# ---- fetch_pc_unit ----
## config.mk

```make
export PLATFORM = sky130hd
export DESIGN_NAME = fetch_pc_unit
export DESIGN_NICKNAME = d
export VERILOG_FILES = /design/src/rtl/cpu_pkg.sv /design/src/rtl/next_pc_calc.sv /design/src/rtl/fetch_pc_unit.sv
export SDC_FILE = /design/constraint.sdc
export NUM_CORES = 1
export LEC_CHECK = 0
export CAP_MARGIN = 30
export CORE_MARGIN = 5
export CORE_UTILIZATION = 54
export CTS_BUF_LIST = sky130_fd_sc_hd__clkbuf_8
export DETAILED_ROUTE_END_ITERATION = 10
export PLACE_DENSITY = 0.95
export SLEW_MARGIN = 40
export SYNTH_ARGS = -nofsm -noshare
export SYNTH_HDL_FRONTEND = slang
export SYNTH_SLANG_ARGS = --single-unit
```

## constraint.sdc

```tcl
create_clock -name CLK -period 5.8 [get_ports CLK]
set_input_delay 1.16 -clock CLK [delete_from_list [all_inputs] [get_ports CLK]]
set_output_delay 1.16 -clock CLK [all_outputs]
set_load 0.05 [all_outputs]
```

## src/rtl/cpu_pkg.sv

```systemverilog
// Shared LEGv8 core definitions: datapath widths, fetch FSM states and
// the sign-extender control codes used by decode.
package cpu_pkg;

    localparam int INSTR_W = 32;
    localparam int ADDR_W  = 64;

    localparam logic [ADDR_W-1:0] PC_INC     = 64'd4;
    localparam logic [ADDR_W-1:0] ALIGN_MASK = ~64'h3;

    typedef enum logic {
        FETCH,
        HOLD
    } fetch_state_t;

    typedef enum logic [2:0] {
        EXT_I,
        EXT_D,
        EXT_B,
        EXT_CBZ,
        EXT_MOVZ
    } ext_ctrl_t;

endpackage

```

## src/rtl/next_pc_calc.sv

```systemverilog
// Next-PC adder: sequential step or word-scaled branch offset, always
// word-aligned, modulo 2^64.
module next_pc_calc
    import cpu_pkg::*;
(
    input  logic [ADDR_W-1:0] pc,
    input  logic [ADDR_W-1:0] bus_imm,
    input  logic              br_taken,
    output logic [ADDR_W-1:0] next_pc
);

    logic [ADDR_W-1:0] offset;
    logic [ADDR_W-1:0] sum;

    // The offset is in words, so the shift discards the two top bits.
    assign offset  = br_taken ? (bus_imm << 2) : PC_INC;
    assign sum     = pc + offset;
    assign next_pc = sum & ALIGN_MASK;

endmodule

```

## src/rtl/fetch_pc_unit.sv

```systemverilog
// LEGv8 fetch stage: owns the PC, fetches over a req/ack memory handshake
// and hands each instruction to decode over valid/ready.
module fetch_pc_unit
    import cpu_pkg::*;
#(
    parameter logic [ADDR_W-1:0] RESET_PC = 64'h0,
    parameter int                CNT_W    = 32
) (
    input  logic               CLK,
    input  logic               Reset,
    output logic               imem_req,
    output logic [ADDR_W-1:0]  imem_addr,
    input  logic               imem_ack,
    input  logic [INSTR_W-1:0] imem_rdata,
    output logic               InstrValid,
    input  logic               InstrReady,
    output logic [INSTR_W-1:0] Instr,
    output logic [ADDR_W-1:0]  InstrPC,
    input  logic               BrTaken,
    input  logic [ADDR_W-1:0]  BusImm,
    output logic [CNT_W-1:0]   FetchCount
);

    fetch_state_t      state;
    logic [ADDR_W-1:0] pc;
    logic [ADDR_W-1:0] next_pc;

    next_pc_calc u_next_pc (
        .pc       (InstrPC),
        .bus_imm  (BusImm),
        .br_taken (BrTaken),
        .next_pc  (next_pc)
    );

    // Reset gates the handshake outputs immediately so memory never sees
    // a request in the cycle Reset is asserted.
    assign imem_req   = (state == FETCH) && !Reset;
    assign InstrValid = (state == HOLD) && !Reset;
    assign imem_addr  = pc;

    always_ff @(posedge CLK) begin
        if (Reset) begin
            state      <= FETCH;
            pc         <= RESET_PC & ALIGN_MASK;
            Instr      <= '0;
            InstrPC    <= '0;
            FetchCount <= '0;
        end else begin
            case (state)
                FETCH: begin
                    if (imem_ack) begin
                        Instr   <= imem_rdata;
                        InstrPC <= pc;
                        state   <= HOLD;
                    end
                end
                HOLD: begin
                    if (InstrReady) begin
                        pc         <= next_pc;
                        FetchCount <= FetchCount + CNT_W'(1);
                        state      <= FETCH;
                    end
                end
                default: state <= FETCH;
            endcase
        end
    end

endmodule
```

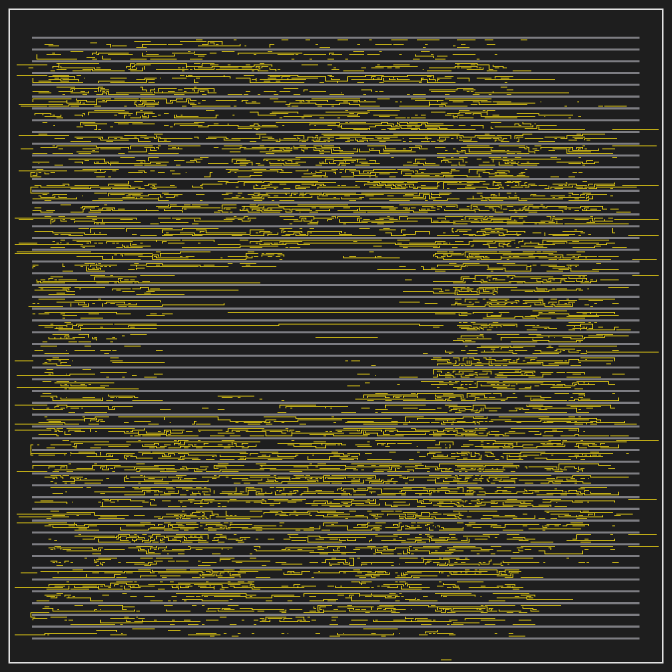
fetch_pc_unit/layer_met1.png
Supply wires on this layer in gray.
main direction: horizontal
share of all routed wire: 38%
wire length on this layer: 12800 um
nets with wire on the layer: 1633

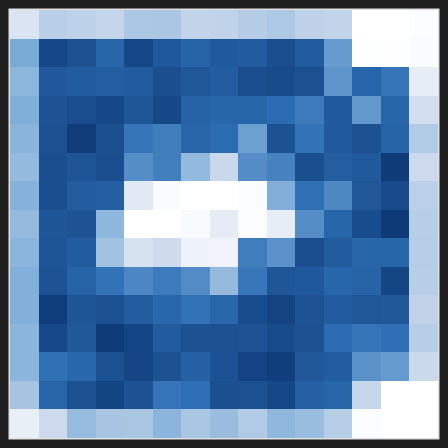
fetch_pc_unit/cell_density.png
The die is cut into 15 by 15 equal tiles; white is low, dark blue is high, 0 to 100% covered.
emptiest ninth of the die: center
nearly empty tiles: 7.1%
tiles over 75% full: 50%
mean over tiles: 61%

==> ci_impl_report.md <==
### Yosys + OpenROAD results

| Metric | Value |
|---|---|
| Vias in the first global route | `10900` |
| Multi-input gate count | `roughly 1100` |
| Most used routing layer | `met2` |
| Synthesized instance count | `between 1000 and 1500` |
| Commonest Layout Cell | `nand2_1` |
| Tool warning count | `28` |
| GR Util met1 | `33.6%` |
| Signal inverters | `28` |
| Combinational Power Share | `18.9%` |
| Critical path's slowest cell | `clkdlybuf4s50_1` |
| Worst vdd ir | `148 uV` |
| Post-synth cell types | `59` |
| Post-synth top cells | `nand2_1 (327), a21oi_1 (215), dfxtp_1 (189)` |
| TritonCTS Sinks | `189` |
| Buf+Inv Stages, Crit Path | `2` |
| Flops & latches, synth | `around 190` |
| I/O Pins | `~300` |
| Max Root-Sink Buffers | `2` |
| Status | `complete, no violations` |
| Average wire per standard cell | `17.6 um` |
| Register area | `3780 um^2` |

# ---- step_clock_ctrl ----
step_clock_ctrl/layer_met4.png
Bar = 20 um. Supply wires on this layer in gray.
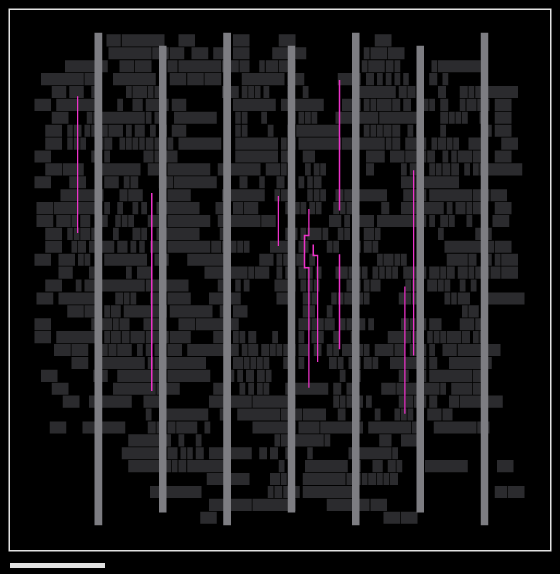
### config.mk
export PLATFORM = sky130hd
export DESIGN_NAME = step_clock_ctrl
export DESIGN_NICKNAME = d
export VERILOG_FILES = /design/src/rtl/step_ctrl_pkg.sv /design/src/rtl/btn_conditioner.sv /design/src/rtl/step_clock_ctrl.sv
export SDC_FILE = /design/constraint.sdc
export NUM_CORES = 1
export LEC_CHECK = 0
export ABC_AREA = 1
export ABC_CLOCK_PERIOD_IN_PS = 6000
export CAP_MARGIN = 25
export CORE_MARGIN = 5
export CORE_UTILIZATION = 45
export DETAILED_ROUTE_END_ITERATION = 7
export GPL_TIMING_DRIVEN = 1
export PLACE_DENSITY = 0.68
export SYNTH_ARGS = -nofsm -noshare
export SYNTH_HDL_FRONTEND = slang
export SYNTH_HIERARCHICAL = 1
export SYNTH_SLANG_ARGS = --single-unit
### constraint.sdc
create_clock -name clk -period 6 [get_ports clk]
set_clock_uncertainty 0.15 [all_clocks]
set_input_delay 0.6 -clock clk [delete_from_list [all_inputs] [get_ports clk]]
set_output_delay 0.6 -clock clk [all_outputs]
set_load 0.005 [all_outputs]
### src/rtl/step_ctrl_pkg.sv
// step_ctrl_pkg: shared mode encoding, counter width and zero-as-one helper for step_clock_ctrl
package step_ctrl_pkg;
  typedef enum logic [1:0] {MODE_IDLE = 2'd0, MODE_BURST = 2'd1, MODE_RUN = 2'd2} mode_e;
  localparam int EN_COUNT_W = 32;
  function automatic logic [31:0] max1(input logic [31:0] v);
    return (v == '0) ? 32'd1 : v;
  endfunction
endpackage

### src/rtl/btn_conditioner.sv
// btn_conditioner: 2-FF synchroniser, consecutive-sample debounce and one-cycle press on the debounced rise
module btn_conditioner #(
  parameter int DEBOUNCE_CYCLES = 4
) (
  input  logic clk,
  input  logic reset_n,
  input  logic btn_raw,
  output logic level,
  output logic press
);
  localparam int CNT_W = $clog2(DEBOUNCE_CYCLES + 1);
  localparam logic [CNT_W-1:0] CNT_MAX = CNT_W'(DEBOUNCE_CYCLES - 1);
  logic [1:0] sync_q, sync_d;
  logic [CNT_W-1:0] cnt_q, cnt_d;
  logic level_q, level_d, press_q, press_d;
  // any sample agreeing with the current level restarts the count
  always_comb begin
    sync_d  = {sync_q[0], btn_raw};
    cnt_d   = (sync_q[1] == level_q || cnt_q == CNT_MAX) ? '0 : cnt_q + CNT_W'(1);
    level_d = (sync_q[1] != level_q && cnt_q == CNT_MAX) ? ~level_q : level_q;
    press_d = level_d & ~level_q;
  end
  always_ff @(posedge clk or negedge reset_n) begin
    if (!reset_n) begin
      sync_q  <= '0;
      cnt_q   <= '0;
      level_q <= 1'b0;
      press_q <= 1'b0;
    end else begin
      sync_q  <= sync_d;
      cnt_q   <= cnt_d;
      level_q <= level_d;
      press_q <= press_d;
    end
  end
  assign level = level_q;
  assign press = press_q;
endmodule

### src/rtl/step_clock_ctrl.sv
// step_clock_ctrl: debounced IDLE/BURST/RUN clock-enable controller; breakpoint stop under STEP_CTRL_BREAKPOINT_EN
module step_clock_ctrl
  import step_ctrl_pkg::*;
#(
  parameter int DEBOUNCE_CYCLES = 4,
  parameter int DIV_W           = 16,
  parameter int BURST_W         = 8,
  parameter int PC_W            = 64
) (
  input  logic                  clk,
  input  logic                  reset_n,
  input  logic                  step_btn,
  input  logic                  run_btn,
  input  logic [DIV_W-1:0]      div_ratio,
  input  logic [BURST_W-1:0]    burst_len,
  input  logic                  halt_req,
  output logic                  cpu_en,
  output logic                  busy,
  output logic [1:0]            mode,
  output logic                  done,
  output logic [EN_COUNT_W-1:0] en_count
`ifdef STEP_CTRL_BREAKPOINT_EN
  ,
  input  logic                  bp_valid,
  input  logic [PC_W-1:0]       bp_addr,
  input  logic [PC_W-1:0]       pc_in,
  output logic                  bp_hit
`endif
);
  logic step_press, run_press, step_level_unused, run_level_unused;
  mode_e mode_q, mode_d;
  logic [DIV_W-1:0] div_cnt_q, div_cnt_d, eff_div_q, eff_div_d;
  logic [BURST_W-1:0] rem_q, rem_d;
  logic [EN_COUNT_W-1:0] en_count_q, en_count_d;
  logic done_q, done_d, busy_w, en_raw, issue, bp_stop, stop;

  btn_conditioner #(.DEBOUNCE_CYCLES(DEBOUNCE_CYCLES)) u_step (
    .clk(clk), .reset_n(reset_n), .btn_raw(step_btn), .level(step_level_unused), .press(step_press)
  );
  btn_conditioner #(.DEBOUNCE_CYCLES(DEBOUNCE_CYCLES)) u_run (
    .clk(clk), .reset_n(reset_n), .btn_raw(run_btn), .level(run_level_unused), .press(run_press)
  );

`ifdef STEP_CTRL_BREAKPOINT_EN
  logic bp_hit_q;
  assign bp_stop = (mode_q == MODE_RUN) && en_raw && bp_valid && (pc_in == bp_addr);
  always_ff @(posedge clk or negedge reset_n) begin
    if (!reset_n) bp_hit_q <= 1'b0;
    else          bp_hit_q <= bp_stop;
  end
  assign bp_hit = bp_hit_q;
`else
  localparam int pc_w_unused = PC_W;
  assign bp_stop = 1'b0;
`endif

  // ratios are re-latched every idle cycle so the value seen on the entry edge sticks
  always_comb begin
    busy_w     = mode_q != MODE_IDLE;
    en_raw     = busy_w && (div_cnt_q == eff_div_q - DIV_W'(1));
    issue      = en_raw && !bp_stop;
    div_cnt_d  = (!busy_w || en_raw) ? '0 : div_cnt_q + DIV_W'(1);
    eff_div_d  = busy_w ? eff_div_q : DIV_W'(max1(32'(div_ratio)));
    rem_d      = !busy_w ? BURST_W'(max1(32'(burst_len))) :
                 (mode_q == MODE_BURST && issue) ? rem_q - BURST_W'(1) : rem_q;
    en_count_d = en_count_q + EN_COUNT_W'(issue);
    stop       = (mode_q == MODE_BURST && ((issue && rem_q == BURST_W'(1)) || halt_req)) ||
                 (mode_q == MODE_RUN && (run_press || halt_req || bp_stop));
    mode_d     = stop ? MODE_IDLE :
                 (mode_q != MODE_IDLE) ? mode_q :
                 run_press ? MODE_RUN : step_press ? MODE_BURST : MODE_IDLE;
    done_d     = stop;
  end

  always_ff @(posedge clk or negedge reset_n) begin
    if (!reset_n) begin
      mode_q     <= MODE_IDLE;
      div_cnt_q  <= '0;
      eff_div_q  <= '0;
      rem_q      <= '0;
      en_count_q <= '0;
      done_q     <= 1'b0;
    end else begin
      mode_q     <= mode_d;
      div_cnt_q  <= div_cnt_d;
      eff_div_q  <= eff_div_d;
      rem_q      <= rem_d;
      en_count_q <= en_count_d;
      done_q     <= done_d;
    end
  end

  assign cpu_en   = issue;
  assign busy     = busy_w;
  assign mode     = mode_q;
  assign done     = done_q;
  assign en_count = en_count_q;
endmodule

==> ci_impl_report.md <==
### Yosys + OpenROAD results

| Metric | Value |
|---|---|
| P_clk | `0.473 mW` |
| Design Power | `2.07 mW` |
| Critical path depth | `20` |
| Fill count | `just under 1000` |
| Basic Gates by Area | `33.1%` |
| Met2 WL | `4.89 mm` |
| Multi-input gate count | `449` |
| AND-OR/OR-AND Cells, Area Fraction | `3.87%` |
| Max FFs per register | `32` |
| Most used routing layer | `met2` |
| Critical path's slowest cell | `dfrtp_1` |
| Chip area | `13000 um^2` |
| ANT nets after route | `0` |
| Largest net degree at the start of global routing | `73` |
| Final instance area | `5910 um^2` |
| Flops & latches, synth | `89` |
| PD cells | `between 300 and 400 nW/um^2` |
| Combinational Power Share | `36.9%` |
| Dominant register cell | `dfrtp_1` |
| Antenna cells | `0` |
| 1st-iter DRT viols | `approximately 250` |
| Status | `complete, no violations` |
| NonClk Buf Share | `11.5%` |
| Logic share of the area | `between 30 and 40%` |
| Type of the most critical hold path | `reg -> reg` |
| Switch Pwr | `slightly above 0.8 mW` |
## Picture notes: step_clock_ctrl/layer_met4.png
share of all routed wire: 2.4%
main direction: vertical
nets with wire on the layer: 6
wire length on this layer: 257 um
longest straight run: 41.5 um


# ---- pipe_stage_reg ----
### src/rtl/pipe_stage_reg.sv
// rtl/pipe_stage_reg.sv - two-entry skid-buffered pipeline stage register with stall counter
// Registered in_ready; output always driven from the main register.
module pipe_stage_reg #(
    parameter int          INSTR_W   = 32,
    parameter int          PC_W      = 32,
    parameter logic [31:0] NOP_INSTR = 32'h0000_0013,
    parameter int          CNT_W     = 16
) (
    input  logic               clk,
    input  logic               reset,
    input  logic               in_valid,
    output logic               in_ready,
    input  logic [INSTR_W-1:0] in_instr,
    input  logic [PC_W-1:0]    in_pc,
    input  logic               flush,
    output logic               out_valid,
    input  logic               out_ready,
    output logic [INSTR_W-1:0] out_instr,
    output logic [PC_W-1:0]    out_pc,
    output logic [1:0]         occupancy,
    output logic [CNT_W-1:0]   stall_cnt
);

    typedef enum logic [1:0] {
        ST_EMPTY = 2'd0,
        ST_FULL  = 2'd1,
        ST_SKID  = 2'd2
    } state_t;

    state_t             state_q, state_d;
    logic [INSTR_W-1:0] main_instr_q, main_instr_d;
    logic [PC_W-1:0]    main_pc_q, main_pc_d;
    logic [INSTR_W-1:0] skid_instr_q, skid_instr_d;
    logic [PC_W-1:0]    skid_pc_q, skid_pc_d;
    logic               in_ready_q, in_ready_d;
    logic [CNT_W-1:0]   stall_q, stall_d;
    logic               in_xfer, out_xfer;

    assign out_valid = (state_q != ST_EMPTY);
    assign in_xfer   = in_valid && in_ready_q;
    assign out_xfer  = out_valid && out_ready;

    always_comb begin
        state_d      = state_q;
        main_instr_d = main_instr_q;
        main_pc_d    = main_pc_q;
        skid_instr_d = skid_instr_q;
        skid_pc_d    = skid_pc_q;
        stall_d      = stall_q;

        case (state_q)
            ST_EMPTY: begin
                if (in_xfer) begin
                    state_d      = ST_FULL;
                    main_instr_d = in_instr;
                    main_pc_d    = in_pc;
                end
            end
            ST_FULL: begin
                if (in_xfer && out_xfer) begin
                    main_instr_d = in_instr;
                    main_pc_d    = in_pc;
                end else if (out_xfer) begin
                    state_d = ST_EMPTY;
                end else if (in_xfer) begin
                    state_d      = ST_SKID;
                    skid_instr_d = in_instr;
                    skid_pc_d    = in_pc;
                end
            end
            ST_SKID: begin
                if (out_xfer) begin
                    state_d      = ST_FULL;
                    main_instr_d = skid_instr_q;
                    main_pc_d    = skid_pc_q;
                end
            end
            default: state_d = ST_EMPTY;
        endcase

        // flush overrides every transition but leaves the stall counter alone
        if (flush) begin
            state_d = ST_EMPTY;
        end

        in_ready_d = (state_d != ST_SKID);

        if (out_valid && !out_ready && (stall_q != {CNT_W{1'b1}})) begin
            stall_d = stall_q + CNT_W'(1);
        end
    end

    always_ff @(posedge clk or negedge reset) begin
        if (!reset) begin
            state_q      <= ST_EMPTY;
            main_instr_q <= '0;
            main_pc_q    <= '0;
            skid_instr_q <= '0;
            skid_pc_q    <= '0;
            in_ready_q   <= 1'b0;
            stall_q      <= '0;
        end else begin
            state_q      <= state_d;
            main_instr_q <= main_instr_d;
            main_pc_q    <= main_pc_d;
            skid_instr_q <= skid_instr_d;
            skid_pc_q    <= skid_pc_d;
            in_ready_q   <= in_ready_d;
            stall_q      <= stall_d;
        end
    end

    assign in_ready  = in_ready_q;
    assign out_instr = out_valid ? main_instr_q : INSTR_W'(NOP_INSTR);
    assign out_pc    = out_valid ? main_pc_q : '0;
    assign stall_cnt = stall_q;

    always_comb begin
        occupancy = 2'd0;
        case (state_q)
            ST_FULL: occupancy = 2'd1;
            ST_SKID: occupancy = 2'd2;
            default: occupancy = 2'd0;
        endcase
    end

endmodule

### config.mk
export PLATFORM = sky130hd
export DESIGN_NAME = pipe_stage_reg
export DESIGN_NICKNAME = d
export VERILOG_FILES = /design/src/rtl/pipe_stage_reg.sv
export SDC_FILE = /design/constraint.sdc
export NUM_CORES = 1
export LEC_CHECK = 0
export ABC_CLOCK_PERIOD_IN_PS = 2600
export CAP_MARGIN = 10
export CORE_MARGIN = 3
export CORE_UTILIZATION = 65
export CTS_CLUSTER_SIZE = 16
export DETAILED_ROUTE_END_ITERATION = 7
export DONT_BUFFER_PORTS = 1
export PLACE_DENSITY = 0.81
export REMOVE_ABC_BUFFERS = 1
export SYNTH_ARGS = -nofsm -noshare
export SYNTH_HDL_FRONTEND = slang
export SYNTH_SLANG_ARGS = --single-unit
### constraint.sdc
create_clock -name clk -period 2.6 [get_ports clk]
set_input_delay 0.52 -clock clk [delete_from_list [all_inputs] [get_ports clk]]
set_output_delay 0.52 -clock clk [all_outputs]
set_load 0.01 [all_outputs]
==> ci_impl_report.md <==
### Yosys + OpenROAD results

| Metric | Value |
|---|---|
| Worst Tran Pin Value | `about 0.60 ns` |
| Hpwl dp | `8.51 mm` |
| Tool warning count | `29` |
| Ranking of synthesized cells by area | `dfrtp_1 (53%), mux2_2 (29%), and2_1 (5.5%)` |
| Post-synth seq share | `52.9%` |
| Clock buffers | `20` |
| R2R cell count | `4` |
| Failing checks | `hold timing` |
| AND-OR/OR-AND Cells, Area Fraction | `1.17%` |
| Buf+Inv Stages, Crit Path | `1` |
| Fin. Hold Viols | `147` |
| XOR Share, Synth | `1.89%` |
| P_clk | `2.46 mW` |
| Syn-to-layout area delta | `9.86%` |
| Initial antenna violation count | `0` |
| Sequential share of cell area | `48.2%` |
| RR Startpoint | `state_q[0]` |
| Status | `complete, but fails checks` |
| Post-CTS Setup Inserts | `0` |
| Post-synth top cells | `mux2_2 (179), dfrtp_1 (147), and2_1 (61)` |
| Hold Slack | `-0.303 ns` |
| Number of enable flip-flop cells | `0` |
| Setup ws final | `approximately 0.10 ns` |
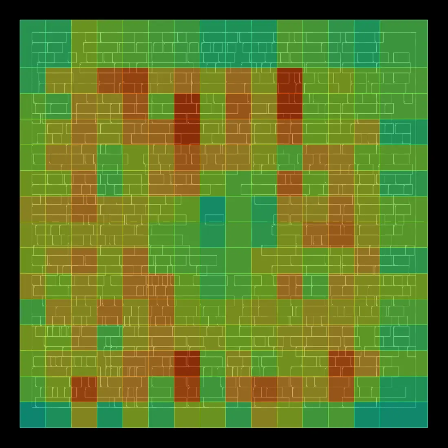
pipe_stage_reg/congestion.png
GR Util met2: 37.3%
Finished Core Util: 73.6%


# ---- mem_stage ----
mem_stage/congestion.png
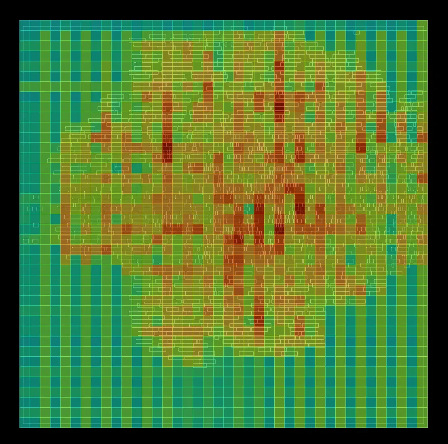
mem_stage/layer_met4.png
Bar = 100 um. Supply wires on this layer in gray.
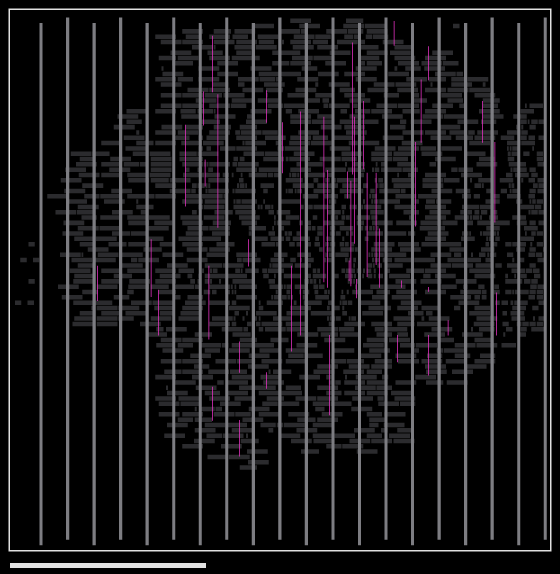
mem_stage/layer_met1.png
Supply wires on this layer in gray.
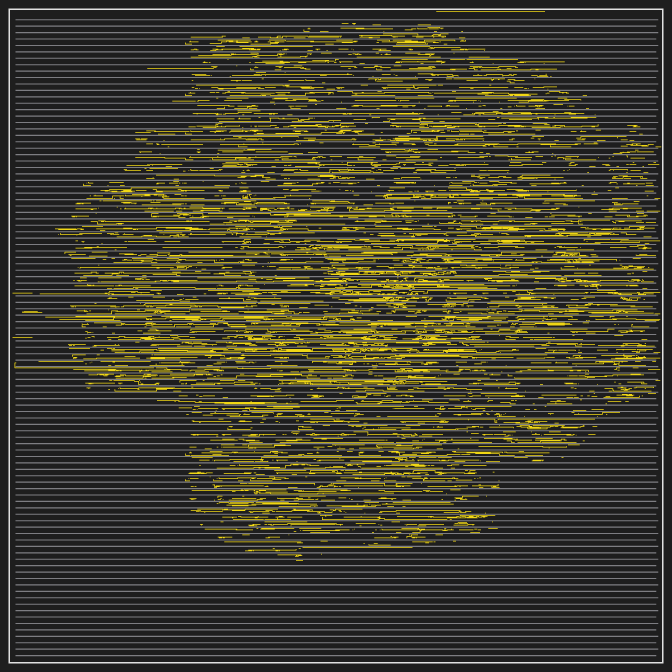
`config.mk`:
```
export PLATFORM = sky130hd
export DESIGN_NAME = mem_stage
export DESIGN_NICKNAME = d
export VERILOG_FILES = /design/src/rtl/mem_stage.sv
export SDC_FILE = /design/constraint.sdc
export NUM_CORES = 1
export LEC_CHECK = 0
export CORE_MARGIN = 2
export CORE_UTILIZATION = 30
export CTS_CLUSTER_DIAMETER = 200
export DETAILED_ROUTE_END_ITERATION = 12
export GPL_TIMING_DRIVEN = 1
export HOLD_SLACK_MARGIN = 0.02
export PLACE_DENSITY = 0.55
export REMOVE_ABC_BUFFERS = 1
export SYNTH_ARGS = -nofsm -noshare
export SYNTH_HDL_FRONTEND = slang
export SYNTH_SLANG_ARGS = --single-unit
```
`constraint.sdc`:
```
create_clock -name clk -period 3.01 [get_ports clk]
set_input_delay 0.7525 -clock clk [delete_from_list [all_inputs] [get_ports clk]]
set_output_delay 0.7525 -clock clk [all_outputs]
set_load 0.005 [all_outputs]
```
`src/rtl/mem_stage.sv`:
```
// mem_stage: memory stage of the 8-bit RISC-V pipeline.
// EX/MEM latch -> branch resolve + data-memory access -> MEM/WB latch.
// Optional build macro MEM_STAGE_FAULT_EN: out-of-range accesses are
// suppressed and flagged on a sticky mem_fault. Without it addresses wrap
// modulo DMEM_DEPTH and mem_fault is tied low.
module mem_stage #(
   parameter int PC_SIZE    = 10,
   parameter int DMEM_DEPTH = 64
) (
   input  logic               clk,
   input  logic               reset,
   input  logic               stall,
   input  logic               flush,
   input  logic [PC_SIZE-1:0] PC_jump,
   input  logic               zero,
   input  logic [7:0]         ALU_result,
   input  logic [7:0]         store_data,
   input  logic [4:0]         rd_in,
   input  logic               reg_write_in,
   input  logic               branch_in,
   input  logic               mem_read_in,
   input  logic               mem_to_reg_in,
   input  logic               mem_write_in,
   output logic               pc_src,
   output logic [PC_SIZE-1:0] PC_branch,
   output logic [7:0]         wb_data,
   output logic [4:0]         wb_rd,
   output logic               wb_reg_write,
   output logic               mem_fault
);

   localparam int AW = (DMEM_DEPTH > 1) ? $clog2(DMEM_DEPTH) : 1;

   typedef struct packed {
      logic [PC_SIZE-1:0] pc_jump;
      logic               zero;
      logic [7:0]         alu_result;
      logic [7:0]         store_data;
      logic [4:0]         rd;
      logic               reg_write;
      logic               branch;
      logic               mem_read;
      logic               mem_to_reg;
      logic               mem_write;
   } ex_mem_t;

   typedef struct packed {
      logic [7:0] data;
      logic [4:0] rd;
      logic       reg_write;
   } mem_wb_t;

   ex_mem_t    ex_d, ex_q;
   mem_wb_t    wb_d, wb_q;
   logic [7:0] dmem [DMEM_DEPTH];
   logic [AW-1:0] addr;
   logic       acc_ok;
   logic [7:0] rd_data;
   logic       do_store;
   logic       fault_q;

   // Next EX/MEM contents: flush turns the incoming slot into a bubble by
   // clearing only control bits; data fields still flow through.
   always_comb begin
      ex_d            = '0;
      ex_d.pc_jump    = PC_jump;
      ex_d.zero       = zero;
      ex_d.alu_result = ALU_result;
      ex_d.store_data = store_data;
      ex_d.rd         = rd_in;
      ex_d.reg_write  = reg_write_in  & ~flush;
      ex_d.branch     = branch_in     & ~flush;
      ex_d.mem_read   = mem_read_in   & ~flush;
      ex_d.mem_to_reg = mem_to_reg_in & ~flush;
      ex_d.mem_write  = mem_write_in  & ~flush;
   end

   // EX/MEM latch; stall holds it (and wins over flush).
   always_ff @(posedge clk) begin
      if (reset)       ex_q <= '0;
      else if (!stall) ex_q <= ex_d;
   end

   assign addr = ex_q.alu_result[AW-1:0];

`ifdef MEM_STAGE_FAULT_EN
   // Only addresses inside the array are legal; compare at 9 bits so a
   // 256-byte memory still works.
   always_comb acc_ok = ({1'b0, ex_q.alu_result} < 9'(DMEM_DEPTH));
`else
   // Upper address bits are ignored, so every access wraps into the array.
   always_comb acc_ok = 1'b1;
`endif

   // Combinational load; zero when no legal read is in flight.
   always_comb begin
      rd_data = 8'h00;
      if (ex_q.mem_read && acc_ok) rd_data = dmem[addr];
   end

   // Store commits at the edge that retires the slot; never under reset or
   // stall, so a held store is written exactly once.
   always_comb do_store = !reset && !stall && ex_q.mem_write && acc_ok;

   // Data memory; contents survive reset.
   always_ff @(posedge clk) begin
      if (do_store) dmem[addr] <= ex_q.store_data;
   end

   // Write-back selection for the MEM/WB latch.
   always_comb begin
      wb_d           = '0;
      wb_d.data      = ex_q.mem_to_reg ? rd_data : ex_q.alu_result;
      wb_d.rd        = ex_q.rd;
      wb_d.reg_write = ex_q.reg_write;
   end

   // MEM/WB latch.
   always_ff @(posedge clk) begin
      if (reset)       wb_q <= '0;
      else if (!stall) wb_q <= wb_d;
   end

`ifdef MEM_STAGE_FAULT_EN
   // Sticky fault: set when an illegal access retires, cleared only by reset.
   always_ff @(posedge clk) begin
      if (reset)
         fault_q <= 1'b0;
      else if (!stall && (ex_q.mem_read || ex_q.mem_write) && !acc_ok)
         fault_q <= 1'b1;
   end
`else
   // No fault tracking in the wrapping build.
   always_comb fault_q = 1'b0;
`endif

   assign pc_src       = ex_q.branch & ex_q.zero;
   assign PC_branch    = ex_q.pc_jump;
   assign wb_data      = wb_q.data;
   assign wb_rd        = wb_q.rd;
   assign wb_reg_write = wb_q.reg_write;
   assign mem_fault    = fault_q;

endmodule

```
==> ci_impl_report.md <==
### Yosys + OpenROAD results

| Metric | Value |
|---|---|
| Clock-cell share of area | `around 6.7%` |
| Area leader share | `roughly 69%` |
| Chip area in the Yosys report | `22200 um^2` |
| Fin. max-slew vios | `0` |
| Dominant register cell | `edfxtp_1` |
| Status | `complete, no violations` |
| Resized Gates After CTS | `0` |
| Post-synth top cells | `edfxtp_1 (512), nor2_1 (112), mux4_2 (108)` |
| Wl on met1 | `23.5 mm` |
| Synth area leader | `edfxtp_1` |
| Syn Std Cell Area | `22200 um^2` |
| Sequential share of cell area | `63.2%` |
| Initial Util | `a little under a third` |
| Tool warning count | `25` |
| Fraction of layout cells with a size suffix above 1 | `23.3%` |
| Top comb family, area | `multiplexers` |
| Met2 WL | `23.5 mm` |
| Most instantiated library cell after synthesis | `edfxtp_1` |
| 1st-iter DRT viols | `around 830` |
| Most frequent cells in the layout | `edfxtp_1 (512), nor2_1 (112), mux4_2 (108)` |
| Vias in the first global route | `11200` |
| GRT Util Overall | `13.4%` |
| XOR Share, Synth | `0%` |
| Max layer used | `met5` |
| Yosys warns | `0` |
## Picture notes: mem_stage/congestion.png
GR Util met1: 18.7%
average wire per standard cell: 23.0 um
most used routing layer: met2
grt met3 use: 3.52%
GR Util met2: 20.7%

## Picture notes: mem_stage/layer_met4.png
nets with wire on the layer: 17
longest straight run: 114 um
main direction: vertical

## Picture notes: mem_stage/layer_met1.png
nets with wire on the layer: 1234
main direction: horizontal
DR vias: 10900
WL final: 51.6 mm


# ---- vga_draw_scheduler_flat ----
vga_draw_scheduler_flat/layer_met4.png
Bar = 20 um. Supply wires on this layer in gray.
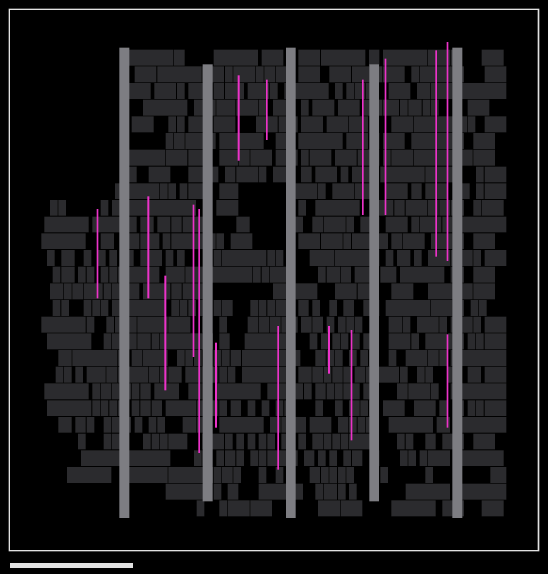
vga_draw_scheduler_flat/congestion.png
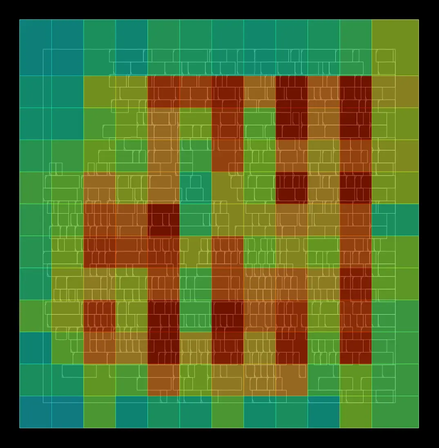
--- src/rtl/vga_draw_scheduler_if.sv ---
// Bus between the draw scheduler, its draw engines and the VGA adapter write port.
interface vga_draw_scheduler_if #(
    parameter int unsigned N_REQ = 4,
    parameter int unsigned X_W   = 8,
    parameter int unsigned Y_W   = 7,
    parameter int unsigned C_W   = 9
);
    localparam int unsigned GW = (N_REQ > 1) ? $clog2(N_REQ) : 1;

    logic [N_REQ-1:0]     req;
    logic [N_REQ-1:0]     engine_resetn;
    logic [N_REQ-1:0]     engine_done;
    logic [N_REQ*X_W-1:0] engine_x;
    logic [N_REQ*Y_W-1:0] engine_y;
    logic [N_REQ*C_W-1:0] engine_colour;
    logic [X_W-1:0]       vga_x;
    logic [Y_W-1:0]       vga_y;
    logic [C_W-1:0]       vga_colour;
    logic                 vga_plot;
    logic                 busy;
    logic [GW-1:0]        grant_id;
    logic [N_REQ-1:0]     done_pulse;
    logic                 timeout_err;

    // Scheduler side.
    modport master (
        input  req, engine_done, engine_x, engine_y, engine_colour,
        output engine_resetn, vga_x, vga_y, vga_colour, vga_plot,
               busy, grant_id, done_pulse, timeout_err
    );

    // Requester / engine / adapter side.
    modport slave (
        output req, engine_done, engine_x, engine_y, engine_colour,
        input  engine_resetn, vga_x, vga_y, vga_colour, vga_plot,
               busy, grant_id, done_pulse, timeout_err
    );
endinterface

--- src/rtl/vga_draw_scheduler.sv ---
// Round-robin scheduler that lends the single VGA write port to one full-region
// draw engine at a time, holding all other engines in reset.
module vga_draw_scheduler #(
    parameter int unsigned N_REQ      = 4,
    parameter int unsigned X_W        = 8,
    parameter int unsigned Y_W        = 7,
    parameter int unsigned C_W        = 9,
    parameter int unsigned PLOT_SKIP  = 2,
    parameter int unsigned DRAIN      = 1,
    parameter int unsigned MAX_CYCLES = 16384
) (
    input logic                  clk,
    input logic                  resetn,
    vga_draw_scheduler_if.master bus
);
    localparam int unsigned GW      = (N_REQ > 1) ? $clog2(N_REQ) : 1;
    localparam int unsigned TOP_A   = (MAX_CYCLES > PLOT_SKIP) ? MAX_CYCLES : PLOT_SKIP;
    localparam int unsigned CNT_TOP = (TOP_A > DRAIN) ? TOP_A : DRAIN;
    localparam int unsigned CW      = $clog2(CNT_TOP + 1);

    // Terminal counts; a zero-length START still occupies one cycle.
    localparam logic [CW-1:0] SKIP_LAST  = CW'((PLOT_SKIP == 0) ? 0 : PLOT_SKIP - 1);
    localparam logic [CW-1:0] DRAIN_LAST = CW'((DRAIN == 0) ? 0 : DRAIN - 1);
    localparam logic [CW-1:0] RUN_LAST   = CW'((MAX_CYCLES == 0) ? 0 : MAX_CYCLES - 1);

    typedef enum logic [2:0] {
        S_IDLE,
        S_START,
        S_RUN,
        S_DRAIN,
        S_RELEASE
    } state_t;

    state_t          state, state_d;
    logic [GW-1:0]   grant_id_q, grant_d;
    logic [GW-1:0]   rr_ptr, rr_ptr_d;
    logic            rr_valid, rr_valid_d;
    logic [CW-1:0]   cnt, cnt_d;
    logic            timeout_q, timeout_d;

    logic [GW-1:0]    arb_win;
    int unsigned      arb_start;
    int unsigned      arb_idx;
    logic             arb_found;
    logic [N_REQ-1:0] grant_oh;
    logic             done_sel;

    // Round-robin search from the slot after the last completed grant (slot 0 after reset).
    always_comb begin
        arb_win   = '0;
        arb_found = 1'b0;
        arb_idx   = 0;
        arb_start = rr_valid ? 32'(rr_ptr) + 1 : 0;
        if (arb_start >= N_REQ) begin
            arb_start = 0;
        end
        for (int unsigned k = 0; k < N_REQ; k++) begin
            arb_idx = arb_start + k;
            if (arb_idx >= N_REQ) begin
                arb_idx = arb_idx - N_REQ;
            end
            if (!arb_found && bus.req[arb_idx]) begin
                arb_found = 1'b1;
                arb_win   = GW'(arb_idx);
            end
        end
    end

    // Port mux and per-grant decode; pixel data follows grant_id in every state.
    always_comb begin
        bus.vga_x      = '0;
        bus.vga_y      = '0;
        bus.vga_colour = '0;
        grant_oh       = '0;
        done_sel       = 1'b0;
        for (int unsigned i = 0; i < N_REQ; i++) begin
            if (grant_id_q == GW'(i)) begin
                bus.vga_x      = bus.engine_x[i*X_W +: X_W];
                bus.vga_y      = bus.engine_y[i*Y_W +: Y_W];
                bus.vga_colour = bus.engine_colour[i*C_W +: C_W];
                grant_oh[i]    = 1'b1;
                done_sel       = bus.engine_done[i];
            end
        end
    end

    // Next-state and Moore outputs of the grant sequencer.
    always_comb begin
        state_d           = state;
        grant_d           = grant_id_q;
        rr_ptr_d          = rr_ptr;
        rr_valid_d        = rr_valid;
        cnt_d             = cnt;
        timeout_d         = timeout_q;
        bus.engine_resetn = '0;
        bus.vga_plot      = 1'b0;
        bus.done_pulse    = '0;
        bus.busy          = (state != S_IDLE);

        case (state)
            S_IDLE: begin
                cnt_d = '0;
                if (|bus.req) begin
                    grant_d = arb_win;
                    state_d = S_START;
                end
            end
            S_START: begin
                bus.engine_resetn = grant_oh;
                if (cnt == SKIP_LAST) begin
                    cnt_d   = '0;
                    state_d = S_RUN;
                end else begin
                    cnt_d = cnt + CW'(1);
                end
            end
            S_RUN: begin
                bus.engine_resetn = grant_oh;
                bus.vga_plot      = 1'b1;
                // cnt == 0 marks the first RUN cycle, where done may be left over from a prior pass.
                if (cnt != '0 && done_sel) begin
                    cnt_d   = '0;
                    state_d = (DRAIN == 0) ? S_RELEASE : S_DRAIN;
                end else if (cnt == RUN_LAST) begin
                    cnt_d     = '0;
                    timeout_d = 1'b1;
                    state_d   = S_RELEASE;
                end else begin
                    cnt_d = cnt + CW'(1);
                end
            end
            S_DRAIN: begin
                bus.engine_resetn = grant_oh;
                bus.vga_plot      = 1'b1;
                if (cnt == DRAIN_LAST) begin
                    cnt_d   = '0;
                    state_d = S_RELEASE;
                end else begin
                    cnt_d = cnt + CW'(1);
                end
            end
            S_RELEASE: begin
                bus.done_pulse = grant_oh;
                rr_ptr_d       = grant_id_q;
                rr_valid_d     = 1'b1;
                cnt_d          = '0;
                state_d        = S_IDLE;
            end
            default: begin
                cnt_d   = '0;
                state_d = S_IDLE;
            end
        endcase
    end

    // State and bookkeeping registers with synchronous active-low reset.
    always_ff @(posedge clk) begin
        if (!resetn) begin
            state      <= S_IDLE;
            grant_id_q <= '0;
            rr_ptr     <= '0;
            rr_valid   <= 1'b0;
            cnt        <= '0;
            timeout_q  <= 1'b0;
        end else begin
            state      <= state_d;
            grant_id_q <= grant_d;
            rr_ptr     <= rr_ptr_d;
            rr_valid   <= rr_valid_d;
            cnt        <= cnt_d;
            timeout_q  <= timeout_d;
        end
    end

    assign bus.grant_id    = grant_id_q;
    assign bus.timeout_err = timeout_q;

    // At most one engine is ever out of reset.
    a_one_engine: assert property (@(posedge clk) $onehot0(bus.engine_resetn));
endmodule

--- src/flat_wrapper.sv ---
// flat-port wrapper written by rule: the top's interface ports become plain ports
module vga_draw_scheduler_flat 
#(
    parameter int unsigned N_REQ      = 4,
    parameter int unsigned X_W        = 8,
    parameter int unsigned Y_W        = 7,
    parameter int unsigned C_W        = 9,
    parameter int unsigned PLOT_SKIP  = 2,
    parameter int unsigned DRAIN      = 1,
    parameter int unsigned MAX_CYCLES = 16384
)
  (clk, resetn, bus_req, bus_engine_done, bus_engine_x, bus_engine_y, bus_engine_colour, bus_engine_resetn, bus_vga_x, bus_vga_y, bus_vga_colour, bus_vga_plot, bus_busy, bus_grant_id, bus_done_pulse, bus_timeout_err);
  vga_draw_scheduler_if #(.N_REQ(N_REQ), .X_W(X_W), .Y_W(Y_W), .C_W(C_W)) bus_i ();
  input logic clk;
  input logic resetn;
  input wire logic [$bits(bus_i.req)-1:0] bus_req;
  input wire logic [$bits(bus_i.engine_done)-1:0] bus_engine_done;
  input wire logic [$bits(bus_i.engine_x)-1:0] bus_engine_x;
  input wire logic [$bits(bus_i.engine_y)-1:0] bus_engine_y;
  input wire logic [$bits(bus_i.engine_colour)-1:0] bus_engine_colour;
  output wire logic [$bits(bus_i.engine_resetn)-1:0] bus_engine_resetn;
  output wire logic [$bits(bus_i.vga_x)-1:0] bus_vga_x;
  output wire logic [$bits(bus_i.vga_y)-1:0] bus_vga_y;
  output wire logic [$bits(bus_i.vga_colour)-1:0] bus_vga_colour;
  output wire logic [$bits(bus_i.vga_plot)-1:0] bus_vga_plot;
  output wire logic [$bits(bus_i.busy)-1:0] bus_busy;
  output wire logic [$bits(bus_i.grant_id)-1:0] bus_grant_id;
  output wire logic [$bits(bus_i.done_pulse)-1:0] bus_done_pulse;
  output wire logic [$bits(bus_i.timeout_err)-1:0] bus_timeout_err;
  assign bus_i.req = bus_req;
  assign bus_i.engine_done = bus_engine_done;
  assign bus_i.engine_x = bus_engine_x;
  assign bus_i.engine_y = bus_engine_y;
  assign bus_i.engine_colour = bus_engine_colour;
  assign bus_engine_resetn = bus_i.engine_resetn;
  assign bus_vga_x = bus_i.vga_x;
  assign bus_vga_y = bus_i.vga_y;
  assign bus_vga_colour = bus_i.vga_colour;
  assign bus_vga_plot = bus_i.vga_plot;
  assign bus_busy = bus_i.busy;
  assign bus_grant_id = bus_i.grant_id;
  assign bus_done_pulse = bus_i.done_pulse;
  assign bus_timeout_err = bus_i.timeout_err;
  vga_draw_scheduler #(.N_REQ(N_REQ), .X_W(X_W), .Y_W(Y_W), .C_W(C_W), .PLOT_SKIP(PLOT_SKIP), .DRAIN(DRAIN), .MAX_CYCLES(MAX_CYCLES)) u_core (.clk(clk), .resetn(resetn), .bus(bus_i));
endmodule
--- config.mk ---
export PLATFORM = sky130hd
export DESIGN_NAME = vga_draw_scheduler_flat
export DESIGN_NICKNAME = d
export VERILOG_FILES = /design/src/rtl/vga_draw_scheduler_if.sv /design/src/rtl/vga_draw_scheduler.sv /design/src/flat_wrapper.sv
export SDC_FILE = /design/constraint.sdc
export NUM_CORES = 1
export LEC_CHECK = 0
export ABC_AREA = 1
export CORE_AREA = 5 5 81 83
export CTS_BUF_LIST = sky130_fd_sc_hd__clkbuf_8
export CTS_CLUSTER_SIZE = 25
export DETAILED_ROUTE_END_ITERATION = 16
export DIE_AREA = 0 0 86 88
export PLACE_DENSITY = 0.88
export RECOVER_POWER = 25
export SLEW_MARGIN = 20
export SYNTH_ARGS = -nofsm -noshare
export SYNTH_HDL_FRONTEND = slang
export SYNTH_SLANG_ARGS = --single-unit
export TNS_END_PERCENT = 100
--- constraint.sdc ---
create_clock -name clk -period 2.8 [get_ports clk]
set_input_delay 0.42 -clock clk [delete_from_list [all_inputs] [get_ports clk]]
set_output_delay 0.42 -clock clk [all_outputs]
set_load 0.05 [all_outputs]
==> ci_impl_report.md <==
### Yosys + OpenROAD results

| Metric | Value |
|---|---|
| Post-synth cell types | `28` |
| Non-filler cells, final | `625` |
| PD cells | `876 nW/um^2` |
| Largest regs | `u_core.cnt: 15 flops, u_core.state: 3 flops` |
| Clock-cell share of area | `1.71%` |
| Crit-path max FO | `26` |
| Status | `complete, no violations` |
| Commonest Layout Cell | `nand2_1` |
| Cts bufs inserted | `3` |
| Most instantiated library cell after synthesis | `nand2_1` |
| Syn-to-layout area delta | `78.1%` |
| Setup crit start | `u_core.bus.grant_id[1]` |
| Clock buffers | `3` |
| Register area | `approximately 480 um^2` |
| Seq cells | `24` |
| Fraction of layout cells with a size suffix above 1 | `between 10 and 15%` |
| Basic Gates by Area | `52.2%` |
| Fraction of registers with async set or reset after synthesis | `0%` |
| Number of non-clock buffers | `between 100 and 150` |
| Hold endpoint | `u_core.rr_ptr[1]` |
| Met2 WL | `5.24 mm` |
| Placed Instance Area | `about 4100 um^2` |
Notes on vga_draw_scheduler_flat/layer_met4.png above:
share of all routed wire: 3.3%
nets with wire on the layer: 16
main direction: vertical

Notes on vga_draw_scheduler_flat/congestion.png above:
GR Util met2: 46.1%
average wire per standard cell: 16.0 um
grt met3 use: 4.99%
most used routing layer: met2
Finished Core Util: 72.0%


# ---- ack_bus_scheduler ----
[src/rtl/ack_bus_pkg.sv]
// Shared definitions for the ACK bus scheduler: source IDs, FSM states and
// the fixed-priority pick (CTRL > MEM > AES > SHA).
package ack_bus_pkg;

   localparam logic [1:0] SRC_MEM  = 2'b00;
   localparam logic [1:0] SRC_SHA  = 2'b01;
   localparam logic [1:0] SRC_AES  = 2'b10;
   localparam logic [1:0] SRC_CTRL = 2'b11;

   typedef enum logic [1:0] {
      ST_IDLE,
      ST_GRANT,
      ST_RELEASE
   } state_t;

   // Request vector is indexed by source ID.
   function automatic logic [1:0] prio_pick(input logic [3:0] req);
      if (req[SRC_CTRL])     return SRC_CTRL;
      else if (req[SRC_MEM]) return SRC_MEM;
      else if (req[SRC_AES]) return SRC_AES;
      else                   return SRC_SHA;
   endfunction

endpackage

[src/rtl/ack_wait_counter.sv]
// Per-source wait counter: counts cycles a request waits ungranted and
// flags when it has saturated at LIMIT.
module ack_wait_counter #(
   parameter int unsigned LIMIT = 8
) (
   input  logic clk,
   input  logic rst_n,
   input  logic req,
   input  logic clr,
   output logic sat
);

   localparam int unsigned W = $clog2(LIMIT + 1);

   logic [W-1:0] cnt;

   always_ff @(posedge clk or negedge rst_n) begin
      if (!rst_n)
         cnt <= '0;
      else if (!req || clr)
         cnt <= '0;
      else if (cnt != W'(LIMIT))
         cnt <= cnt + 1'b1;
   end

   assign sat = (cnt == W'(LIMIT));

endmodule

[src/rtl/ack_bus_scheduler.sv]
// Registered owner of the shared ACK bus with a one-cycle release gap and
// age promotion. Optional grant hold timeout via ACK_SCHED_TIMEOUT_EN.
import ack_bus_pkg::*;

module ack_bus_scheduler #(
   parameter int unsigned STARVE_LIMIT = 8,
   parameter int unsigned HOLD_MAX     = 4
) (
   input  logic       clk,
   input  logic       rst_n,
   input  logic       req_mem,
   input  logic       req_sha,
   input  logic       req_aes,
   input  logic       req_ctrl,
   input  logic       ack_done,
   output logic       ack_ready_to_mem,
   output logic       ack_ready_to_sha,
   output logic       ack_ready_to_aes,
   output logic       ack_ready_to_ctrl,
   output logic [1:0] winner_source_id,
   output logic       ack_event,
   output logic       timeout_flag,
   output logic [1:0] timeout_src
);

   if (STARVE_LIMIT < 1 || HOLD_MAX < 1) begin : g_bad_param
      $error("ack_bus_scheduler: STARVE_LIMIT and HOLD_MAX must be >= 1");
   end

   state_t     state;
   logic [3:0] req_vec;
   logic [3:0] sat_vec;
   logic [3:0] starved;
   logic [3:0] grant_q;
   logic [3:0] issue_vec;
   logic [1:0] pick;
   logic       arb_en;
   logic       grantee_req;

   assign req_vec = {req_ctrl, req_aes, req_sha, req_mem};

   // Starved requesters pre-empt the normal priority order.
   always_comb begin
      starved     = req_vec & sat_vec;
      pick        = prio_pick((|starved) ? starved : req_vec);
      arb_en      = (state != ST_GRANT) && (|req_vec);
      issue_vec   = arb_en ? (4'b0001 << pick) : '0;
      grantee_req = |(req_vec & grant_q);
   end

   for (genvar i = 0; i < 4; i++) begin : g_wait
      ack_wait_counter #(.LIMIT(STARVE_LIMIT)) u_wait (
         .clk   (clk),
         .rst_n (rst_n),
         .req   (req_vec[i]),
         .clr   (grant_q[i] | issue_vec[i]),
         .sat   (sat_vec[i])
      );
   end

`ifdef ACK_SCHED_TIMEOUT_EN
   localparam int unsigned HW = $clog2(HOLD_MAX + 1);
   logic [HW-1:0] hold_cnt;
   logic          hold_expire;
   assign hold_expire = (hold_cnt == HW'(HOLD_MAX - 1));
`else
   assign timeout_flag = 1'b0;
   assign timeout_src  = 2'b00;
`endif

   always_ff @(posedge clk or negedge rst_n) begin
      if (!rst_n) begin
         state            <= ST_IDLE;
         grant_q          <= '0;
         ack_event        <= 1'b0;
         winner_source_id <= SRC_CTRL;
`ifdef ACK_SCHED_TIMEOUT_EN
         hold_cnt         <= '0;
         timeout_flag     <= 1'b0;
         timeout_src      <= 2'b00;
`endif
      end else begin
         case (state)
            ST_IDLE, ST_RELEASE: begin
               if (arb_en) begin
                  state            <= ST_GRANT;
                  grant_q          <= issue_vec;
                  ack_event        <= 1'b1;
                  winner_source_id <= pick;
`ifdef ACK_SCHED_TIMEOUT_EN
                  hold_cnt         <= '0;
`endif
               end else begin
                  state     <= ST_IDLE;
                  grant_q   <= '0;
                  ack_event <= 1'b0;
               end
            end
            ST_GRANT: begin
               if (ack_done || !grantee_req) begin
                  state     <= ST_RELEASE;
                  grant_q   <= '0;
                  ack_event <= 1'b0;
               end
`ifdef ACK_SCHED_TIMEOUT_EN
               else if (hold_expire) begin
                  state     <= ST_RELEASE;
                  grant_q   <= '0;
                  ack_event <= 1'b0;
                  if (!timeout_flag) begin
                     timeout_flag <= 1'b1;
                     timeout_src  <= winner_source_id;
                  end
               end else begin
                  hold_cnt <= hold_cnt + 1'b1;
               end
`endif
            end
            default: begin
               state     <= ST_IDLE;
               grant_q   <= '0;
               ack_event <= 1'b0;
            end
         endcase
      end
   end

   assign ack_ready_to_mem  = grant_q[SRC_MEM];
   assign ack_ready_to_sha  = grant_q[SRC_SHA];
   assign ack_ready_to_aes  = grant_q[SRC_AES];
   assign ack_ready_to_ctrl = grant_q[SRC_CTRL];

endmodule
[config.mk]
export PLATFORM = sky130hd
export DESIGN_NAME = ack_bus_scheduler
export DESIGN_NICKNAME = d
export VERILOG_FILES = /design/src/rtl/ack_bus_pkg.sv /design/src/rtl/ack_wait_counter.sv /design/src/rtl/ack_bus_scheduler.sv
export SDC_FILE = /design/constraint.sdc
export NUM_CORES = 1
export LEC_CHECK = 0
export CAP_MARGIN = 0
export CORE_MARGIN = 2
export CORE_UTILIZATION = 45
export CTS_CLUSTER_DIAMETER = 100
export CTS_CLUSTER_SIZE = 14
export DETAILED_ROUTE_END_ITERATION = 8
export PLACE_DENSITY = 0.77
export REMOVE_ABC_BUFFERS = 1
export SLEW_MARGIN = 20
export SYNTH_ARGS = -nofsm -noshare
export SYNTH_HDL_FRONTEND = slang
export SYNTH_HIERARCHICAL = 1
export SYNTH_SLANG_ARGS = --single-unit
[constraint.sdc]
create_clock -name clk -period 4.91 [get_ports clk]
set_input_delay 0.7365 -clock clk [delete_from_list [all_inputs] [get_ports clk]]
set_output_delay 0.7365 -clock clk [all_outputs]
set_load 0.05 [all_outputs]
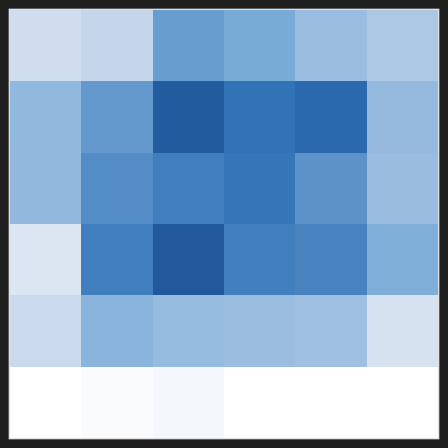
ack_bus_scheduler/cell_density.png
The die is cut into 6 by 6 equal tiles; white is low, dark blue is high, 0 to 100% covered.
fullest tile: 83%
densest ninth of the die: center
emptiest ninth of the die: south-east
tiles over 75% full: 8.3%
nearly empty tiles: 11%
mean over tiles: 42%
Finished Core Util: 51.7%
Initial Util: 47.2%
Core Region: 3340 um^2

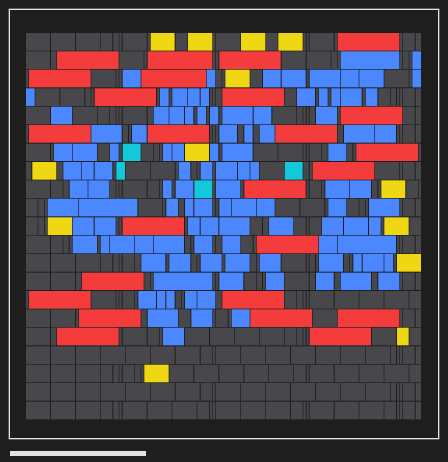
ack_bus_scheduler/placement_by_type.png
Bar = 20 um. Fill, decap, tap and diode cells in gray.
legend:
  cyan:
    class: clock drivers and dummy loads
    cells: 4
    share_of_their_area: 1.6%
  red:
    class: flops
    cells: 25
    share_of_their_area: 38%
  blue:
    class: combinational and other logic
    cells: 111
    share_of_their_area: 53%
  yellow:
    class: other buffers and delay cells
    cells: 13
    share_of_their_area: 7.5%

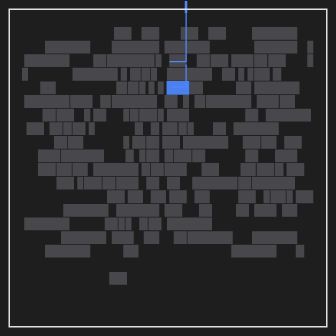
ack_bus_scheduler/io_fan.png
legend:
  blue:
    port: `ack_done`
    bits: 1
    direction: input
    end_cells: 1
    buffers: 1
    wire: 20.4 um

==> ci_impl_report.md <==
### Yosys + OpenROAD results

| Metric | Value |
|---|---|
| Status | `complete, no violations` |
| Clk root buf | `clkbuf_4` |
| Resized Gates After CTS | `0` |
| Average wire per standard cell | `between 15 and 20 um` |
| RSZ-0062 raised after global routing | `false` |
| Startpoint Class | `input pin` |
| Critical path depth | `7` |
| # Cells Yosys | `141` |
| Logic cell area | `around 850 um^2` |
| Logic share of the area | `between 40% and 50%` |
| Wl on met1 | `1.37 mm` |
| Seq pwr | `~0.29 mW` |
| GR Util met2 | `26.7%` |
| Tool warning count | `29` |
| Setup violations, final | `0` |
| Fraction of registers with async set or reset after synthesis | `100%` |
| Number of enable flip-flop cells | `0` |

# ---- mips_cpu_lsu ----
mips_cpu_lsu/cell_density.png
The die is cut into 17 by 13 equal tiles; white is low, dark blue is high, 0 to 100% covered.
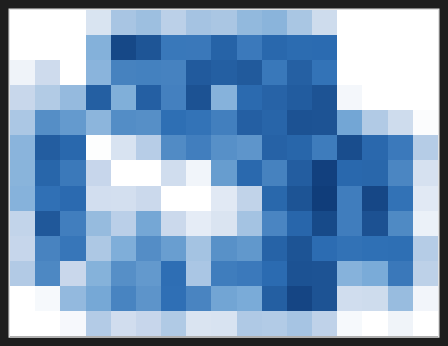
mips_cpu_lsu/placement_by_type.png
Bar = 50 um. Fill, decap, tap and diode cells in gray.
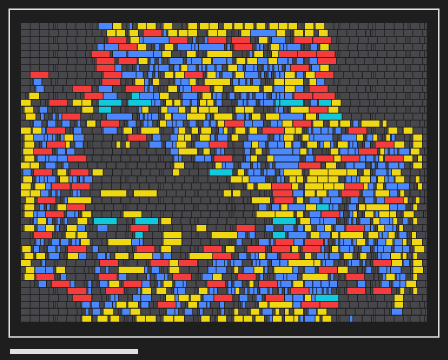
==> src/rtl/mips_cpu_pkg.sv <==
// rtl/mips_cpu_pkg.sv - shared types and lane helpers for the load/store unit
package mips_cpu_pkg;

  // Memory operation codes; bit 3 marks a store.
  typedef enum logic [3:0] {
    LB  = 4'b0000,
    LBU = 4'b0001,
    LH  = 4'b0010,
    LHU = 4'b0011,
    LW  = 4'b0100,
    SB  = 4'b1000,
    SH  = 4'b1001,
    SW  = 4'b1010
  } typeLsuOp;

  typedef enum logic [2:0] {
    LSU_IDLE    = 3'd0,
    LSU_BUS_RD  = 3'd1,
    LSU_BUS_WR  = 3'd2,
    LSU_CAPTURE = 3'd3,
    LSU_RESP    = 3'd4
  } typeLsuState;

  // Any encoding outside the defined set behaves as a word load.
  function automatic typeLsuOp lsu_normalize_op(input logic [3:0] raw);
    case (raw)
      4'b0000: return LB;
      4'b0001: return LBU;
      4'b0010: return LH;
      4'b0011: return LHU;
      4'b1000: return SB;
      4'b1001: return SH;
      4'b1010: return SW;
      default: return LW;
    endcase
  endfunction

  function automatic logic lsu_is_store(input typeLsuOp op);
    return op[3];
  endfunction

  // Halfwords need an even address, words a multiple of four; bytes never fault.
  function automatic logic lsu_misaligned(input typeLsuOp op, input logic [1:0] off);
    case (op)
      LH, LHU, SH: return off[0];
      LW, SW:      return (off != 2'b00);
      default:     return 1'b0;
    endcase
  endfunction

  // Little-endian lanes: byte offset k drives byteenable[k]. Halfwords key off
  // addr[1] only so that unchecked misaligned accesses still hit a legal pair.
  function automatic logic [3:0] lsu_byteenable(input typeLsuOp op, input logic [1:0] off);
    case (op)
      LB, LBU, SB: return 4'b0001 << off;
      LH, LHU, SH: return off[1] ? 4'b1100 : 4'b0011;
      default:     return 4'b1111;
    endcase
  endfunction

  // Replicate narrow store data across all lanes; byteenable picks the live one.
  function automatic logic [31:0] lsu_writedata(input typeLsuOp op, input logic [31:0] wdata);
    case (op)
      SB:      return {4{wdata[7:0]}};
      SH:      return {2{wdata[15:0]}};
      default: return wdata;
    endcase
  endfunction

endpackage

==> src/rtl/mips_cpu_lsu_format.sv <==
// rtl/mips_cpu_lsu_format.sv - load lane extraction and sign/zero extension
module mips_cpu_lsu_format
  import mips_cpu_pkg::*;
(
  input  typeLsuOp    op_i,
  input  logic [1:0]  offset_i,
  input  logic [31:0] readdata_i,
  output logic [31:0] result_o
);

  logic [7:0]  byte_lane;
  logic [15:0] half_lane;

  // Pick the addressed byte/halfword and extend it to a register-width result.
  always_comb begin
    byte_lane = readdata_i[7:0];
    half_lane = offset_i[1] ? readdata_i[31:16] : readdata_i[15:0];
    case (offset_i)
      2'd0: byte_lane = readdata_i[7:0];
      2'd1: byte_lane = readdata_i[15:8];
      2'd2: byte_lane = readdata_i[23:16];
      2'd3: byte_lane = readdata_i[31:24];
      default: byte_lane = readdata_i[7:0];
    endcase
    result_o = readdata_i;
    case (op_i)
      LB:      result_o = {{24{byte_lane[7]}}, byte_lane};
      LBU:     result_o = {24'h000000, byte_lane};
      LH:      result_o = {{16{half_lane[15]}}, half_lane};
      LHU:     result_o = {16'h0000, half_lane};
      default: result_o = readdata_i;
    endcase
  end

endmodule

==> src/rtl/mips_cpu_lsu.sv <==
// rtl/mips_cpu_lsu.sv - load/store unit bridging execute requests to Avalon-MM
module mips_cpu_lsu
  import mips_cpu_pkg::*;
#(
  parameter int ALIGN_CHECK = 1
) (
  input  logic        clk,
  input  logic        reset,
  input  logic        req_valid,
  output logic        req_ready,
  input  logic [3:0]  req_op,
  input  logic [31:0] req_addr,
  input  logic [31:0] req_wdata,
  output logic        rsp_valid,
  output logic [31:0] rsp_data,
  output logic        rsp_err,
  output logic [31:0] address,
  output logic        read,
  output logic        write,
  input  logic        waitrequest,
  output logic [31:0] writedata,
  output logic [3:0]  byteenable,
  input  logic [31:0] readdata
);

  typeLsuState state_q, state_d;
  typeLsuOp    op_q, op_d;
  logic [31:0] addr_q, addr_d;
  logic [31:0] wdata_q, wdata_d;
  logic        err_q, err_d;
  logic [31:0] rsp_data_q, rsp_data_d;

  typeLsuOp    req_op_n;
  logic [31:0] fmt_result;

  assign req_op_n = lsu_normalize_op(req_op);
  assign rsp_data = rsp_data_q;

  mips_cpu_lsu_format u_format (
    .op_i       (op_q),
    .offset_i   (addr_q[1:0]),
    .readdata_i (readdata),
    .result_o   (fmt_result)
  );

  // State and latched request registers; reset drops any in-flight bus cycle.
  always_ff @(posedge clk) begin
    if (reset) begin
      state_q    <= LSU_IDLE;
      op_q       <= LW;
      addr_q     <= 32'h0;
      wdata_q    <= 32'h0;
      err_q      <= 1'b0;
      rsp_data_q <= 32'h0;
    end else begin
      state_q    <= state_d;
      op_q       <= op_d;
      addr_q     <= addr_d;
      wdata_q    <= wdata_d;
      err_q      <= err_d;
      rsp_data_q <= rsp_data_d;
    end
  end

  // Next-state and output decode; bus outputs come only from latched registers.
  always_comb begin
    state_d    = state_q;
    op_d       = op_q;
    addr_d     = addr_q;
    wdata_d    = wdata_q;
    err_d      = err_q;
    rsp_data_d = rsp_data_q;
    req_ready  = 1'b0;
    rsp_valid  = 1'b0;
    rsp_err    = 1'b0;
    read       = 1'b0;
    write      = 1'b0;
    address    = 32'h0;
    writedata  = 32'h0;
    byteenable = 4'b0000;
    case (state_q)
      LSU_IDLE: begin
        req_ready = 1'b1;
        if (req_valid) begin
          op_d    = req_op_n;
          addr_d  = req_addr;
          wdata_d = req_wdata;
          err_d   = 1'b0;
          if ((ALIGN_CHECK != 0) && lsu_misaligned(req_op_n, req_addr[1:0])) begin
            err_d      = 1'b1;
            rsp_data_d = 32'h0;
            state_d    = LSU_RESP;
          end else if (lsu_is_store(req_op_n)) begin
            state_d = LSU_BUS_WR;
          end else begin
            state_d = LSU_BUS_RD;
          end
        end
      end
      LSU_BUS_RD: begin
        read       = 1'b1;
        address    = {addr_q[31:2], 2'b00};
        byteenable = lsu_byteenable(op_q, addr_q[1:0]);
        if (!waitrequest) begin
          state_d = LSU_CAPTURE;
        end
      end
      LSU_BUS_WR: begin
        write      = 1'b1;
        address    = {addr_q[31:2], 2'b00};
        byteenable = lsu_byteenable(op_q, addr_q[1:0]);
        writedata  = lsu_writedata(op_q, wdata_q);
        if (!waitrequest) begin
          rsp_data_d = 32'h0;
          state_d    = LSU_RESP;
        end
      end
      LSU_CAPTURE: begin
        rsp_data_d = fmt_result;
        state_d    = LSU_RESP;
      end
      LSU_RESP: begin
        rsp_valid = 1'b1;
        rsp_err   = err_q;
        state_d   = LSU_IDLE;
      end
      default: begin
        state_d = LSU_IDLE;
      end
    endcase
  end

endmodule

==> config.mk <==
export PLATFORM = sky130hd
export DESIGN_NAME = mips_cpu_lsu
export DESIGN_NICKNAME = d
export VERILOG_FILES = /design/src/rtl/mips_cpu_pkg.sv /design/src/rtl/mips_cpu_lsu_format.sv /design/src/rtl/mips_cpu_lsu.sv
export SDC_FILE = /design/constraint.sdc
export NUM_CORES = 1
export LEC_CHECK = 0
export CELL_PAD_IN_SITES_DETAIL_PLACEMENT = 0
export CELL_PAD_IN_SITES_GLOBAL_PLACEMENT = 1
export CORE_ASPECT_RATIO = 0.75
export CORE_MARGIN = 4
export CORE_UTILIZATION = 27
export DETAILED_ROUTE_END_ITERATION = 16
export PLACE_DENSITY = 0.86
export SLEW_MARGIN = 25
export SYNTH_ARGS = -nofsm -noshare
export SYNTH_HDL_FRONTEND = slang
export SYNTH_SLANG_ARGS = --single-unit
==> constraint.sdc <==
create_clock -name clk -period 1.6 [get_ports clk]
set_input_delay 0.24 -clock clk [delete_from_list [all_inputs] [get_ports clk]]
set_output_delay 0.24 -clock clk [all_outputs]
set_load 0.01 [all_outputs]
==> ci_impl_report.md <==
### Yosys + OpenROAD results

| Metric | Value |
|---|---|
| Status | `complete, but fails checks` |
| Failing checks | `setup timing` |
| Vias in the first global route | `5662` |
| Grt met3 use | `around 5.6%` |
| Average wire per standard cell | `between 15 and 20 um` |
| First-pass GRT wire length | `between 30 and 40 mm` |
| Startpoint Class | `register` |
| Ranking of synthesized cells by area | `dfxtp_1 (41%), nand2_1 (13%), a21oi_1 (9.6%)` |
| GR Util met1 | `25.9%` |
| Pre-CTS setup slack | `-0.447 ns` |
| Cts bufs inserted | `9` |
| Setup ws final | `-0.425 ns` |
| Setup violations, final | `slightly above 100` |
| Design Power | `~7.6 mW` |
| Die Ht | `~130 um` |
| Initial antenna violation count | `1` |
| Clock power frac | `29.7%` |
| Int Pwr | `5.31 mW` |
| Buf+Inv Stages, Crit Path | `2` |
| Clock buffers | `13` |
| Chip area in the Yosys report | `5130 um^2` |
| Most frequent cells in the layout | `nand2_1 (129), clkdlybuf4s50_1 (128), dfxtp_1 (97)` |
| Tool warning count | `29` |
| GRT Util Overall | `18.9%` |
| AND-OR/OR-AND Cells, Area Fraction | `between 20% and 30%` |
## Picture notes: mips_cpu_lsu/cell_density.png
mean over tiles: 46%
nearly empty tiles: 14%
emptiest ninth of the die: north-east
tiles over 75% full: 23%
fullest tile: 95%
Finished Core Util: 54.8%
Initial Util: 27.6%

## Picture notes: mips_cpu_lsu/placement_by_type.png
legend:
  blue:
    class: combinational and other logic
    cells: 507
    share_of_their_area: 38%
  cyan:
    class: clock drivers and dummy loads
    cells: 16
    share_of_their_area: 3.1%
  red:
    class: flops
    cells: 104
    share_of_their_area: 21%
  yellow:
    class: other buffers and delay cells
    cells: 350
    share_of_their_area: 38%


# ---- lmg_seq_flat ----
### config.mk
export PLATFORM = sky130hd
export DESIGN_NAME = lmg_seq_flat
export DESIGN_NICKNAME = d
export VERILOG_FILES = /design/src/rtl/lmg_pkg.sv /design/src/rtl/lmg_seq_if.sv /design/src/rtl/lmg_slot_pick.sv /design/src/rtl/lmg_seq.sv /design/src/flat_wrapper.sv
export SDC_FILE = /design/constraint.sdc
export NUM_CORES = 1
export LEC_CHECK = 0
export CAP_MARGIN = 5
export CORE_AREA = 5 5 279 281
export CTS_BUF_LIST = sky130_fd_sc_hd__clkbuf_2
export DETAILED_ROUTE_END_ITERATION = 16
export DIE_AREA = 0 0 284 286
export REMOVE_ABC_BUFFERS = 1
export SLEW_MARGIN = 20
export SYNTH_ARGS = -nofsm -noshare
export SYNTH_HDL_FRONTEND = slang
export SYNTH_SLANG_ARGS = --single-unit
### constraint.sdc
create_clock -name clk -period 4.6 [get_ports clk]
set_input_delay 1.38 -clock clk [delete_from_list [all_inputs] [get_ports clk]]
set_output_delay 1.38 -clock clk [all_outputs]
set_load 0.1 [all_outputs]
### src/rtl/lmg_pkg.sv
// Shared types and constants for the LMG sequencer and its helpers.
package lmg_pkg;

    localparam int unsigned MOVE_W         = 19;
    localparam int unsigned SLOTS          = 8;
    localparam int unsigned WORD_W         = 160;
    localparam int unsigned MV_INVALID_BIT = 18;
    localparam int unsigned SLOT_IDX_W     = 3;

    // Move field layout
    localparam int unsigned SQ_W     = 6;
    localparam int unsigned TO_LSB   = 0;
    localparam int unsigned FROM_LSB = 6;
    localparam int unsigned PASS_LSB = 12;
    localparam int unsigned PASS_W   = 6;

    typedef logic [MOVE_W-1:0]                move_t;
    // Slot 1 occupies the top of the payload, so it sits at index SLOTS-1.
    typedef logic [SLOTS-1:0][MOVE_W-1:0]     slots_t;
    typedef logic [SLOT_IDX_W-1:0]            slot_idx_t;

    typedef enum logic [2:0] {
        StIdle,
        StLaunch,
        StWaitDone,
        StPop,
        StCapture,
        StEmit,
        StFinish
    } state_t;

    // Zero-based slot index (0 = slot 1) to move; index is mirrored.
    function automatic move_t slot_get(input slots_t s, input slot_idx_t idx);
        return s[~idx];
    endfunction

endpackage

### src/rtl/lmg_seq_if.sv
// Move stream from the sequencer to the search engine.
interface lmg_seq_if;
    import lmg_pkg::*;

    logic  mv_valid;
    move_t mv_data;
    logic  mv_ready;

    modport master (output mv_valid, output mv_data, input mv_ready);
    modport slave  (input mv_valid, input mv_data, output mv_ready);
endinterface

### src/rtl/lmg_slot_pick.sv
// Lowest-set-bit priority select over the slot mask.
module lmg_slot_pick
    import lmg_pkg::*;
(
    input  logic [SLOTS-1:0] mask,
    output slot_idx_t        idx,
    output logic             any
);

    // Scan from the top so the lowest set bit wins.
    always_comb begin
        idx = '0;
        any = 1'b0;
        for (int i = SLOTS - 1; i >= 0; i--) begin
            if (mask[i]) begin
                idx = SLOT_IDX_W'(i);
                any = 1'b1;
            end
        end
    end

endmodule

### src/rtl/lmg_seq.sv
// Runs one LMG pass per start: launch, wait, drain the FIFO, stream valid moves.
module lmg_seq
    import lmg_pkg::*;
#(
    parameter int unsigned TIMEOUT_CYC = 4096,
    parameter int unsigned CNT_W       = 8
) (
    input  logic              clk,
    input  logic              reset,
    input  logic              start,
    input  logic [255:0]      bstate_in,
    input  logic              lcas_in,
    input  logic              rcas_in,
    input  logic [7:0]        enp_in,
    output logic              lmg_reset,
    output logic [255:0]      lmg_bstate,
    output logic              lmg_lcas,
    output logic              lmg_rcas,
    output logic [7:0]        lmg_enp,
    input  logic              lmg_done,
    output logic              lmg_rden,
    input  logic [WORD_W-1:0] lmg_fifo_out,
    input  logic              lmg_fifo_empty,
    lmg_seq_if.master         mv,
    output logic              busy,
    output logic              done,
    output logic              err,
    output logic [CNT_W-1:0]  move_count
);

    localparam int unsigned TO_W = (TIMEOUT_CYC > 1) ? $clog2(TIMEOUT_CYC) : 1;

    state_t           stateQ, stateD;
    logic [TO_W-1:0]  toCntQ, toCntD;
    slots_t           wordQ, wordD;
    logic [SLOTS-1:0] maskQ, maskD;
    logic [CNT_W-1:0] countQ, countD;
    logic             errQ, errD;
    logic             startAcc;
    slot_idx_t        pickIdx;
    logic             pickAny;
    move_t            curSlot;
    slots_t           fifoSlots;
    logic [WORD_W-SLOTS*MOVE_W-1:0] unusedFifoTop;
    logic             unusedInvalidBit;

    assign fifoSlots        = lmg_fifo_out[SLOTS*MOVE_W-1:0];
    assign unusedFifoTop    = lmg_fifo_out[WORD_W-1:SLOTS*MOVE_W];
    assign curSlot          = slot_get(wordQ, pickIdx);
    assign unusedInvalidBit = curSlot[MV_INVALID_BIT];
    assign startAcc         = (stateQ == StIdle) && start;

    assign lmg_reset  = (stateQ == StIdle) || (stateQ == StLaunch) || (stateQ == StFinish);
    assign busy       = (stateQ != StIdle);
    assign done       = (stateQ == StFinish);
    assign err        = errQ;
    assign move_count = countQ;

    lmg_slot_pick u_pick (
        .mask (maskQ),
        .idx  (pickIdx),
        .any  (pickAny)
    );

    // Next-state, datapath updates and stream/FIFO strobes.
    always_comb begin
        stateD      = stateQ;
        toCntD      = toCntQ;
        wordD       = wordQ;
        maskD       = maskQ;
        countD      = countQ;
        errD        = errQ;
        lmg_rden    = 1'b0;
        mv.mv_valid = 1'b0;
        mv.mv_data  = '0;

        unique case (stateQ)
            StIdle: begin
                if (start) begin
                    countD = '0;
                    errD   = 1'b0;
                    stateD = StLaunch;
                end
            end
            StLaunch: begin
                toCntD = '0;
                stateD = StWaitDone;
            end
            StWaitDone: begin
                if (lmg_done) begin
                    stateD = StPop;
                end else if (toCntQ == TO_W'(TIMEOUT_CYC - 1)) begin
                    errD   = 1'b1;
                    stateD = StFinish;
                end else begin
                    toCntD = toCntQ + 1'b1;
                end
            end
            StPop: begin
                if (lmg_fifo_empty) begin
                    stateD = StFinish;
                end else begin
                    lmg_rden = 1'b1;
                    stateD   = StCapture;
                end
            end
            StCapture: begin
                wordD = fifoSlots;
                for (int i = 0; i < SLOTS; i++) begin
                    maskD[i] = ~fifoSlots[SLOTS-1-i][MV_INVALID_BIT];
                end
                stateD = StEmit;
            end
            StEmit: begin
                if (!pickAny) begin
                    stateD = StPop;
                end else begin
                    mv.mv_valid = 1'b1;
                    mv.mv_data[PASS_LSB +: PASS_W] = curSlot[PASS_LSB +: PASS_W];
                    mv.mv_data[FROM_LSB +: SQ_W]   = curSlot[FROM_LSB +: SQ_W];
                    mv.mv_data[TO_LSB +: SQ_W]     = curSlot[TO_LSB +: SQ_W];
                    if (mv.mv_ready) begin
                        maskD = maskQ & ~(SLOTS'(1) << pickIdx);
                        if (countQ != '1) begin
                            countD = countQ + 1'b1;
                        end
                        // Leave straight after the last beat to save a cycle per word.
                        if (maskD == '0) begin
                            stateD = StPop;
                        end
                    end
                end
            end
            StFinish: begin
                stateD = StIdle;
            end
            default: begin
                stateD = StIdle;
            end
        endcase
    end

    // State and latched LMG inputs; reset aborts any pass in flight.
    always_ff @(posedge clk) begin
        if (reset) begin
            stateQ     <= StIdle;
            toCntQ     <= '0;
            wordQ      <= '0;
            maskQ      <= '0;
            countQ     <= '0;
            errQ       <= 1'b0;
            lmg_bstate <= '0;
            lmg_lcas   <= 1'b0;
            lmg_rcas   <= 1'b0;
            lmg_enp    <= '0;
        end else begin
            stateQ <= stateD;
            toCntQ <= toCntD;
            wordQ  <= wordD;
            maskQ  <= maskD;
            countQ <= countD;
            errQ   <= errD;
            if (startAcc) begin
                lmg_bstate <= bstate_in;
                lmg_lcas   <= lcas_in;
                lmg_rcas   <= rcas_in;
                lmg_enp    <= enp_in;
            end
        end
    end

endmodule

### src/flat_wrapper.sv
// flat-port wrapper written by rule: the top's interface ports become plain ports
module lmg_seq_flat import lmg_pkg::*;
#(
    parameter int unsigned TIMEOUT_CYC = 4096,
    parameter int unsigned CNT_W       = 8
)
  (clk, reset, start, bstate_in, lcas_in, rcas_in, enp_in, lmg_reset, lmg_bstate, lmg_lcas, lmg_rcas, lmg_enp, lmg_done, lmg_rden, lmg_fifo_out, lmg_fifo_empty, busy, done, err, move_count, mv_mv_valid, mv_mv_data, mv_mv_ready);
  lmg_seq_if mv_i ();
  input  logic clk;
  input  logic reset;
  input  logic start;
  input  logic [255:0] bstate_in;
  input  logic lcas_in;
  input  logic rcas_in;
  input  logic [7:0] enp_in;
  output logic lmg_reset;
  output logic [255:0] lmg_bstate;
  output logic lmg_lcas;
  output logic lmg_rcas;
  output logic [7:0] lmg_enp;
  input  logic lmg_done;
  output logic lmg_rden;
  input  logic [WORD_W-1:0] lmg_fifo_out;
  input  logic lmg_fifo_empty;
  output logic busy;
  output logic done;
  output logic err;
  output logic [CNT_W-1:0] move_count;
  output wire logic [$bits(mv_i.mv_valid)-1:0] mv_mv_valid;
  output wire logic [$bits(mv_i.mv_data)-1:0] mv_mv_data;
  input wire logic [$bits(mv_i.mv_ready)-1:0] mv_mv_ready;
  assign mv_mv_valid = mv_i.mv_valid;
  assign mv_mv_data = mv_i.mv_data;
  assign mv_i.mv_ready = mv_mv_ready;
  lmg_seq #(.TIMEOUT_CYC(TIMEOUT_CYC), .CNT_W(CNT_W)) u_core (.clk(clk), .reset(reset), .start(start), .bstate_in(bstate_in), .lcas_in(lcas_in), .rcas_in(rcas_in), .enp_in(enp_in), .lmg_reset(lmg_reset), .lmg_bstate(lmg_bstate), .lmg_lcas(lmg_lcas), .lmg_rcas(lmg_rcas), .lmg_enp(lmg_enp), .lmg_done(lmg_done), .lmg_rden(lmg_rden), .lmg_fifo_out(lmg_fifo_out), .lmg_fifo_empty(lmg_fifo_empty), .mv(mv_i), .busy(busy), .done(done), .err(err), .move_count(move_count));
endmodule
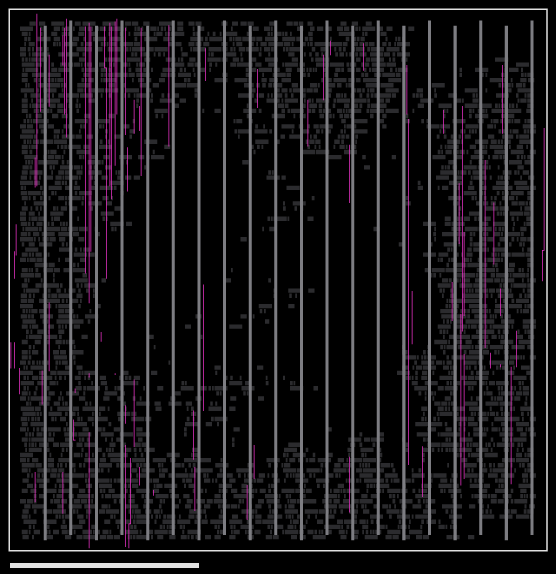
lmg_seq_flat/layer_met4.png
Bar = 100 um. Supply wires on this layer in gray.
main direction: vertical
longest straight run: 183 um
WL final: 77.5 mm
DR vias: 17700

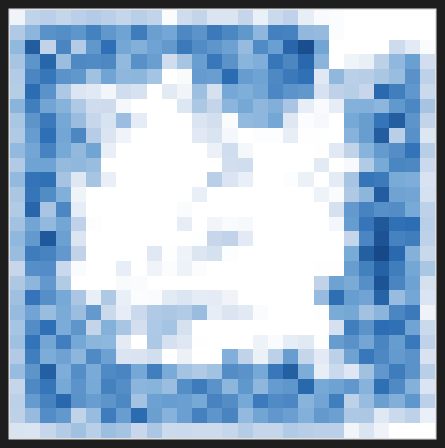
lmg_seq_flat/cell_density.png
The die is cut into 28 by 29 equal tiles; white is low, dark blue is high, 0 to 100% covered.
mean over tiles: 32%
tiles over 75% full: 3.4%
fullest tile: 90%

==> ci_impl_report.md <==
### Yosys + OpenROAD results

| Metric | Value |
|---|---|
| Status | `complete, but fails checks` |
| Failing checks | `setup timing` |
| Grt met3 use | `8.75%` |
| Syn avg cell area | `7.85 um^2` |
| Number of port buffers | `721` |
| Flops & latches, synth | `442` |
| Min-Delay Path Depth | `2` |
| Drt first pass iters | `5` |
| Setup crit start | `u_core.maskQ[7]` |
| Post-synth cell types | `54` |
| MUX share of area | `4.70%` |
| Setup violations, final | `11` |
| Total negative slack | `-0.252 ns` |
| Syn Std Cell Area | `about 17000 um^2` |
| CP cell instances | `nor2b_4 -> o311a_4 -> o21bai_4 -> buf_12 -> buf_12 -> buf_12 -> mux2i_2 -> nand2_2 -> a31o_1 -> buf_12` |
| Synthesized instance count | `about 2200` |
| GRT Util Overall | `17.7%` |
| Int Pwr | `6.42 mW` |
| Startpoint Class | `register` |
| Synth area leader | `dfxtp_1` |
| Setup ws final | `-0.0535 ns` |
| Post-synth top cells | `nand2_1 (869), a21oi_1 (442), dfxtp_1 (442)` |
| Design Power | `11.5 mW` |
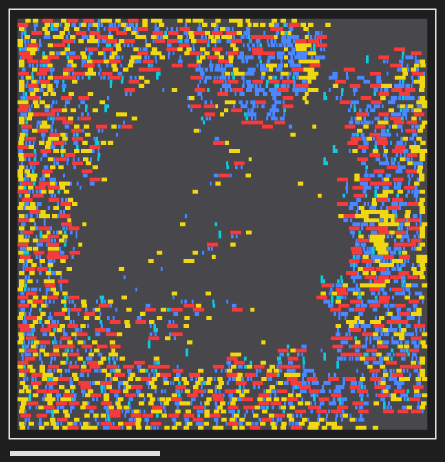
lmg_seq_flat/placement_by_type.png
Bar = 100 um. Fill, decap, tap and diode cells in gray.
legend:
  yellow:
    class: other buffers and delay cells
    cells: 781
    share_of_their_area: 32%
  cyan:
    class: clock drivers and dummy loads
    cells: 223
    share_of_their_area: 4.4%
  blue:
    class: combinational and other logic
    cells: 1574
    share_of_their_area: 29%
  red:
    class: flops
    cells: 442
    share_of_their_area: 34%
sequential share of cell area: 32.7%
cell row count: 101
Core Region: 75200 um^2
Finished Core Util: 36.0%
final instance area: 27100 um^2


# ---- clock_reset_manager ----
`src/rtl/clock_reset_manager.sv`:
```
`default_nettype none
// ============================================================================
// Module   : clock_reset_manager
// Purpose  : Generates NUM_CH clock-enable / divided-clock channels with
//            run-time programmable divisors. Also releases per-channel resets
//            in a staggered sequence after power-on or a soft reset request.
// Revision : 1.0 - initial release
// ----------------------------------------------------------------------------
// Ports
//   clk         in   system clock
//   rst_n       in   asynchronous active-low reset
//   div_i       in   requested divisors, channel i at [i*DIV_WIDTH +: DIV_WIDTH]
//   div_load_i  in   per-channel strobe capturing div_i into a shadow register
//   soft_rst_i  in   synchronous restart of the sequencer and all dividers
//   en_o        out  one-cycle enable, once per divisor period
//   div_clk_o   out  registered divided clock (high for ceil(D/2) cycles)
//   rst_o       out  active-high channel resets
//   done_o      out  all channel resets released
// ============================================================================
module clock_reset_manager #(
  parameter int NUM_CH         = 2,
  parameter int DIV_WIDTH      = 8,
  parameter int DEFAULT_DIV    = 2,
  parameter int RESET_CYCLES   = 20,
  parameter int STAGGER_CYCLES = 4
) (
  input  logic                          clk,
  input  logic                          rst_n,
  input  logic [NUM_CH*DIV_WIDTH-1:0]   div_i,
  input  logic [NUM_CH-1:0]             div_load_i,
  input  logic                          soft_rst_i,
  output logic [NUM_CH-1:0]             en_o,
  output logic [NUM_CH-1:0]             div_clk_o,
  output logic [NUM_CH-1:0]             rst_o,
  output logic                          done_o
);

  localparam logic [DIV_WIDTH-1:0] DEF_DIV_C = DIV_WIDTH'(DEFAULT_DIV);
  localparam logic [DIV_WIDTH-1:0] ONE_C     = DIV_WIDTH'(1);
  localparam logic [DIV_WIDTH:0]   ONE_W_C   = {{DIV_WIDTH{1'b0}}, 1'b1};

  // --------------------------------------------------------------------------
  // Divider channels
  // --------------------------------------------------------------------------
  generate
    for (genvar gi = 0; gi < NUM_CH; gi++) begin : g_ch
      logic [DIV_WIDTH-1:0] active_q, active_d;
      logic [DIV_WIDTH-1:0] shadow_q, shadow_d;
      logic [DIV_WIDTH-1:0] cnt_q, cnt_d;
      logic                 pending_q, pending_d;
      logic                 en_q, en_d;
      logic                 dclk_q, dclk_d;
      logic [DIV_WIDTH-1:0] div_eff;
      logic [DIV_WIDTH-1:0] div_in;
      logic [DIV_WIDTH:0]   half;
      logic                 wrap;

      assign div_in = div_i[gi*DIV_WIDTH +: DIV_WIDTH];

      always_comb begin
        // 0 and 1 both mean divide-by-1
        div_eff   = (active_q == '0) ? ONE_C : active_q;
        half      = ({1'b0, div_eff} + ONE_W_C) >> 1;
        wrap      = (cnt_q >= div_eff - ONE_C);
        active_d  = active_q;
        shadow_d  = shadow_q;
        pending_d = pending_q;
        cnt_d     = cnt_q;
        en_d      = 1'b0;
        dclk_d    = 1'b0;
        if (soft_rst_i) begin
          // A load on the same edge wins over an older pending value.
          if (div_load_i[gi]) begin
            active_d = div_in;
            shadow_d = div_in;
          end else if (pending_q) begin
            active_d = shadow_q;
          end
          pending_d = 1'b0;
          cnt_d     = '0;
        end else begin
          cnt_d = wrap ? '0 : cnt_q + ONE_C;
          // New divisor only takes effect at a wrap, so periods stay whole.
          // The outputs on the wrap edge are 1/1 for any divisor, so the old
          // half-period threshold is safe to use below.
          if (wrap && pending_q) begin
            active_d  = shadow_q;
            pending_d = 1'b0;
          end
          if (div_load_i[gi]) begin
            shadow_d  = div_in;
            pending_d = 1'b1;
          end
          en_d   = (cnt_d == '0);
          dclk_d = ({1'b0, cnt_d} < half);
        end
      end

      always_ff @(posedge clk or negedge rst_n) begin
        if (!rst_n) begin
          active_q  <= DEF_DIV_C;
          shadow_q  <= DEF_DIV_C;
          pending_q <= 1'b0;
          cnt_q     <= '0;
          en_q      <= 1'b0;
          dclk_q    <= 1'b0;
        end else begin
          active_q  <= active_d;
          shadow_q  <= shadow_d;
          pending_q <= pending_d;
          cnt_q     <= cnt_d;
          en_q      <= en_d;
          dclk_q    <= dclk_d;
        end
      end

      assign en_o[gi]      = en_q;
      assign div_clk_o[gi] = dclk_q;
    end
  endgenerate

  // --------------------------------------------------------------------------
  // Reset sequencer
  // --------------------------------------------------------------------------
  localparam int SEQ_MAX = RESET_CYCLES + (NUM_CH - 1) * STAGGER_CYCLES;
  localparam int SEQ_W   = (SEQ_MAX < 2) ? 1 : $clog2(SEQ_MAX + 1);
  localparam logic [SEQ_W-1:0] SEQ_MAX_C = SEQ_W'(SEQ_MAX);
  localparam logic [SEQ_W-1:0] REL0_C    = SEQ_W'(RESET_CYCLES);

  typedef enum logic [1:0] {
    S_HOLD    = 2'd0,
    S_STAGGER = 2'd1,
    S_RUN     = 2'd2
  } state_t;

  state_t              state_q;
  logic [SEQ_W-1:0]    seq_q;
  logic [SEQ_W-1:0]    seq_d;
  logic [NUM_CH-1:0]   rst_q;
  logic                done_q;

  // seq_d is the count after this edge; outputs are flopped from it so that
  // rst_o[i] falls exactly after edge RESET_CYCLES + i*STAGGER_CYCLES.
  assign seq_d = (seq_q >= SEQ_MAX_C) ? seq_q : seq_q + SEQ_W'(1);

  always_ff @(posedge clk or negedge rst_n) begin
    if (!rst_n) begin
      state_q <= S_HOLD;
      seq_q   <= '0;
      rst_q   <= '1;
      done_q  <= 1'b0;
    end else if (soft_rst_i) begin
      state_q <= S_HOLD;
      seq_q   <= '0;
      rst_q   <= '1;
      done_q  <= 1'b0;
    end else begin
      seq_q <= seq_d;
      case (state_q)
        S_HOLD: begin
          if (seq_d >= REL0_C) begin
            // With one channel or no stagger, everything releases at once.
            state_q <= (seq_d >= SEQ_MAX_C) ? S_RUN : S_STAGGER;
          end
        end
        S_STAGGER: begin
          if (seq_d >= SEQ_MAX_C) state_q <= S_RUN;
        end
        S_RUN:   state_q <= S_RUN;
        default: state_q <= S_HOLD;
      endcase
      for (int i = 0; i < NUM_CH; i++) begin
        if (seq_d >= SEQ_W'(RESET_CYCLES + i * STAGGER_CYCLES)) rst_q[i] <= 1'b0;
      end
      done_q <= (seq_d >= SEQ_MAX_C);
    end
  end

  assign rst_o  = rst_q;
  assign done_o = done_q;

endmodule
`default_nettype wire

```
`config.mk`:
```
export PLATFORM = sky130hd
export DESIGN_NAME = clock_reset_manager
export DESIGN_NICKNAME = d
export VERILOG_FILES = /design/src/rtl/clock_reset_manager.sv
export SDC_FILE = /design/constraint.sdc
export NUM_CORES = 1
export LEC_CHECK = 0
export CAP_MARGIN = 30
export CORE_MARGIN = 2
export CORE_UTILIZATION = 54
export CTS_CLUSTER_SIZE = 24
export DETAILED_ROUTE_END_ITERATION = 7
export MAX_ROUTING_LAYER = met4
export PLACE_DENSITY = 0.84
export SYNTH_ARGS = -nofsm -noshare
export SYNTH_HDL_FRONTEND = slang
export SYNTH_SLANG_ARGS = --single-unit
```
`constraint.sdc`:
```
create_clock -name clk -period 3.7 [get_ports clk]
set_input_delay 0.925 -clock clk [delete_from_list [all_inputs] [get_ports clk]]
set_output_delay 0.925 -clock clk [all_outputs]
set_load 0.02 [all_outputs]
```
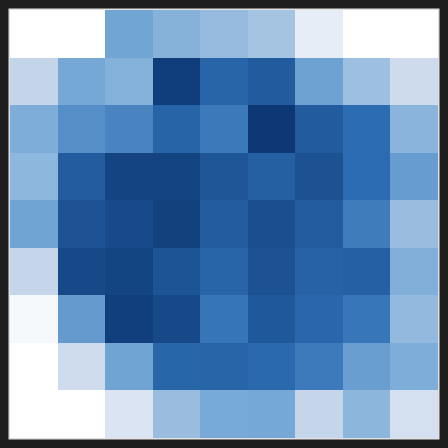
clock_reset_manager/cell_density.png
The die is cut into 9 by 9 equal tiles; white is low, dark blue is high, 0 to 100% covered.
emptiest ninth of the die: south-west
fullest tile: 97%
densest ninth of the die: center
tiles over 75% full: 42%
mean over tiles: 58%
nearly empty tiles: 8.6%

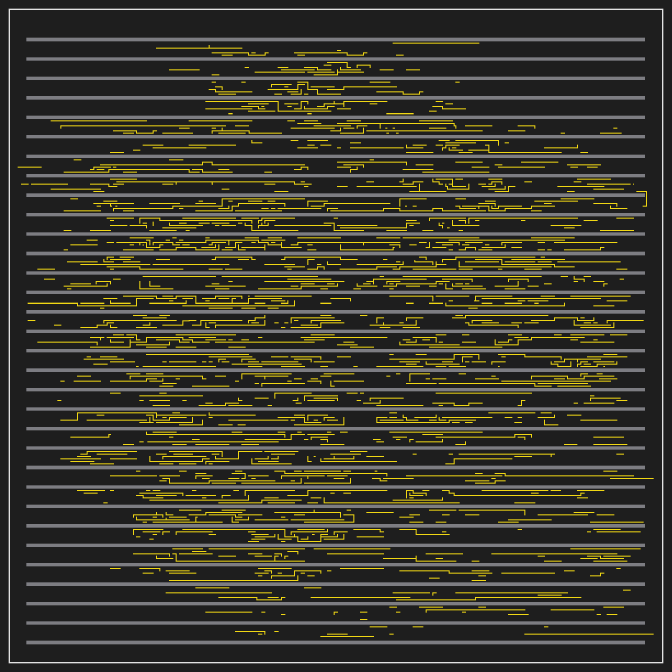
clock_reset_manager/layer_met1.png
Supply wires on this layer in gray.
longest straight run: 24.8 um
nets with wire on the layer: 475
share of all routed wire: 41%
DR vias: 3355
WL final: 9.78 mm

==> ci_impl_report.md <==
### Yosys + OpenROAD results

| Metric | Value |
|---|---|
| Status | `complete, but fails checks` |
| Failing checks | `setup timing` |
| Final Skew | `between 0.006 and 0.007 ns` |
| Top delay family on crit path | `AND-OR/OR-AND gates` |
| Dominant register cell | `dfrtp_1` |
| CP cell instances | `or3_4 -> nor4_4 -> a21oi_2 -> ha_2 -> nand2_2 -> nor3_2 -> xnor2_1 -> ha_1 -> a41o_1 -> o21ai_4 -> o22ai_4 -> nor2_2 -> ha_1 -> o21ai_0 -> a21oi_2 -> a2111o_1 -> a31oi_1` |
| Final instance area | `4910 um^2` |
| Setup violations, final | `2` |
| Setup ws final | `-0.0954 ns` |
| Basic Gates by Area | `15.7%` |
| P_clk | `0.521 mW` |
| Top comb family, area | `simple AND/OR/NAND/NOR gates` |
| Chip area | `8310 um^2` |
| Static Leak | `2.11 nW` |
| Combinational Power Share | `about two fifths` |

# ---- stream_multiplexer ----
`config.mk`:
```
export PLATFORM = sky130hd
export DESIGN_NAME = stream_multiplexer
export DESIGN_NICKNAME = d
export VERILOG_FILES = /design/src/rtl/stream_multiplexer.sv
export SDC_FILE = /design/constraint.sdc
export NUM_CORES = 1
export LEC_CHECK = 0
export ABC_CLOCK_PERIOD_IN_PS = 3200
export CAP_MARGIN = 20
export CORE_AREA = 2 2 133 135
export CTS_CLUSTER_DIAMETER = 60
export DETAILED_ROUTE_END_ITERATION = 8
export DIE_AREA = 0 0 135 137
export MAX_ROUTING_LAYER = met4
export PLACE_DENSITY = 0.67
export SLEW_MARGIN = 10
export SYNTH_ARGS = -nofsm -noshare
export SYNTH_HDL_FRONTEND = slang
export SYNTH_SLANG_ARGS = --single-unit
```
`constraint.sdc`:
```
create_clock -name clk -period 3.2 [get_ports clk]
set_input_delay 0.64 -clock clk [delete_from_list [all_inputs] [get_ports clk]]
set_output_delay 0.64 -clock clk [all_outputs]
set_load 0.005 [all_outputs]
```
`src/rtl/stream_multiplexer.sv`:
```
// N:1 streaming mux, fixed-select or round-robin, registered output stage.
// Latency: one cycle from input transfer to out_valid/out_data.
// Backpressure: in_ready follows load = !out_valid || out_ready; a stalled output holds its word.
module stream_multiplexer #(
  parameter int WIDTH = 64,
  parameter int N = 4,
  localparam int SEL_W = $clog2(N)
) (
  input  logic               clk,
  input  logic               rst_n,
  input  logic               mode,
  input  logic [SEL_W-1:0]   sel,
  input  logic [N*WIDTH-1:0] in_data,
  input  logic [N-1:0]       in_valid,
  output logic [N-1:0]       in_ready,
  output logic [WIDTH-1:0]   out_data,
  output logic               out_valid,
  input  logic               out_ready,
  output logic [SEL_W-1:0]   out_src
);

  logic             load;
  logic             found;
  logic             xfer;
  logic [SEL_W-1:0] chosen;
  logic [SEL_W-1:0] ptr;
  logic [WIDTH-1:0] ch_data [N];

  // Unpack the flattened channel bus into per-channel words.
  for (genvar i = 0; i < N; i++) begin : g_unpack
    assign ch_data[i] = in_data[i*WIDTH +: WIDTH];
  end

  // Pick the candidate channel: sel in fixed mode, first valid from ptr in round-robin.
  always_comb begin : choose_blk
    int idx;
    idx    = 0;
    found  = 1'b0;
    chosen = '0;
    if (!mode) begin
      // An out-of-range sel (possible when N is not a power of two) selects nothing.
      if (int'(sel) < N) begin
        found  = 1'b1;
        chosen = sel;
      end
    end else begin
      for (int off = 0; off < N; off++) begin
        idx = int'(ptr) + off;
        if (idx >= N) idx = idx - N;
        if (!found && in_valid[idx]) begin
          found  = 1'b1;
          chosen = SEL_W'(idx);
        end
      end
    end
  end

  // Handshake: only the chosen channel sees ready, and nothing is ready while in reset.
  always_comb begin
    load     = !out_valid || out_ready;
    in_ready = '0;
    if (rst_n && found && load) in_ready[chosen] = 1'b1;
    xfer     = rst_n && found && load && in_valid[chosen];
  end

  // Output register and round-robin pointer; pointer advances only on round-robin transfers.
  always_ff @(posedge clk or negedge rst_n) begin
    if (!rst_n) begin
      out_valid <= 1'b0;
      out_data  <= '0;
      out_src   <= '0;
      ptr       <= '0;
    end else begin
      if (load) begin
        if (xfer) begin
          out_data  <= ch_data[chosen];
          out_src   <= chosen;
          out_valid <= 1'b1;
        end else begin
          out_valid <= 1'b0;
        end
      end
      if (mode && xfer) begin
        ptr <= (int'(chosen) == N - 1) ? '0 : chosen + SEL_W'(1);
      end
    end
  end

endmodule

```
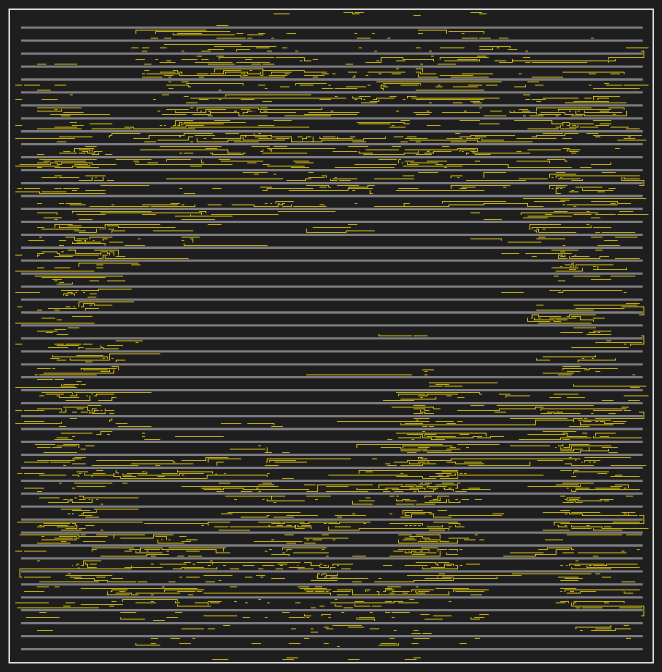
stream_multiplexer/layer_met1.png
Supply wires on this layer in gray.
share of all routed wire: 38%
wire length on this layer: 7000 um
longest straight run: 32.7 um
nets with wire on the layer: 863

==> ci_impl_report.md <==
### Yosys + OpenROAD results

| Metric | Value |
|---|---|
| Switch Pwr | `~1.6 mW` |
| Biggest consumer | `combinational cells` |
| Antenna cells | `0` |
| NonClk Buf Share | `41.9%` |
| Setup ws final | `0.0530 ns` |
| Dominant register cell | `dfrtp_1` |
| AND-OR/OR-AND Cells, Area Fraction | `roughly 16%` |
| Syn Nets | `694` |
| # Max-Cap Violations | `0` |
| Drt first pass iters | `4` |
| Initial Util | `27.8%` |
| Wl on met1 | `7.00 mm` |
| Post-synth cell types | `37` |
| Seq cells | `roughly 70` |
| Number of enable flip-flop cells | `0` |
| Syn avg cell area | `11.2 um^2` |
| Status | `complete, no violations` |
| Final Skew | `0.00815 ns` |
| Startpoint Class | `input pin` |
| WP data arrival | `between 2 and 3 ns` |
| WL final | `18.3 mm` |
| Hold Slack | `roughly 0.50 ns` |
| Non-filler cells, final | `986` |
| Chip area | `18500 um^2` |
| Largest regs | `out_data: 64 flops, out_src: 2 flops, ptr: 2 flops` |
| R2R cell count | `10` |
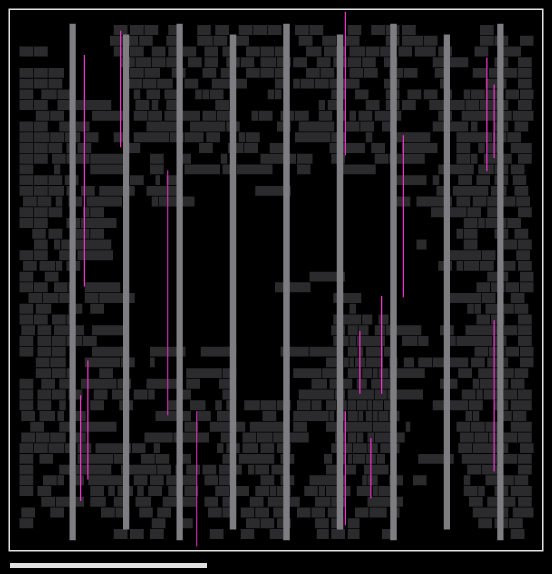
stream_multiplexer/layer_met4.png
Bar = 50 um. Supply wires on this layer in gray.
wire length on this layer: 486 um
share of all routed wire: 2.7%
main direction: vertical
nets with wire on the layer: 13


# ---- serial_subtractor ----
serial_subtractor/congestion.png
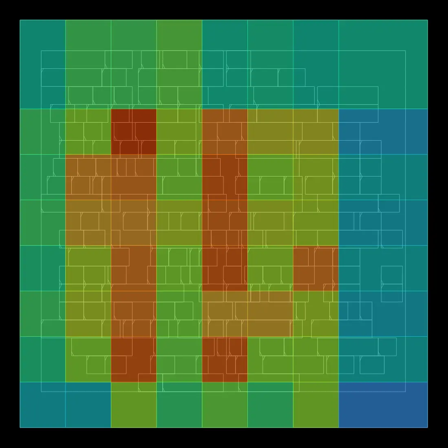
--- config.mk ---
export PLATFORM = sky130hd
export DESIGN_NAME = serial_subtractor
export DESIGN_NICKNAME = d
export VERILOG_FILES = /design/src/rtl/serial_subtractor.sv
export SDC_FILE = /design/constraint.sdc
export NUM_CORES = 1
export LEC_CHECK = 0
export CORE_MARGIN = 3
export CORE_UTILIZATION = 50
export DETAILED_ROUTE_END_ITERATION = 6
export PLACE_DENSITY = 0.84
export REMOVE_ABC_BUFFERS = 1
export SLEW_MARGIN = 10
export SYNTH_ARGS = -nofsm -noshare
export SYNTH_HDL_FRONTEND = slang
export SYNTH_SLANG_ARGS = --single-unit
--- constraint.sdc ---
create_clock -name clk -period 1.5 [get_ports clk]
set_input_delay 0.225 -clock clk [delete_from_list [all_inputs] [get_ports clk]]
set_output_delay 0.225 -clock clk [all_outputs]
set_load 0.02 [all_outputs]
--- src/rtl/serial_subtractor.sv ---
// Bit-serial WIDTH-bit subtractor: one full-subtractor cell plus a borrow flop, LSB first.
// Operands enter on a start handshake; the result leaves on a done handshake.
module serial_subtractor #(
  parameter int unsigned WIDTH = 8
) (
  input  logic             clk,
  input  logic             rst_n,
  input  logic             start_valid,
  output logic             start_ready,
  input  logic [WIDTH-1:0] a,
  input  logic [WIDTH-1:0] b,
  input  logic             bin,
  output logic [WIDTH-1:0] diff,
  output logic             bout,
  output logic             done_valid,
  input  logic             done_ready,
  output logic             busy
);

  localparam int unsigned CntW = (WIDTH > 1) ? $clog2(WIDTH) : 1;
  localparam logic [CntW-1:0] LastBit = CntW'(WIDTH - 1);

  typedef enum logic [1:0] {StIdle, StShift, StDone} state_e;

  state_e          state_q, state_d;
  logic [WIDTH-1:0] a_sr_q, a_sr_d;
  logic [WIDTH-1:0] b_sr_q, b_sr_d;
  logic [WIDTH-1:0] diff_q, diff_d;
  logic [WIDTH-1:0] diff_shift;
  logic [CntW-1:0]  cnt_q, cnt_d;
  logic             brw_q, brw_d;
  logic             bout_q, bout_d;
  logic             d_bit, nb_bit;

  // Full-subtractor cell on the current LSBs.
  assign d_bit  = a_sr_q[0] ^ b_sr_q[0] ^ brw_q;
  assign nb_bit = (~a_sr_q[0] & b_sr_q[0]) | (~(a_sr_q[0] ^ b_sr_q[0]) & brw_q);

  // New bit enters at the MSB so bit 0 lands at diff[0] after WIDTH shifts.
  if (WIDTH == 1) begin : g_shift_w1
    assign diff_shift = d_bit;
  end else begin : g_shift_wn
    assign diff_shift = {d_bit, diff_q[WIDTH-1:1]};
  end

  always_comb begin
    state_d = state_q;
    a_sr_d  = a_sr_q;
    b_sr_d  = b_sr_q;
    diff_d  = diff_q;
    cnt_d   = cnt_q;
    brw_d   = brw_q;
    bout_d  = bout_q;
    unique case (state_q)
      StIdle: begin
        if (start_valid) begin
          a_sr_d  = a;
          b_sr_d  = b;
          brw_d   = bin;
          cnt_d   = '0;
          state_d = StShift;
        end
      end
      StShift: begin
        a_sr_d = a_sr_q >> 1;
        b_sr_d = b_sr_q >> 1;
        diff_d = diff_shift;
        brw_d  = nb_bit;
        cnt_d  = cnt_q + CntW'(1);
        if (cnt_q == LastBit) begin
          bout_d  = nb_bit;
          state_d = StDone;
        end
      end
      StDone: begin
        if (done_ready) state_d = StIdle;
      end
      default: state_d = StIdle;
    endcase
  end

  always_ff @(posedge clk or negedge rst_n) begin
    if (!rst_n) begin
      state_q <= StIdle;
      a_sr_q  <= '0;
      b_sr_q  <= '0;
      diff_q  <= '0;
      cnt_q   <= '0;
      brw_q   <= 1'b0;
      bout_q  <= 1'b0;
    end else begin
      state_q <= state_d;
      a_sr_q  <= a_sr_d;
      b_sr_q  <= b_sr_d;
      diff_q  <= diff_d;
      cnt_q   <= cnt_d;
      brw_q   <= brw_d;
      bout_q  <= bout_d;
    end
  end

  assign start_ready = (state_q == StIdle);
  assign busy        = (state_q == StShift);
  assign done_valid  = (state_q == StDone);
  assign diff        = diff_q;
  assign bout        = bout_q;

endmodule
==> ci_impl_report.md <==
### Yosys + OpenROAD results

| Metric | Value |
|---|---|
| NonClk Buf Share | `19.0%` |
| Reg power frac | `37.1%` |
| Most used routing layer | `met2` |
| Fin. max-slew vios | `0` |
| Max layer used | `met4` |
| Static Leak | `0.900 nW` |
| Yosys warns | `0` |
| Number of port buffers | `32` |
| Tap cell count | `31` |
| Power Combinational | `1.82 mW` |
| Finished Core Util | `between 60% and 70%` |
| Post-synth seq share | `49.9%` |
| Syn Std Cell Area | `1560 um^2` |
| Register area | `about 780 um^2` |
| Logic cell area | `649 um^2` |
| Status | `complete, no violations` |
| Area leader share | `49.9%` |
| First-pass GRT wire length | `4.96 mm` |
| Syn avg cell area | `about 12 um^2` |
| Setup crit start | `state_q[1]` |
| DR vias | `roughly 1100` |
| Via/cell ratio | `5.77` |
| Seq pwr | `1.48 mW` |
| Grt met3 use | `roughly 4.1%` |
| Worst vdd ir | `~1100 uV` |
| Most frequent cells in the layout | `dfrtp_1 (30), clkdlybuf4s50_1 (20), inv_1 (14)` |
| Final period util | `94.9%` |
Notes on serial_subtractor/congestion.png above:
GR Util met2: 28.0%
average wire per standard cell: 15.5 um
GR Util met1: 23.8%


# ---- float_copro_master ----
==> config.mk <==
export PLATFORM = sky130hd
export DESIGN_NAME = float_copro_master
export DESIGN_NICKNAME = d
export VERILOG_FILES = /design/src/rtl/float_copro_master.sv
export SDC_FILE = /design/constraint.sdc
export NUM_CORES = 1
export LEC_CHECK = 0
export CAP_MARGIN = 30
export CORE_ASPECT_RATIO = 2
export CORE_MARGIN = 4
export CORE_UTILIZATION = 57
export DETAILED_ROUTE_END_ITERATION = 7
export DONT_BUFFER_PORTS = 1
export HOLD_SLACK_MARGIN = 0.15
export PLACE_DENSITY = 0.79
export SETUP_SLACK_MARGIN = 0.02
export SYNTH_ARGS = -nofsm -noshare
export SYNTH_HDL_FRONTEND = slang
export SYNTH_SLANG_ARGS = --single-unit
==> constraint.sdc <==
create_clock -name clk -period 4.4 [get_ports clk]
set_input_delay 0.88 -clock clk [delete_from_list [all_inputs] [get_ports clk]]
set_output_delay 0.88 -clock clk [all_outputs]
set_load 0.02 [all_outputs]
==> src/rtl/float_copro_master.sv <==
// CPU-side initiator: queues float ops, issues one at a time to the coprocessor, returns result or timeout.
// Push-to-issue >=2 cycles, complete-to-response 1 cycle; req_ready drops when FIFO full, no issue while a response is unconsumed.
module float_copro_master #(
    parameter int FIFO_DEPTH = 4,
    parameter int T_TIMEOUT  = 64
) (
    input  logic        clk,
    input  logic        rst,
    input  logic        req_valid,
    output logic        req_ready,
    input  logic [10:0] req_opcode,
    input  logic [31:0] req_op0,
    input  logic [31:0] req_op1,
    output logic        rsp_valid,
    input  logic        rsp_ready,
    output logic [31:0] rsp_result,
    output logic [10:0] rsp_opcode,
    output logic        rsp_timeout,
    output logic        copro_valid,
    output logic [10:0] copro_opcode,
    output logic [31:0] copro_op0,
    output logic [31:0] copro_op1,
    input  logic        copro_complete,
    input  logic [31:0] copro_result,
    output logic        copro_accept,
    output logic        busy
);
    localparam int AW = $clog2(FIFO_DEPTH);
    localparam int WW = $clog2(T_TIMEOUT + 1);
    localparam int EW = 11 + 32 + 32;

    typedef enum logic [2:0] {
        S_IDLE,
        S_ISSUE,
        S_WAIT,
        S_ACCEPT,
        S_RECOVER
    } state_t;

    state_t        r_state;
    state_t        w_next;
    logic [EW-1:0] r_mem [FIFO_DEPTH];
    logic [AW:0]   r_wr_ptr;
    logic [AW:0]   r_rd_ptr;
    logic [WW-1:0] r_wd;
    logic [10:0]   r_cop_opcode;
    logic [31:0]   r_cop_op0;
    logic [31:0]   r_cop_op1;
    logic          r_rsp_valid;
    logic [31:0]   r_rsp_result;
    logic [10:0]   r_rsp_opcode;
    logic          r_rsp_timeout;
    logic          w_empty;
    logic          w_full;
    logic          w_push;
    logic          w_pop;
    logic          w_wd_expired;

    assign w_empty      = (r_wr_ptr == r_rd_ptr);
    assign w_full       = (r_wr_ptr[AW] != r_rd_ptr[AW]) && (r_wr_ptr[AW-1:0] == r_rd_ptr[AW-1:0]);
    assign w_push       = req_valid && !w_full;
    assign w_wd_expired = (r_wd == WW'(T_TIMEOUT - 1));

    always_ff @(posedge clk or posedge rst) begin
        if (rst) begin
            r_state <= S_IDLE;
        end else begin
            r_state <= w_next;
        end
    end

    // A complete seen in IDLE is a leftover from a reset or timeout; it is acknowledged and dropped.
    always_comb begin
        w_next = r_state;
        w_pop  = 1'b0;
        case (r_state)
            S_IDLE: begin
                if (copro_complete) begin
                    w_next = S_ACCEPT;
                end else if (!w_empty && !r_rsp_valid) begin
                    w_next = S_ISSUE;
                    w_pop  = 1'b1;
                end
            end
            S_ISSUE:   w_next = S_WAIT;
            S_WAIT: begin
                if (copro_complete) begin
                    w_next = S_ACCEPT;
                end else if (w_wd_expired) begin
                    w_next = S_RECOVER;
                end
            end
            S_ACCEPT:  w_next = S_IDLE;
            S_RECOVER: begin
                if (copro_complete) begin
                    w_next = S_ACCEPT;
                end
            end
            default:   w_next = S_IDLE;
        endcase
    end

    always_ff @(posedge clk) begin
        if (w_push) begin
            r_mem[r_wr_ptr[AW-1:0]] <= {req_opcode, req_op0, req_op1};
        end
    end

    always_ff @(posedge clk or posedge rst) begin
        if (rst) begin
            r_wr_ptr      <= '0;
            r_rd_ptr      <= '0;
            r_wd          <= '0;
            r_cop_opcode  <= '0;
            r_cop_op0     <= '0;
            r_cop_op1     <= '0;
            r_rsp_valid   <= 1'b0;
            r_rsp_result  <= '0;
            r_rsp_opcode  <= '0;
            r_rsp_timeout <= 1'b0;
        end else begin
            if (w_push) begin
                r_wr_ptr <= r_wr_ptr + (AW+1)'(1);
            end
            if (w_pop) begin
                r_rd_ptr <= r_rd_ptr + (AW+1)'(1);
                {r_cop_opcode, r_cop_op0, r_cop_op1} <= r_mem[r_rd_ptr[AW-1:0]];
            end
            if (r_state == S_ISSUE) begin
                r_wd <= '0;
            end else if (r_state == S_WAIT) begin
                r_wd <= r_wd + WW'(1);
            end
            // WAIT is only reachable with rsp_valid low, so capture and consume never collide.
            if (r_rsp_valid && rsp_ready) begin
                r_rsp_valid   <= 1'b0;
                r_rsp_result  <= '0;
                r_rsp_opcode  <= '0;
                r_rsp_timeout <= 1'b0;
            end else if (r_state == S_WAIT && copro_complete) begin
                r_rsp_valid   <= 1'b1;
                r_rsp_result  <= copro_result;
                r_rsp_opcode  <= r_cop_opcode;
                r_rsp_timeout <= 1'b0;
            end else if (r_state == S_WAIT && w_wd_expired) begin
                r_rsp_valid   <= 1'b1;
                r_rsp_result  <= '0;
                r_rsp_opcode  <= r_cop_opcode;
                r_rsp_timeout <= 1'b1;
            end
        end
    end

    assign req_ready    = !w_full;
    assign rsp_valid    = r_rsp_valid;
    assign rsp_result   = r_rsp_result;
    assign rsp_opcode   = r_rsp_opcode;
    assign rsp_timeout  = r_rsp_timeout;
    assign copro_valid  = (r_state == S_ISSUE);
    assign copro_accept = (r_state == S_ACCEPT);
    assign copro_opcode = r_cop_opcode;
    assign copro_op0    = r_cop_op0;
    assign copro_op1    = r_cop_op1;
    assign busy         = !w_empty || (r_state != S_IDLE);

endmodule

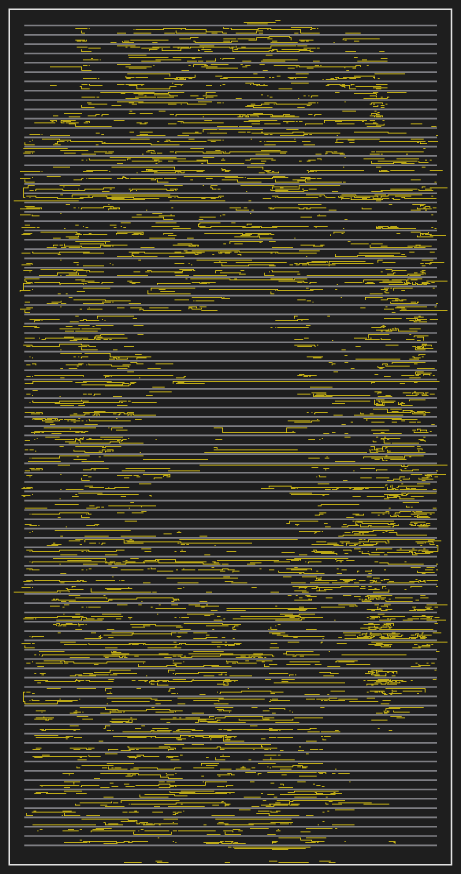
float_copro_master/layer_met1.png
Supply wires on this layer in gray.
main direction: horizontal
wire length on this layer: 10300 um
longest straight run: 77.7 um
share of all routed wire: 33%
DR vias: 7600
GR Util met1: 21.9%
WL final: 31.3 mm

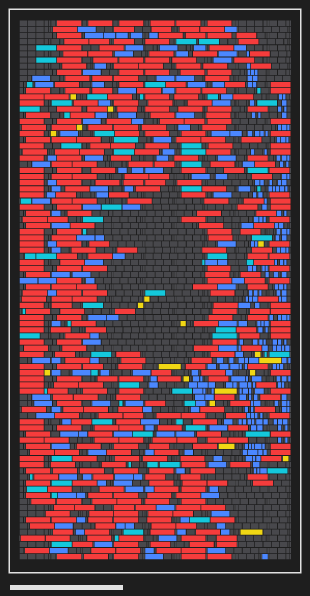
float_copro_master/placement_by_type.png
Bar = 50 um. Fill, decap, tap and diode cells in gray.
legend:
  cyan:
    class: clock drivers and dummy loads
    cells: 68
    share_of_their_area: 7.3%
  blue:
    class: combinational and other logic
    cells: 363
    share_of_their_area: 22%
  yellow:
    class: other buffers and delay cells
    cells: 19
    share_of_their_area: 1.3%
  red:
    class: flops
    cells: 436
    share_of_their_area: 70%

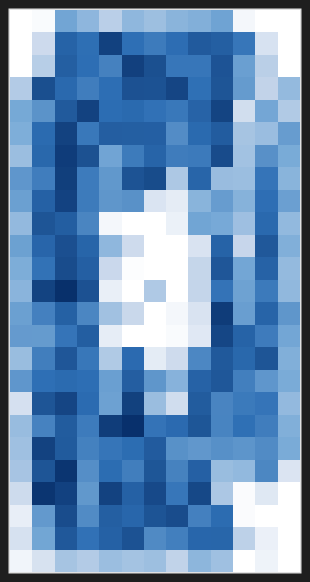
float_copro_master/cell_density.png
The die is cut into 13 by 25 equal tiles; white is low, dark blue is high, 0 to 100% covered.
mean over tiles: 56%
nearly empty tiles: 7.7%
fullest tile: 100%
tiles over 75% full: 33%
emptiest ninth of the die: center
Initial Util: 57.5%
Finished Core Util: 63.4%

==> ci_impl_report.md <==
### Yosys + OpenROAD results

| Metric | Value |
|---|---|
| Status | `complete, no violations` |
| Critical path depth | `3` |
| Buf+Inv Stages, Crit Path | `0` |
| Vias in the first global route | `8224` |
| Number of port buffers | `0` |
| Drt drc | `0` |
| Logic cell area | `3860 um^2` |
| Fin nets | `approximately 1000` |
| Reg power frac | `52.1%` |
| CTS tree | `built` |
| Wl on met1 | `~10 mm` |
| Number of enable flip-flop cells | `300` |
| Post-synth cell types | `41` |
| AND-OR/OR-AND Cells, Area Fraction | `1.93%` |
| First-pass GRT wire length | `48.5 mm` |
| TritonCTS Sinks | `436` |
| GRT overflow | `0` |
| Syn Std Cell Area | `roughly 17000 um^2` |
| Ranking of synthesized cells by area | `edfxtp_1 (54%), dfrtp_1 (21%), mux4_2 (10%)` |

# ---- sdram_cmd_sched ----
### src/rtl/sdram_cmd_sched.sv
// Single-bank SDRAM command sequencer: one request at a time, ACT -> RD/WR -> PRE,
// with spacing taken from the timing inputs latched at accept.
module sdram_cmd_sched #(
  parameter int ROW_W = 12,
  parameter int COL_W = 8
) (
  input  logic                   Clk,
  input  logic                   Rst,
  input  logic                   En,
  input  logic                   ReqValid,
  input  logic                   ReqWe,
  input  logic [ROW_W+COL_W-1:0] ReqAddr,
  output logic                   ReqReady,
  input  logic [7:0]             tpre,
  input  logic [7:0]             tcas,
  input  logic [3:0]             tlat,
  input  logic [7:0]             tburst,
  input  logic [7:0]             twait,
  output logic                   CS,
  output logic                   RAS,
  output logic                   CAS,
  output logic                   WeOut,
  output logic [ROW_W-1:0]       RowAddr,
  output logic [COL_W-1:0]       ColAddr,
  output logic                   BurstActive,
  output logic                   Busy,
  output logic                   Done,
  output logic [2:0]             StateOut
);

  typedef enum logic [2:0] {
    S_IDLE  = 3'd0,
    S_ACT   = 3'd1,
    S_TRCD  = 3'd2,
    S_CMD   = 3'd3,
    S_LAT   = 3'd4,
    S_BURST = 3'd5,
    S_PRE   = 3'd6,
    S_TRP   = 3'd7
  } state_e;

  state_e           state_q, state_d, succ;
  // Nine bits because the precharge phase spans tpre+twait, up to 510 cycles.
  logic [8:0]       cnt_q, cnt_d;
  logic             done_q, done_d;
  logic             we_q;
  logic [ROW_W-1:0] row_q;
  logic [COL_W-1:0] col_q;
  logic [7:0]       tpre_q, tcas_q, tburst_q, twait_q;
  logic [3:0]       tlat_q;
  logic             accept;
  logic [8:0]       trp_len;

  function automatic logic [7:0] clamp8(input logic [7:0] v);
    return (v == 8'd0) ? 8'd1 : v;
  endfunction

  assign trp_len = {1'b0, tpre_q} + {1'b0, twait_q};

  // Cycle count for the state being entered; single-cycle states load 1.
  function automatic logic [8:0] dur(input state_e s);
    case (s)
      S_TRCD:  return {1'b0, tcas_q} - 9'd1;
      S_LAT:   return {5'd0, tlat_q} - 9'd1;
      S_BURST: return {1'b0, tburst_q};
      S_TRP:   return trp_len - 9'd1;
      default: return 9'd1;
    endcase
  endfunction

  assign accept = (state_q == S_IDLE) && ReqValid && En;

  always_comb begin
    // NOTE: every signal written here gets a default first, so no path can infer a latch.
    state_d = state_q;
    cnt_d   = cnt_q;
    done_d  = done_q;
    succ    = S_IDLE;
    case (state_q)
      S_IDLE:  succ = S_ACT;
      S_ACT:   succ = (tcas_q > 8'd1) ? S_TRCD : S_CMD;
      S_TRCD:  succ = S_CMD;
      S_CMD:   succ = (!we_q && tlat_q > 4'd1) ? S_LAT : S_BURST;
      S_LAT:   succ = S_BURST;
      S_BURST: succ = S_PRE;
      S_PRE:   succ = (trp_len > 9'd1) ? S_TRP : S_IDLE;
      default: succ = S_IDLE;
    endcase
    if (En) begin
      if (state_q == S_IDLE) begin
        if (ReqValid) state_d = S_ACT;
      end else if (cnt_q <= 9'd1) begin
        state_d = succ;
      end else begin
        cnt_d = cnt_q - 9'd1;
      end
      if (state_d != state_q) cnt_d = dur(state_d);
      done_d = (state_q != S_IDLE) && (state_d == S_IDLE);
    end
  end

  always_ff @(posedge Clk) begin
    // NOTE: sequential state uses non-blocking assignments so every register samples pre-edge values.
    if (Rst) begin
      state_q  <= S_IDLE;
      cnt_q    <= '0;
      done_q   <= 1'b0;
      we_q     <= 1'b0;
      row_q    <= '0;
      col_q    <= '0;
      tpre_q   <= 8'd1;
      tcas_q   <= 8'd1;
      tlat_q   <= 4'd1;
      tburst_q <= 8'd1;
      twait_q  <= 8'd0;
    end else begin
      state_q <= state_d;
      cnt_q   <= cnt_d;
      done_q  <= done_d;
      if (accept) begin
        we_q     <= ReqWe;
        row_q    <= ReqAddr[ROW_W+COL_W-1:COL_W];
        col_q    <= ReqAddr[COL_W-1:0];
        tpre_q   <= clamp8(tpre);
        tcas_q   <= clamp8(tcas);
        tlat_q   <= (tlat == 4'd0) ? 4'd1 : tlat;
        tburst_q <= clamp8(tburst);
        twait_q  <= twait;
      end
    end
  end

  always_comb begin
    {CS, RAS, CAS, WeOut} = 4'b1111;
    if (En) begin
      case (state_q)
        S_ACT:   {CS, RAS, CAS, WeOut} = 4'b0011;
        S_CMD:   {CS, RAS, CAS, WeOut} = {3'b010, ~we_q};
        S_PRE:   {CS, RAS, CAS, WeOut} = 4'b0010;
        default: {CS, RAS, CAS, WeOut} = 4'b1111;
      endcase
    end
  end

  assign ReqReady    = (state_q == S_IDLE);
  assign Busy        = ~ReqReady;
  assign BurstActive = En && (state_q == S_BURST);
  assign Done        = En && done_q && (state_q == S_IDLE);
  assign RowAddr     = row_q;
  assign ColAddr     = col_q;
  assign StateOut    = state_q;

endmodule
### config.mk
export PLATFORM = sky130hd
export DESIGN_NAME = sdram_cmd_sched
export DESIGN_NICKNAME = d
export VERILOG_FILES = /design/src/rtl/sdram_cmd_sched.sv
export SDC_FILE = /design/constraint.sdc
export NUM_CORES = 1
export LEC_CHECK = 0
export ABC_AREA = 1
export CAP_MARGIN = 30
export CORE_MARGIN = 4
export CORE_UTILIZATION = 51
export CTS_CLUSTER_SIZE = 10
export DETAILED_ROUTE_END_ITERATION = 10
export GPL_TIMING_DRIVEN = 0
export HOLD_SLACK_MARGIN = 0.15
export MAX_ROUTING_LAYER = met4
export PLACE_DENSITY = 0.81
export SLEW_MARGIN = 20
export SYNTH_ARGS = -nofsm -noshare
export SYNTH_HDL_FRONTEND = slang
export SYNTH_SLANG_ARGS = --single-unit
### constraint.sdc
create_clock -name Clk -period 3.6 [get_ports Clk]
set_input_delay 0.36 -clock Clk [delete_from_list [all_inputs] [get_ports Clk]]
set_output_delay 0.36 -clock Clk [all_outputs]
set_load 0.01 [all_outputs]
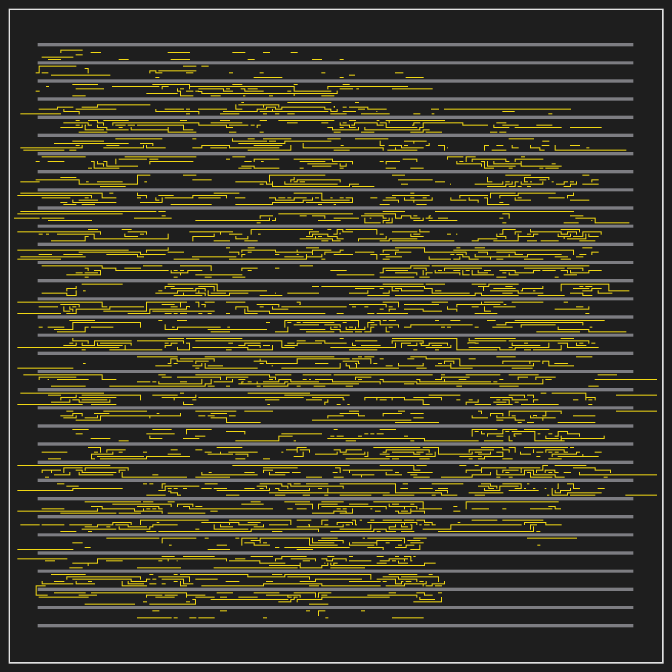
sdram_cmd_sched/layer_met1.png
Supply wires on this layer in gray.
share of all routed wire: 44%
nets with wire on the layer: 742
longest straight run: 23.5 um
main direction: horizontal
wire length on this layer: 5040 um

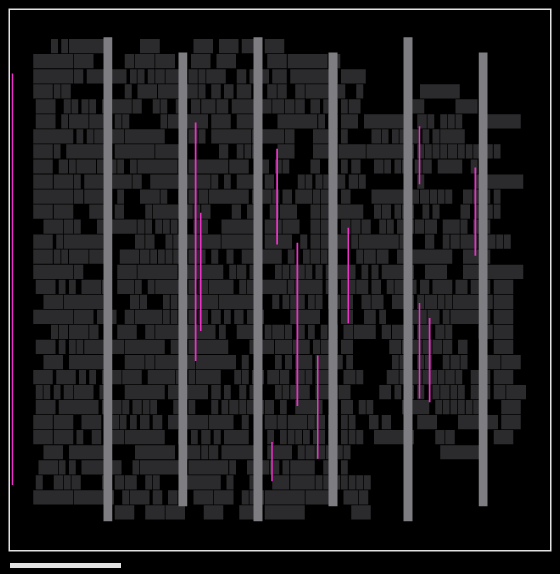
sdram_cmd_sched/layer_met4.png
Bar = 20 um. Supply wires on this layer in gray.
share of all routed wire: 2.5%
wire length on this layer: 284 um
longest straight run: 74.1 um
DR vias: 4365
WL final: 11.5 mm

==> ci_impl_report.md <==
### Yosys + OpenROAD results

| Metric | Value |
|---|---|
| Status | `complete, no violations` |
| Average wire per standard cell | `approximately 14 um` |
| Logic share of the area | `44.1%` |
| # placed instances | `808` |
| Setup crit end | `cnt_q[7]` |
| Syn Nets | `694` |
| Critical path depth | `23` |
| Initial Util | `52.8%` |
| Placed Instance Area | `5130 um^2` |
| Drt first pass iters | `5` |
| RR Startpoint | `tpre_q[0]` |
| Worst Tran Pin Value | `0.588 ns` |
| Multi-input gate count | `462` |
| CTS tree | `built` |
| AND-OR/OR-AND Cells, Area Fraction | `15.5%` |
| HP Start | `En` |
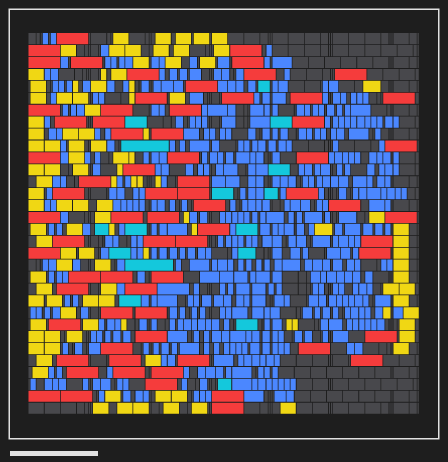
sdram_cmd_sched/placement_by_type.png
Bar = 20 um. Fill, decap, tap and diode cells in gray.
legend:
  blue:
    class: combinational and other logic
    cells: 525
    share_of_their_area: 50%
  yellow:
    class: other buffers and delay cells
    cells: 111
    share_of_their_area: 19%
  cyan:
    class: clock drivers and dummy loads
    cells: 16
    share_of_their_area: 4.4%
  red:
    class: flops
    cells: 70
    share_of_their_area: 27%



==> layout pictures side by side <==
Placement by cell class.
panel A
Bar = 20 um. Fill, decap, tap and diode cells in gray.
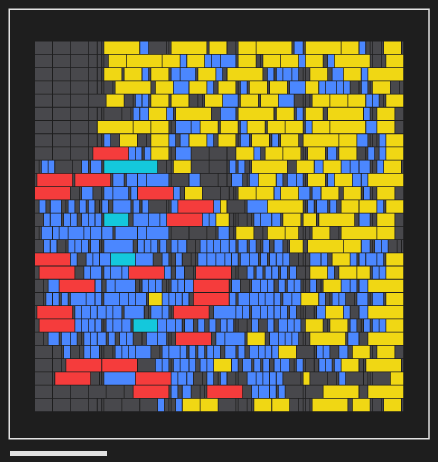
panel B
Bar = 20 um. Fill, decap, tap and diode cells in gray.
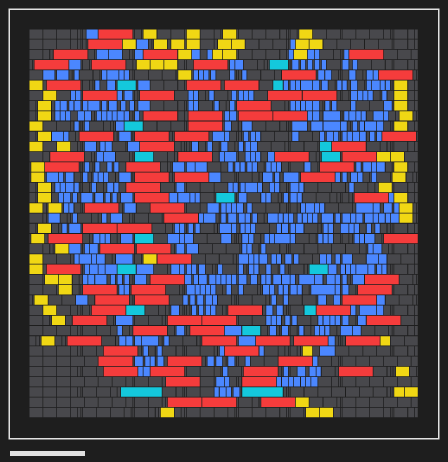
panel C
Bar = 50 um. Fill, decap, tap and diode cells in gray.
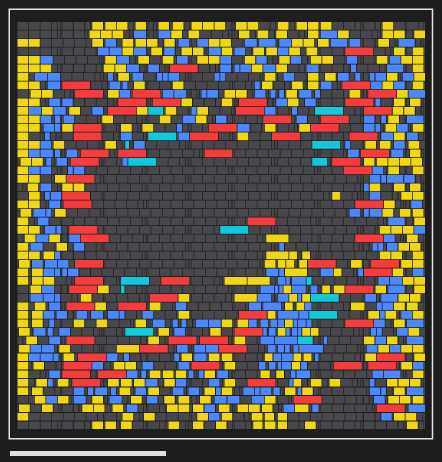
panel D
Bar = 100 um. Fill, decap, tap and diode cells in gray.
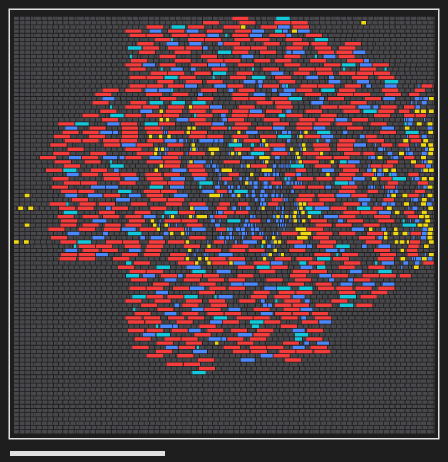
panel E
Bar = 50 um. Fill, decap, tap and diode cells in gray.
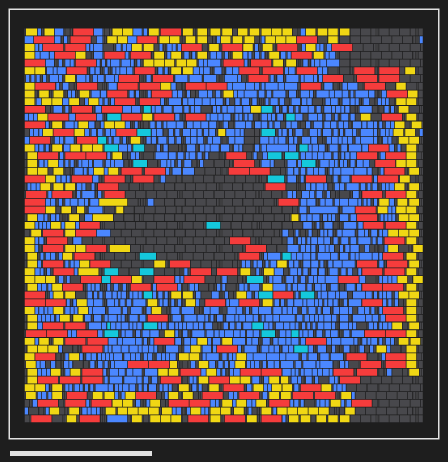
panel F
Bar = 20 um. Fill, decap, tap and diode cells in gray.
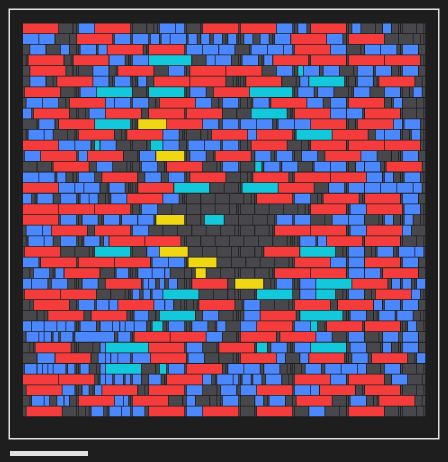
| from | picture |
|---|---|
| step_clock_ctrl | panel B |
| vga_draw_scheduler_flat | panel A |
| mem_stage | panel D |
| stream_multiplexer | panel C |
| fetch_pc_unit | panel E |
| pipe_stage_reg | panel F |
- most sequential cells: panel D

Key to panel F:
legend:
  cyan:
    class: clock drivers and dummy loads
    cells: 30
    share_of_their_area: 8.0%
  yellow:
    class: other buffers and delay cells
    cells: 7
    share_of_their_area: 1.7%
  blue:
    class: combinational and other logic
    cells: 329
    share_of_their_area: 41%
  red:
    class: flops
    cells: 147
    share_of_their_area: 49%


## Gallery

Routing congestion.
(a)
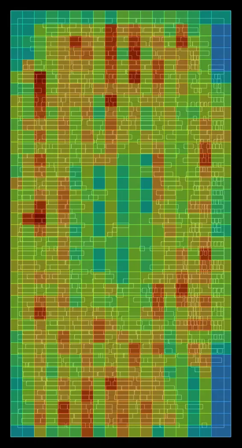
(b)
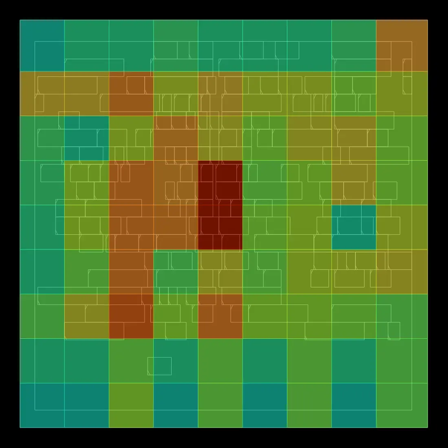
(c)
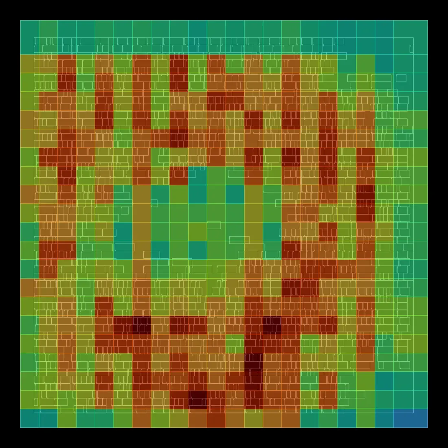
(d)
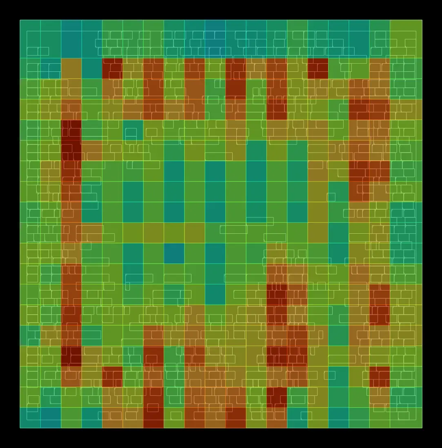
(e)
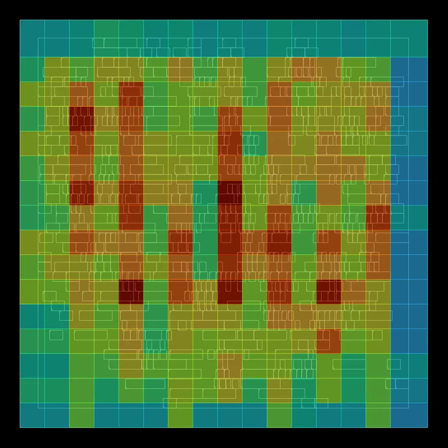
(f)
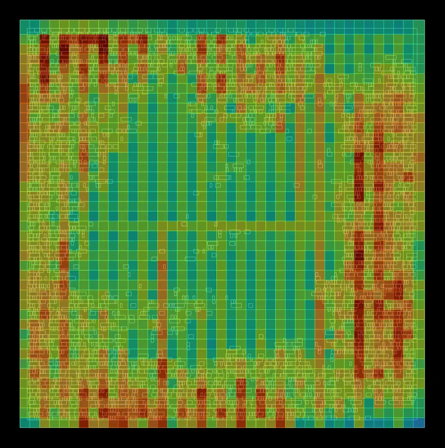
stream_multiplexer -> (d)
lmg_seq_flat -> (f)
fetch_pc_unit -> (c)
step_clock_ctrl -> (e)
ack_bus_scheduler -> (b)
float_copro_master -> (a)

Power is estimated from default activity; no workload was simulated.
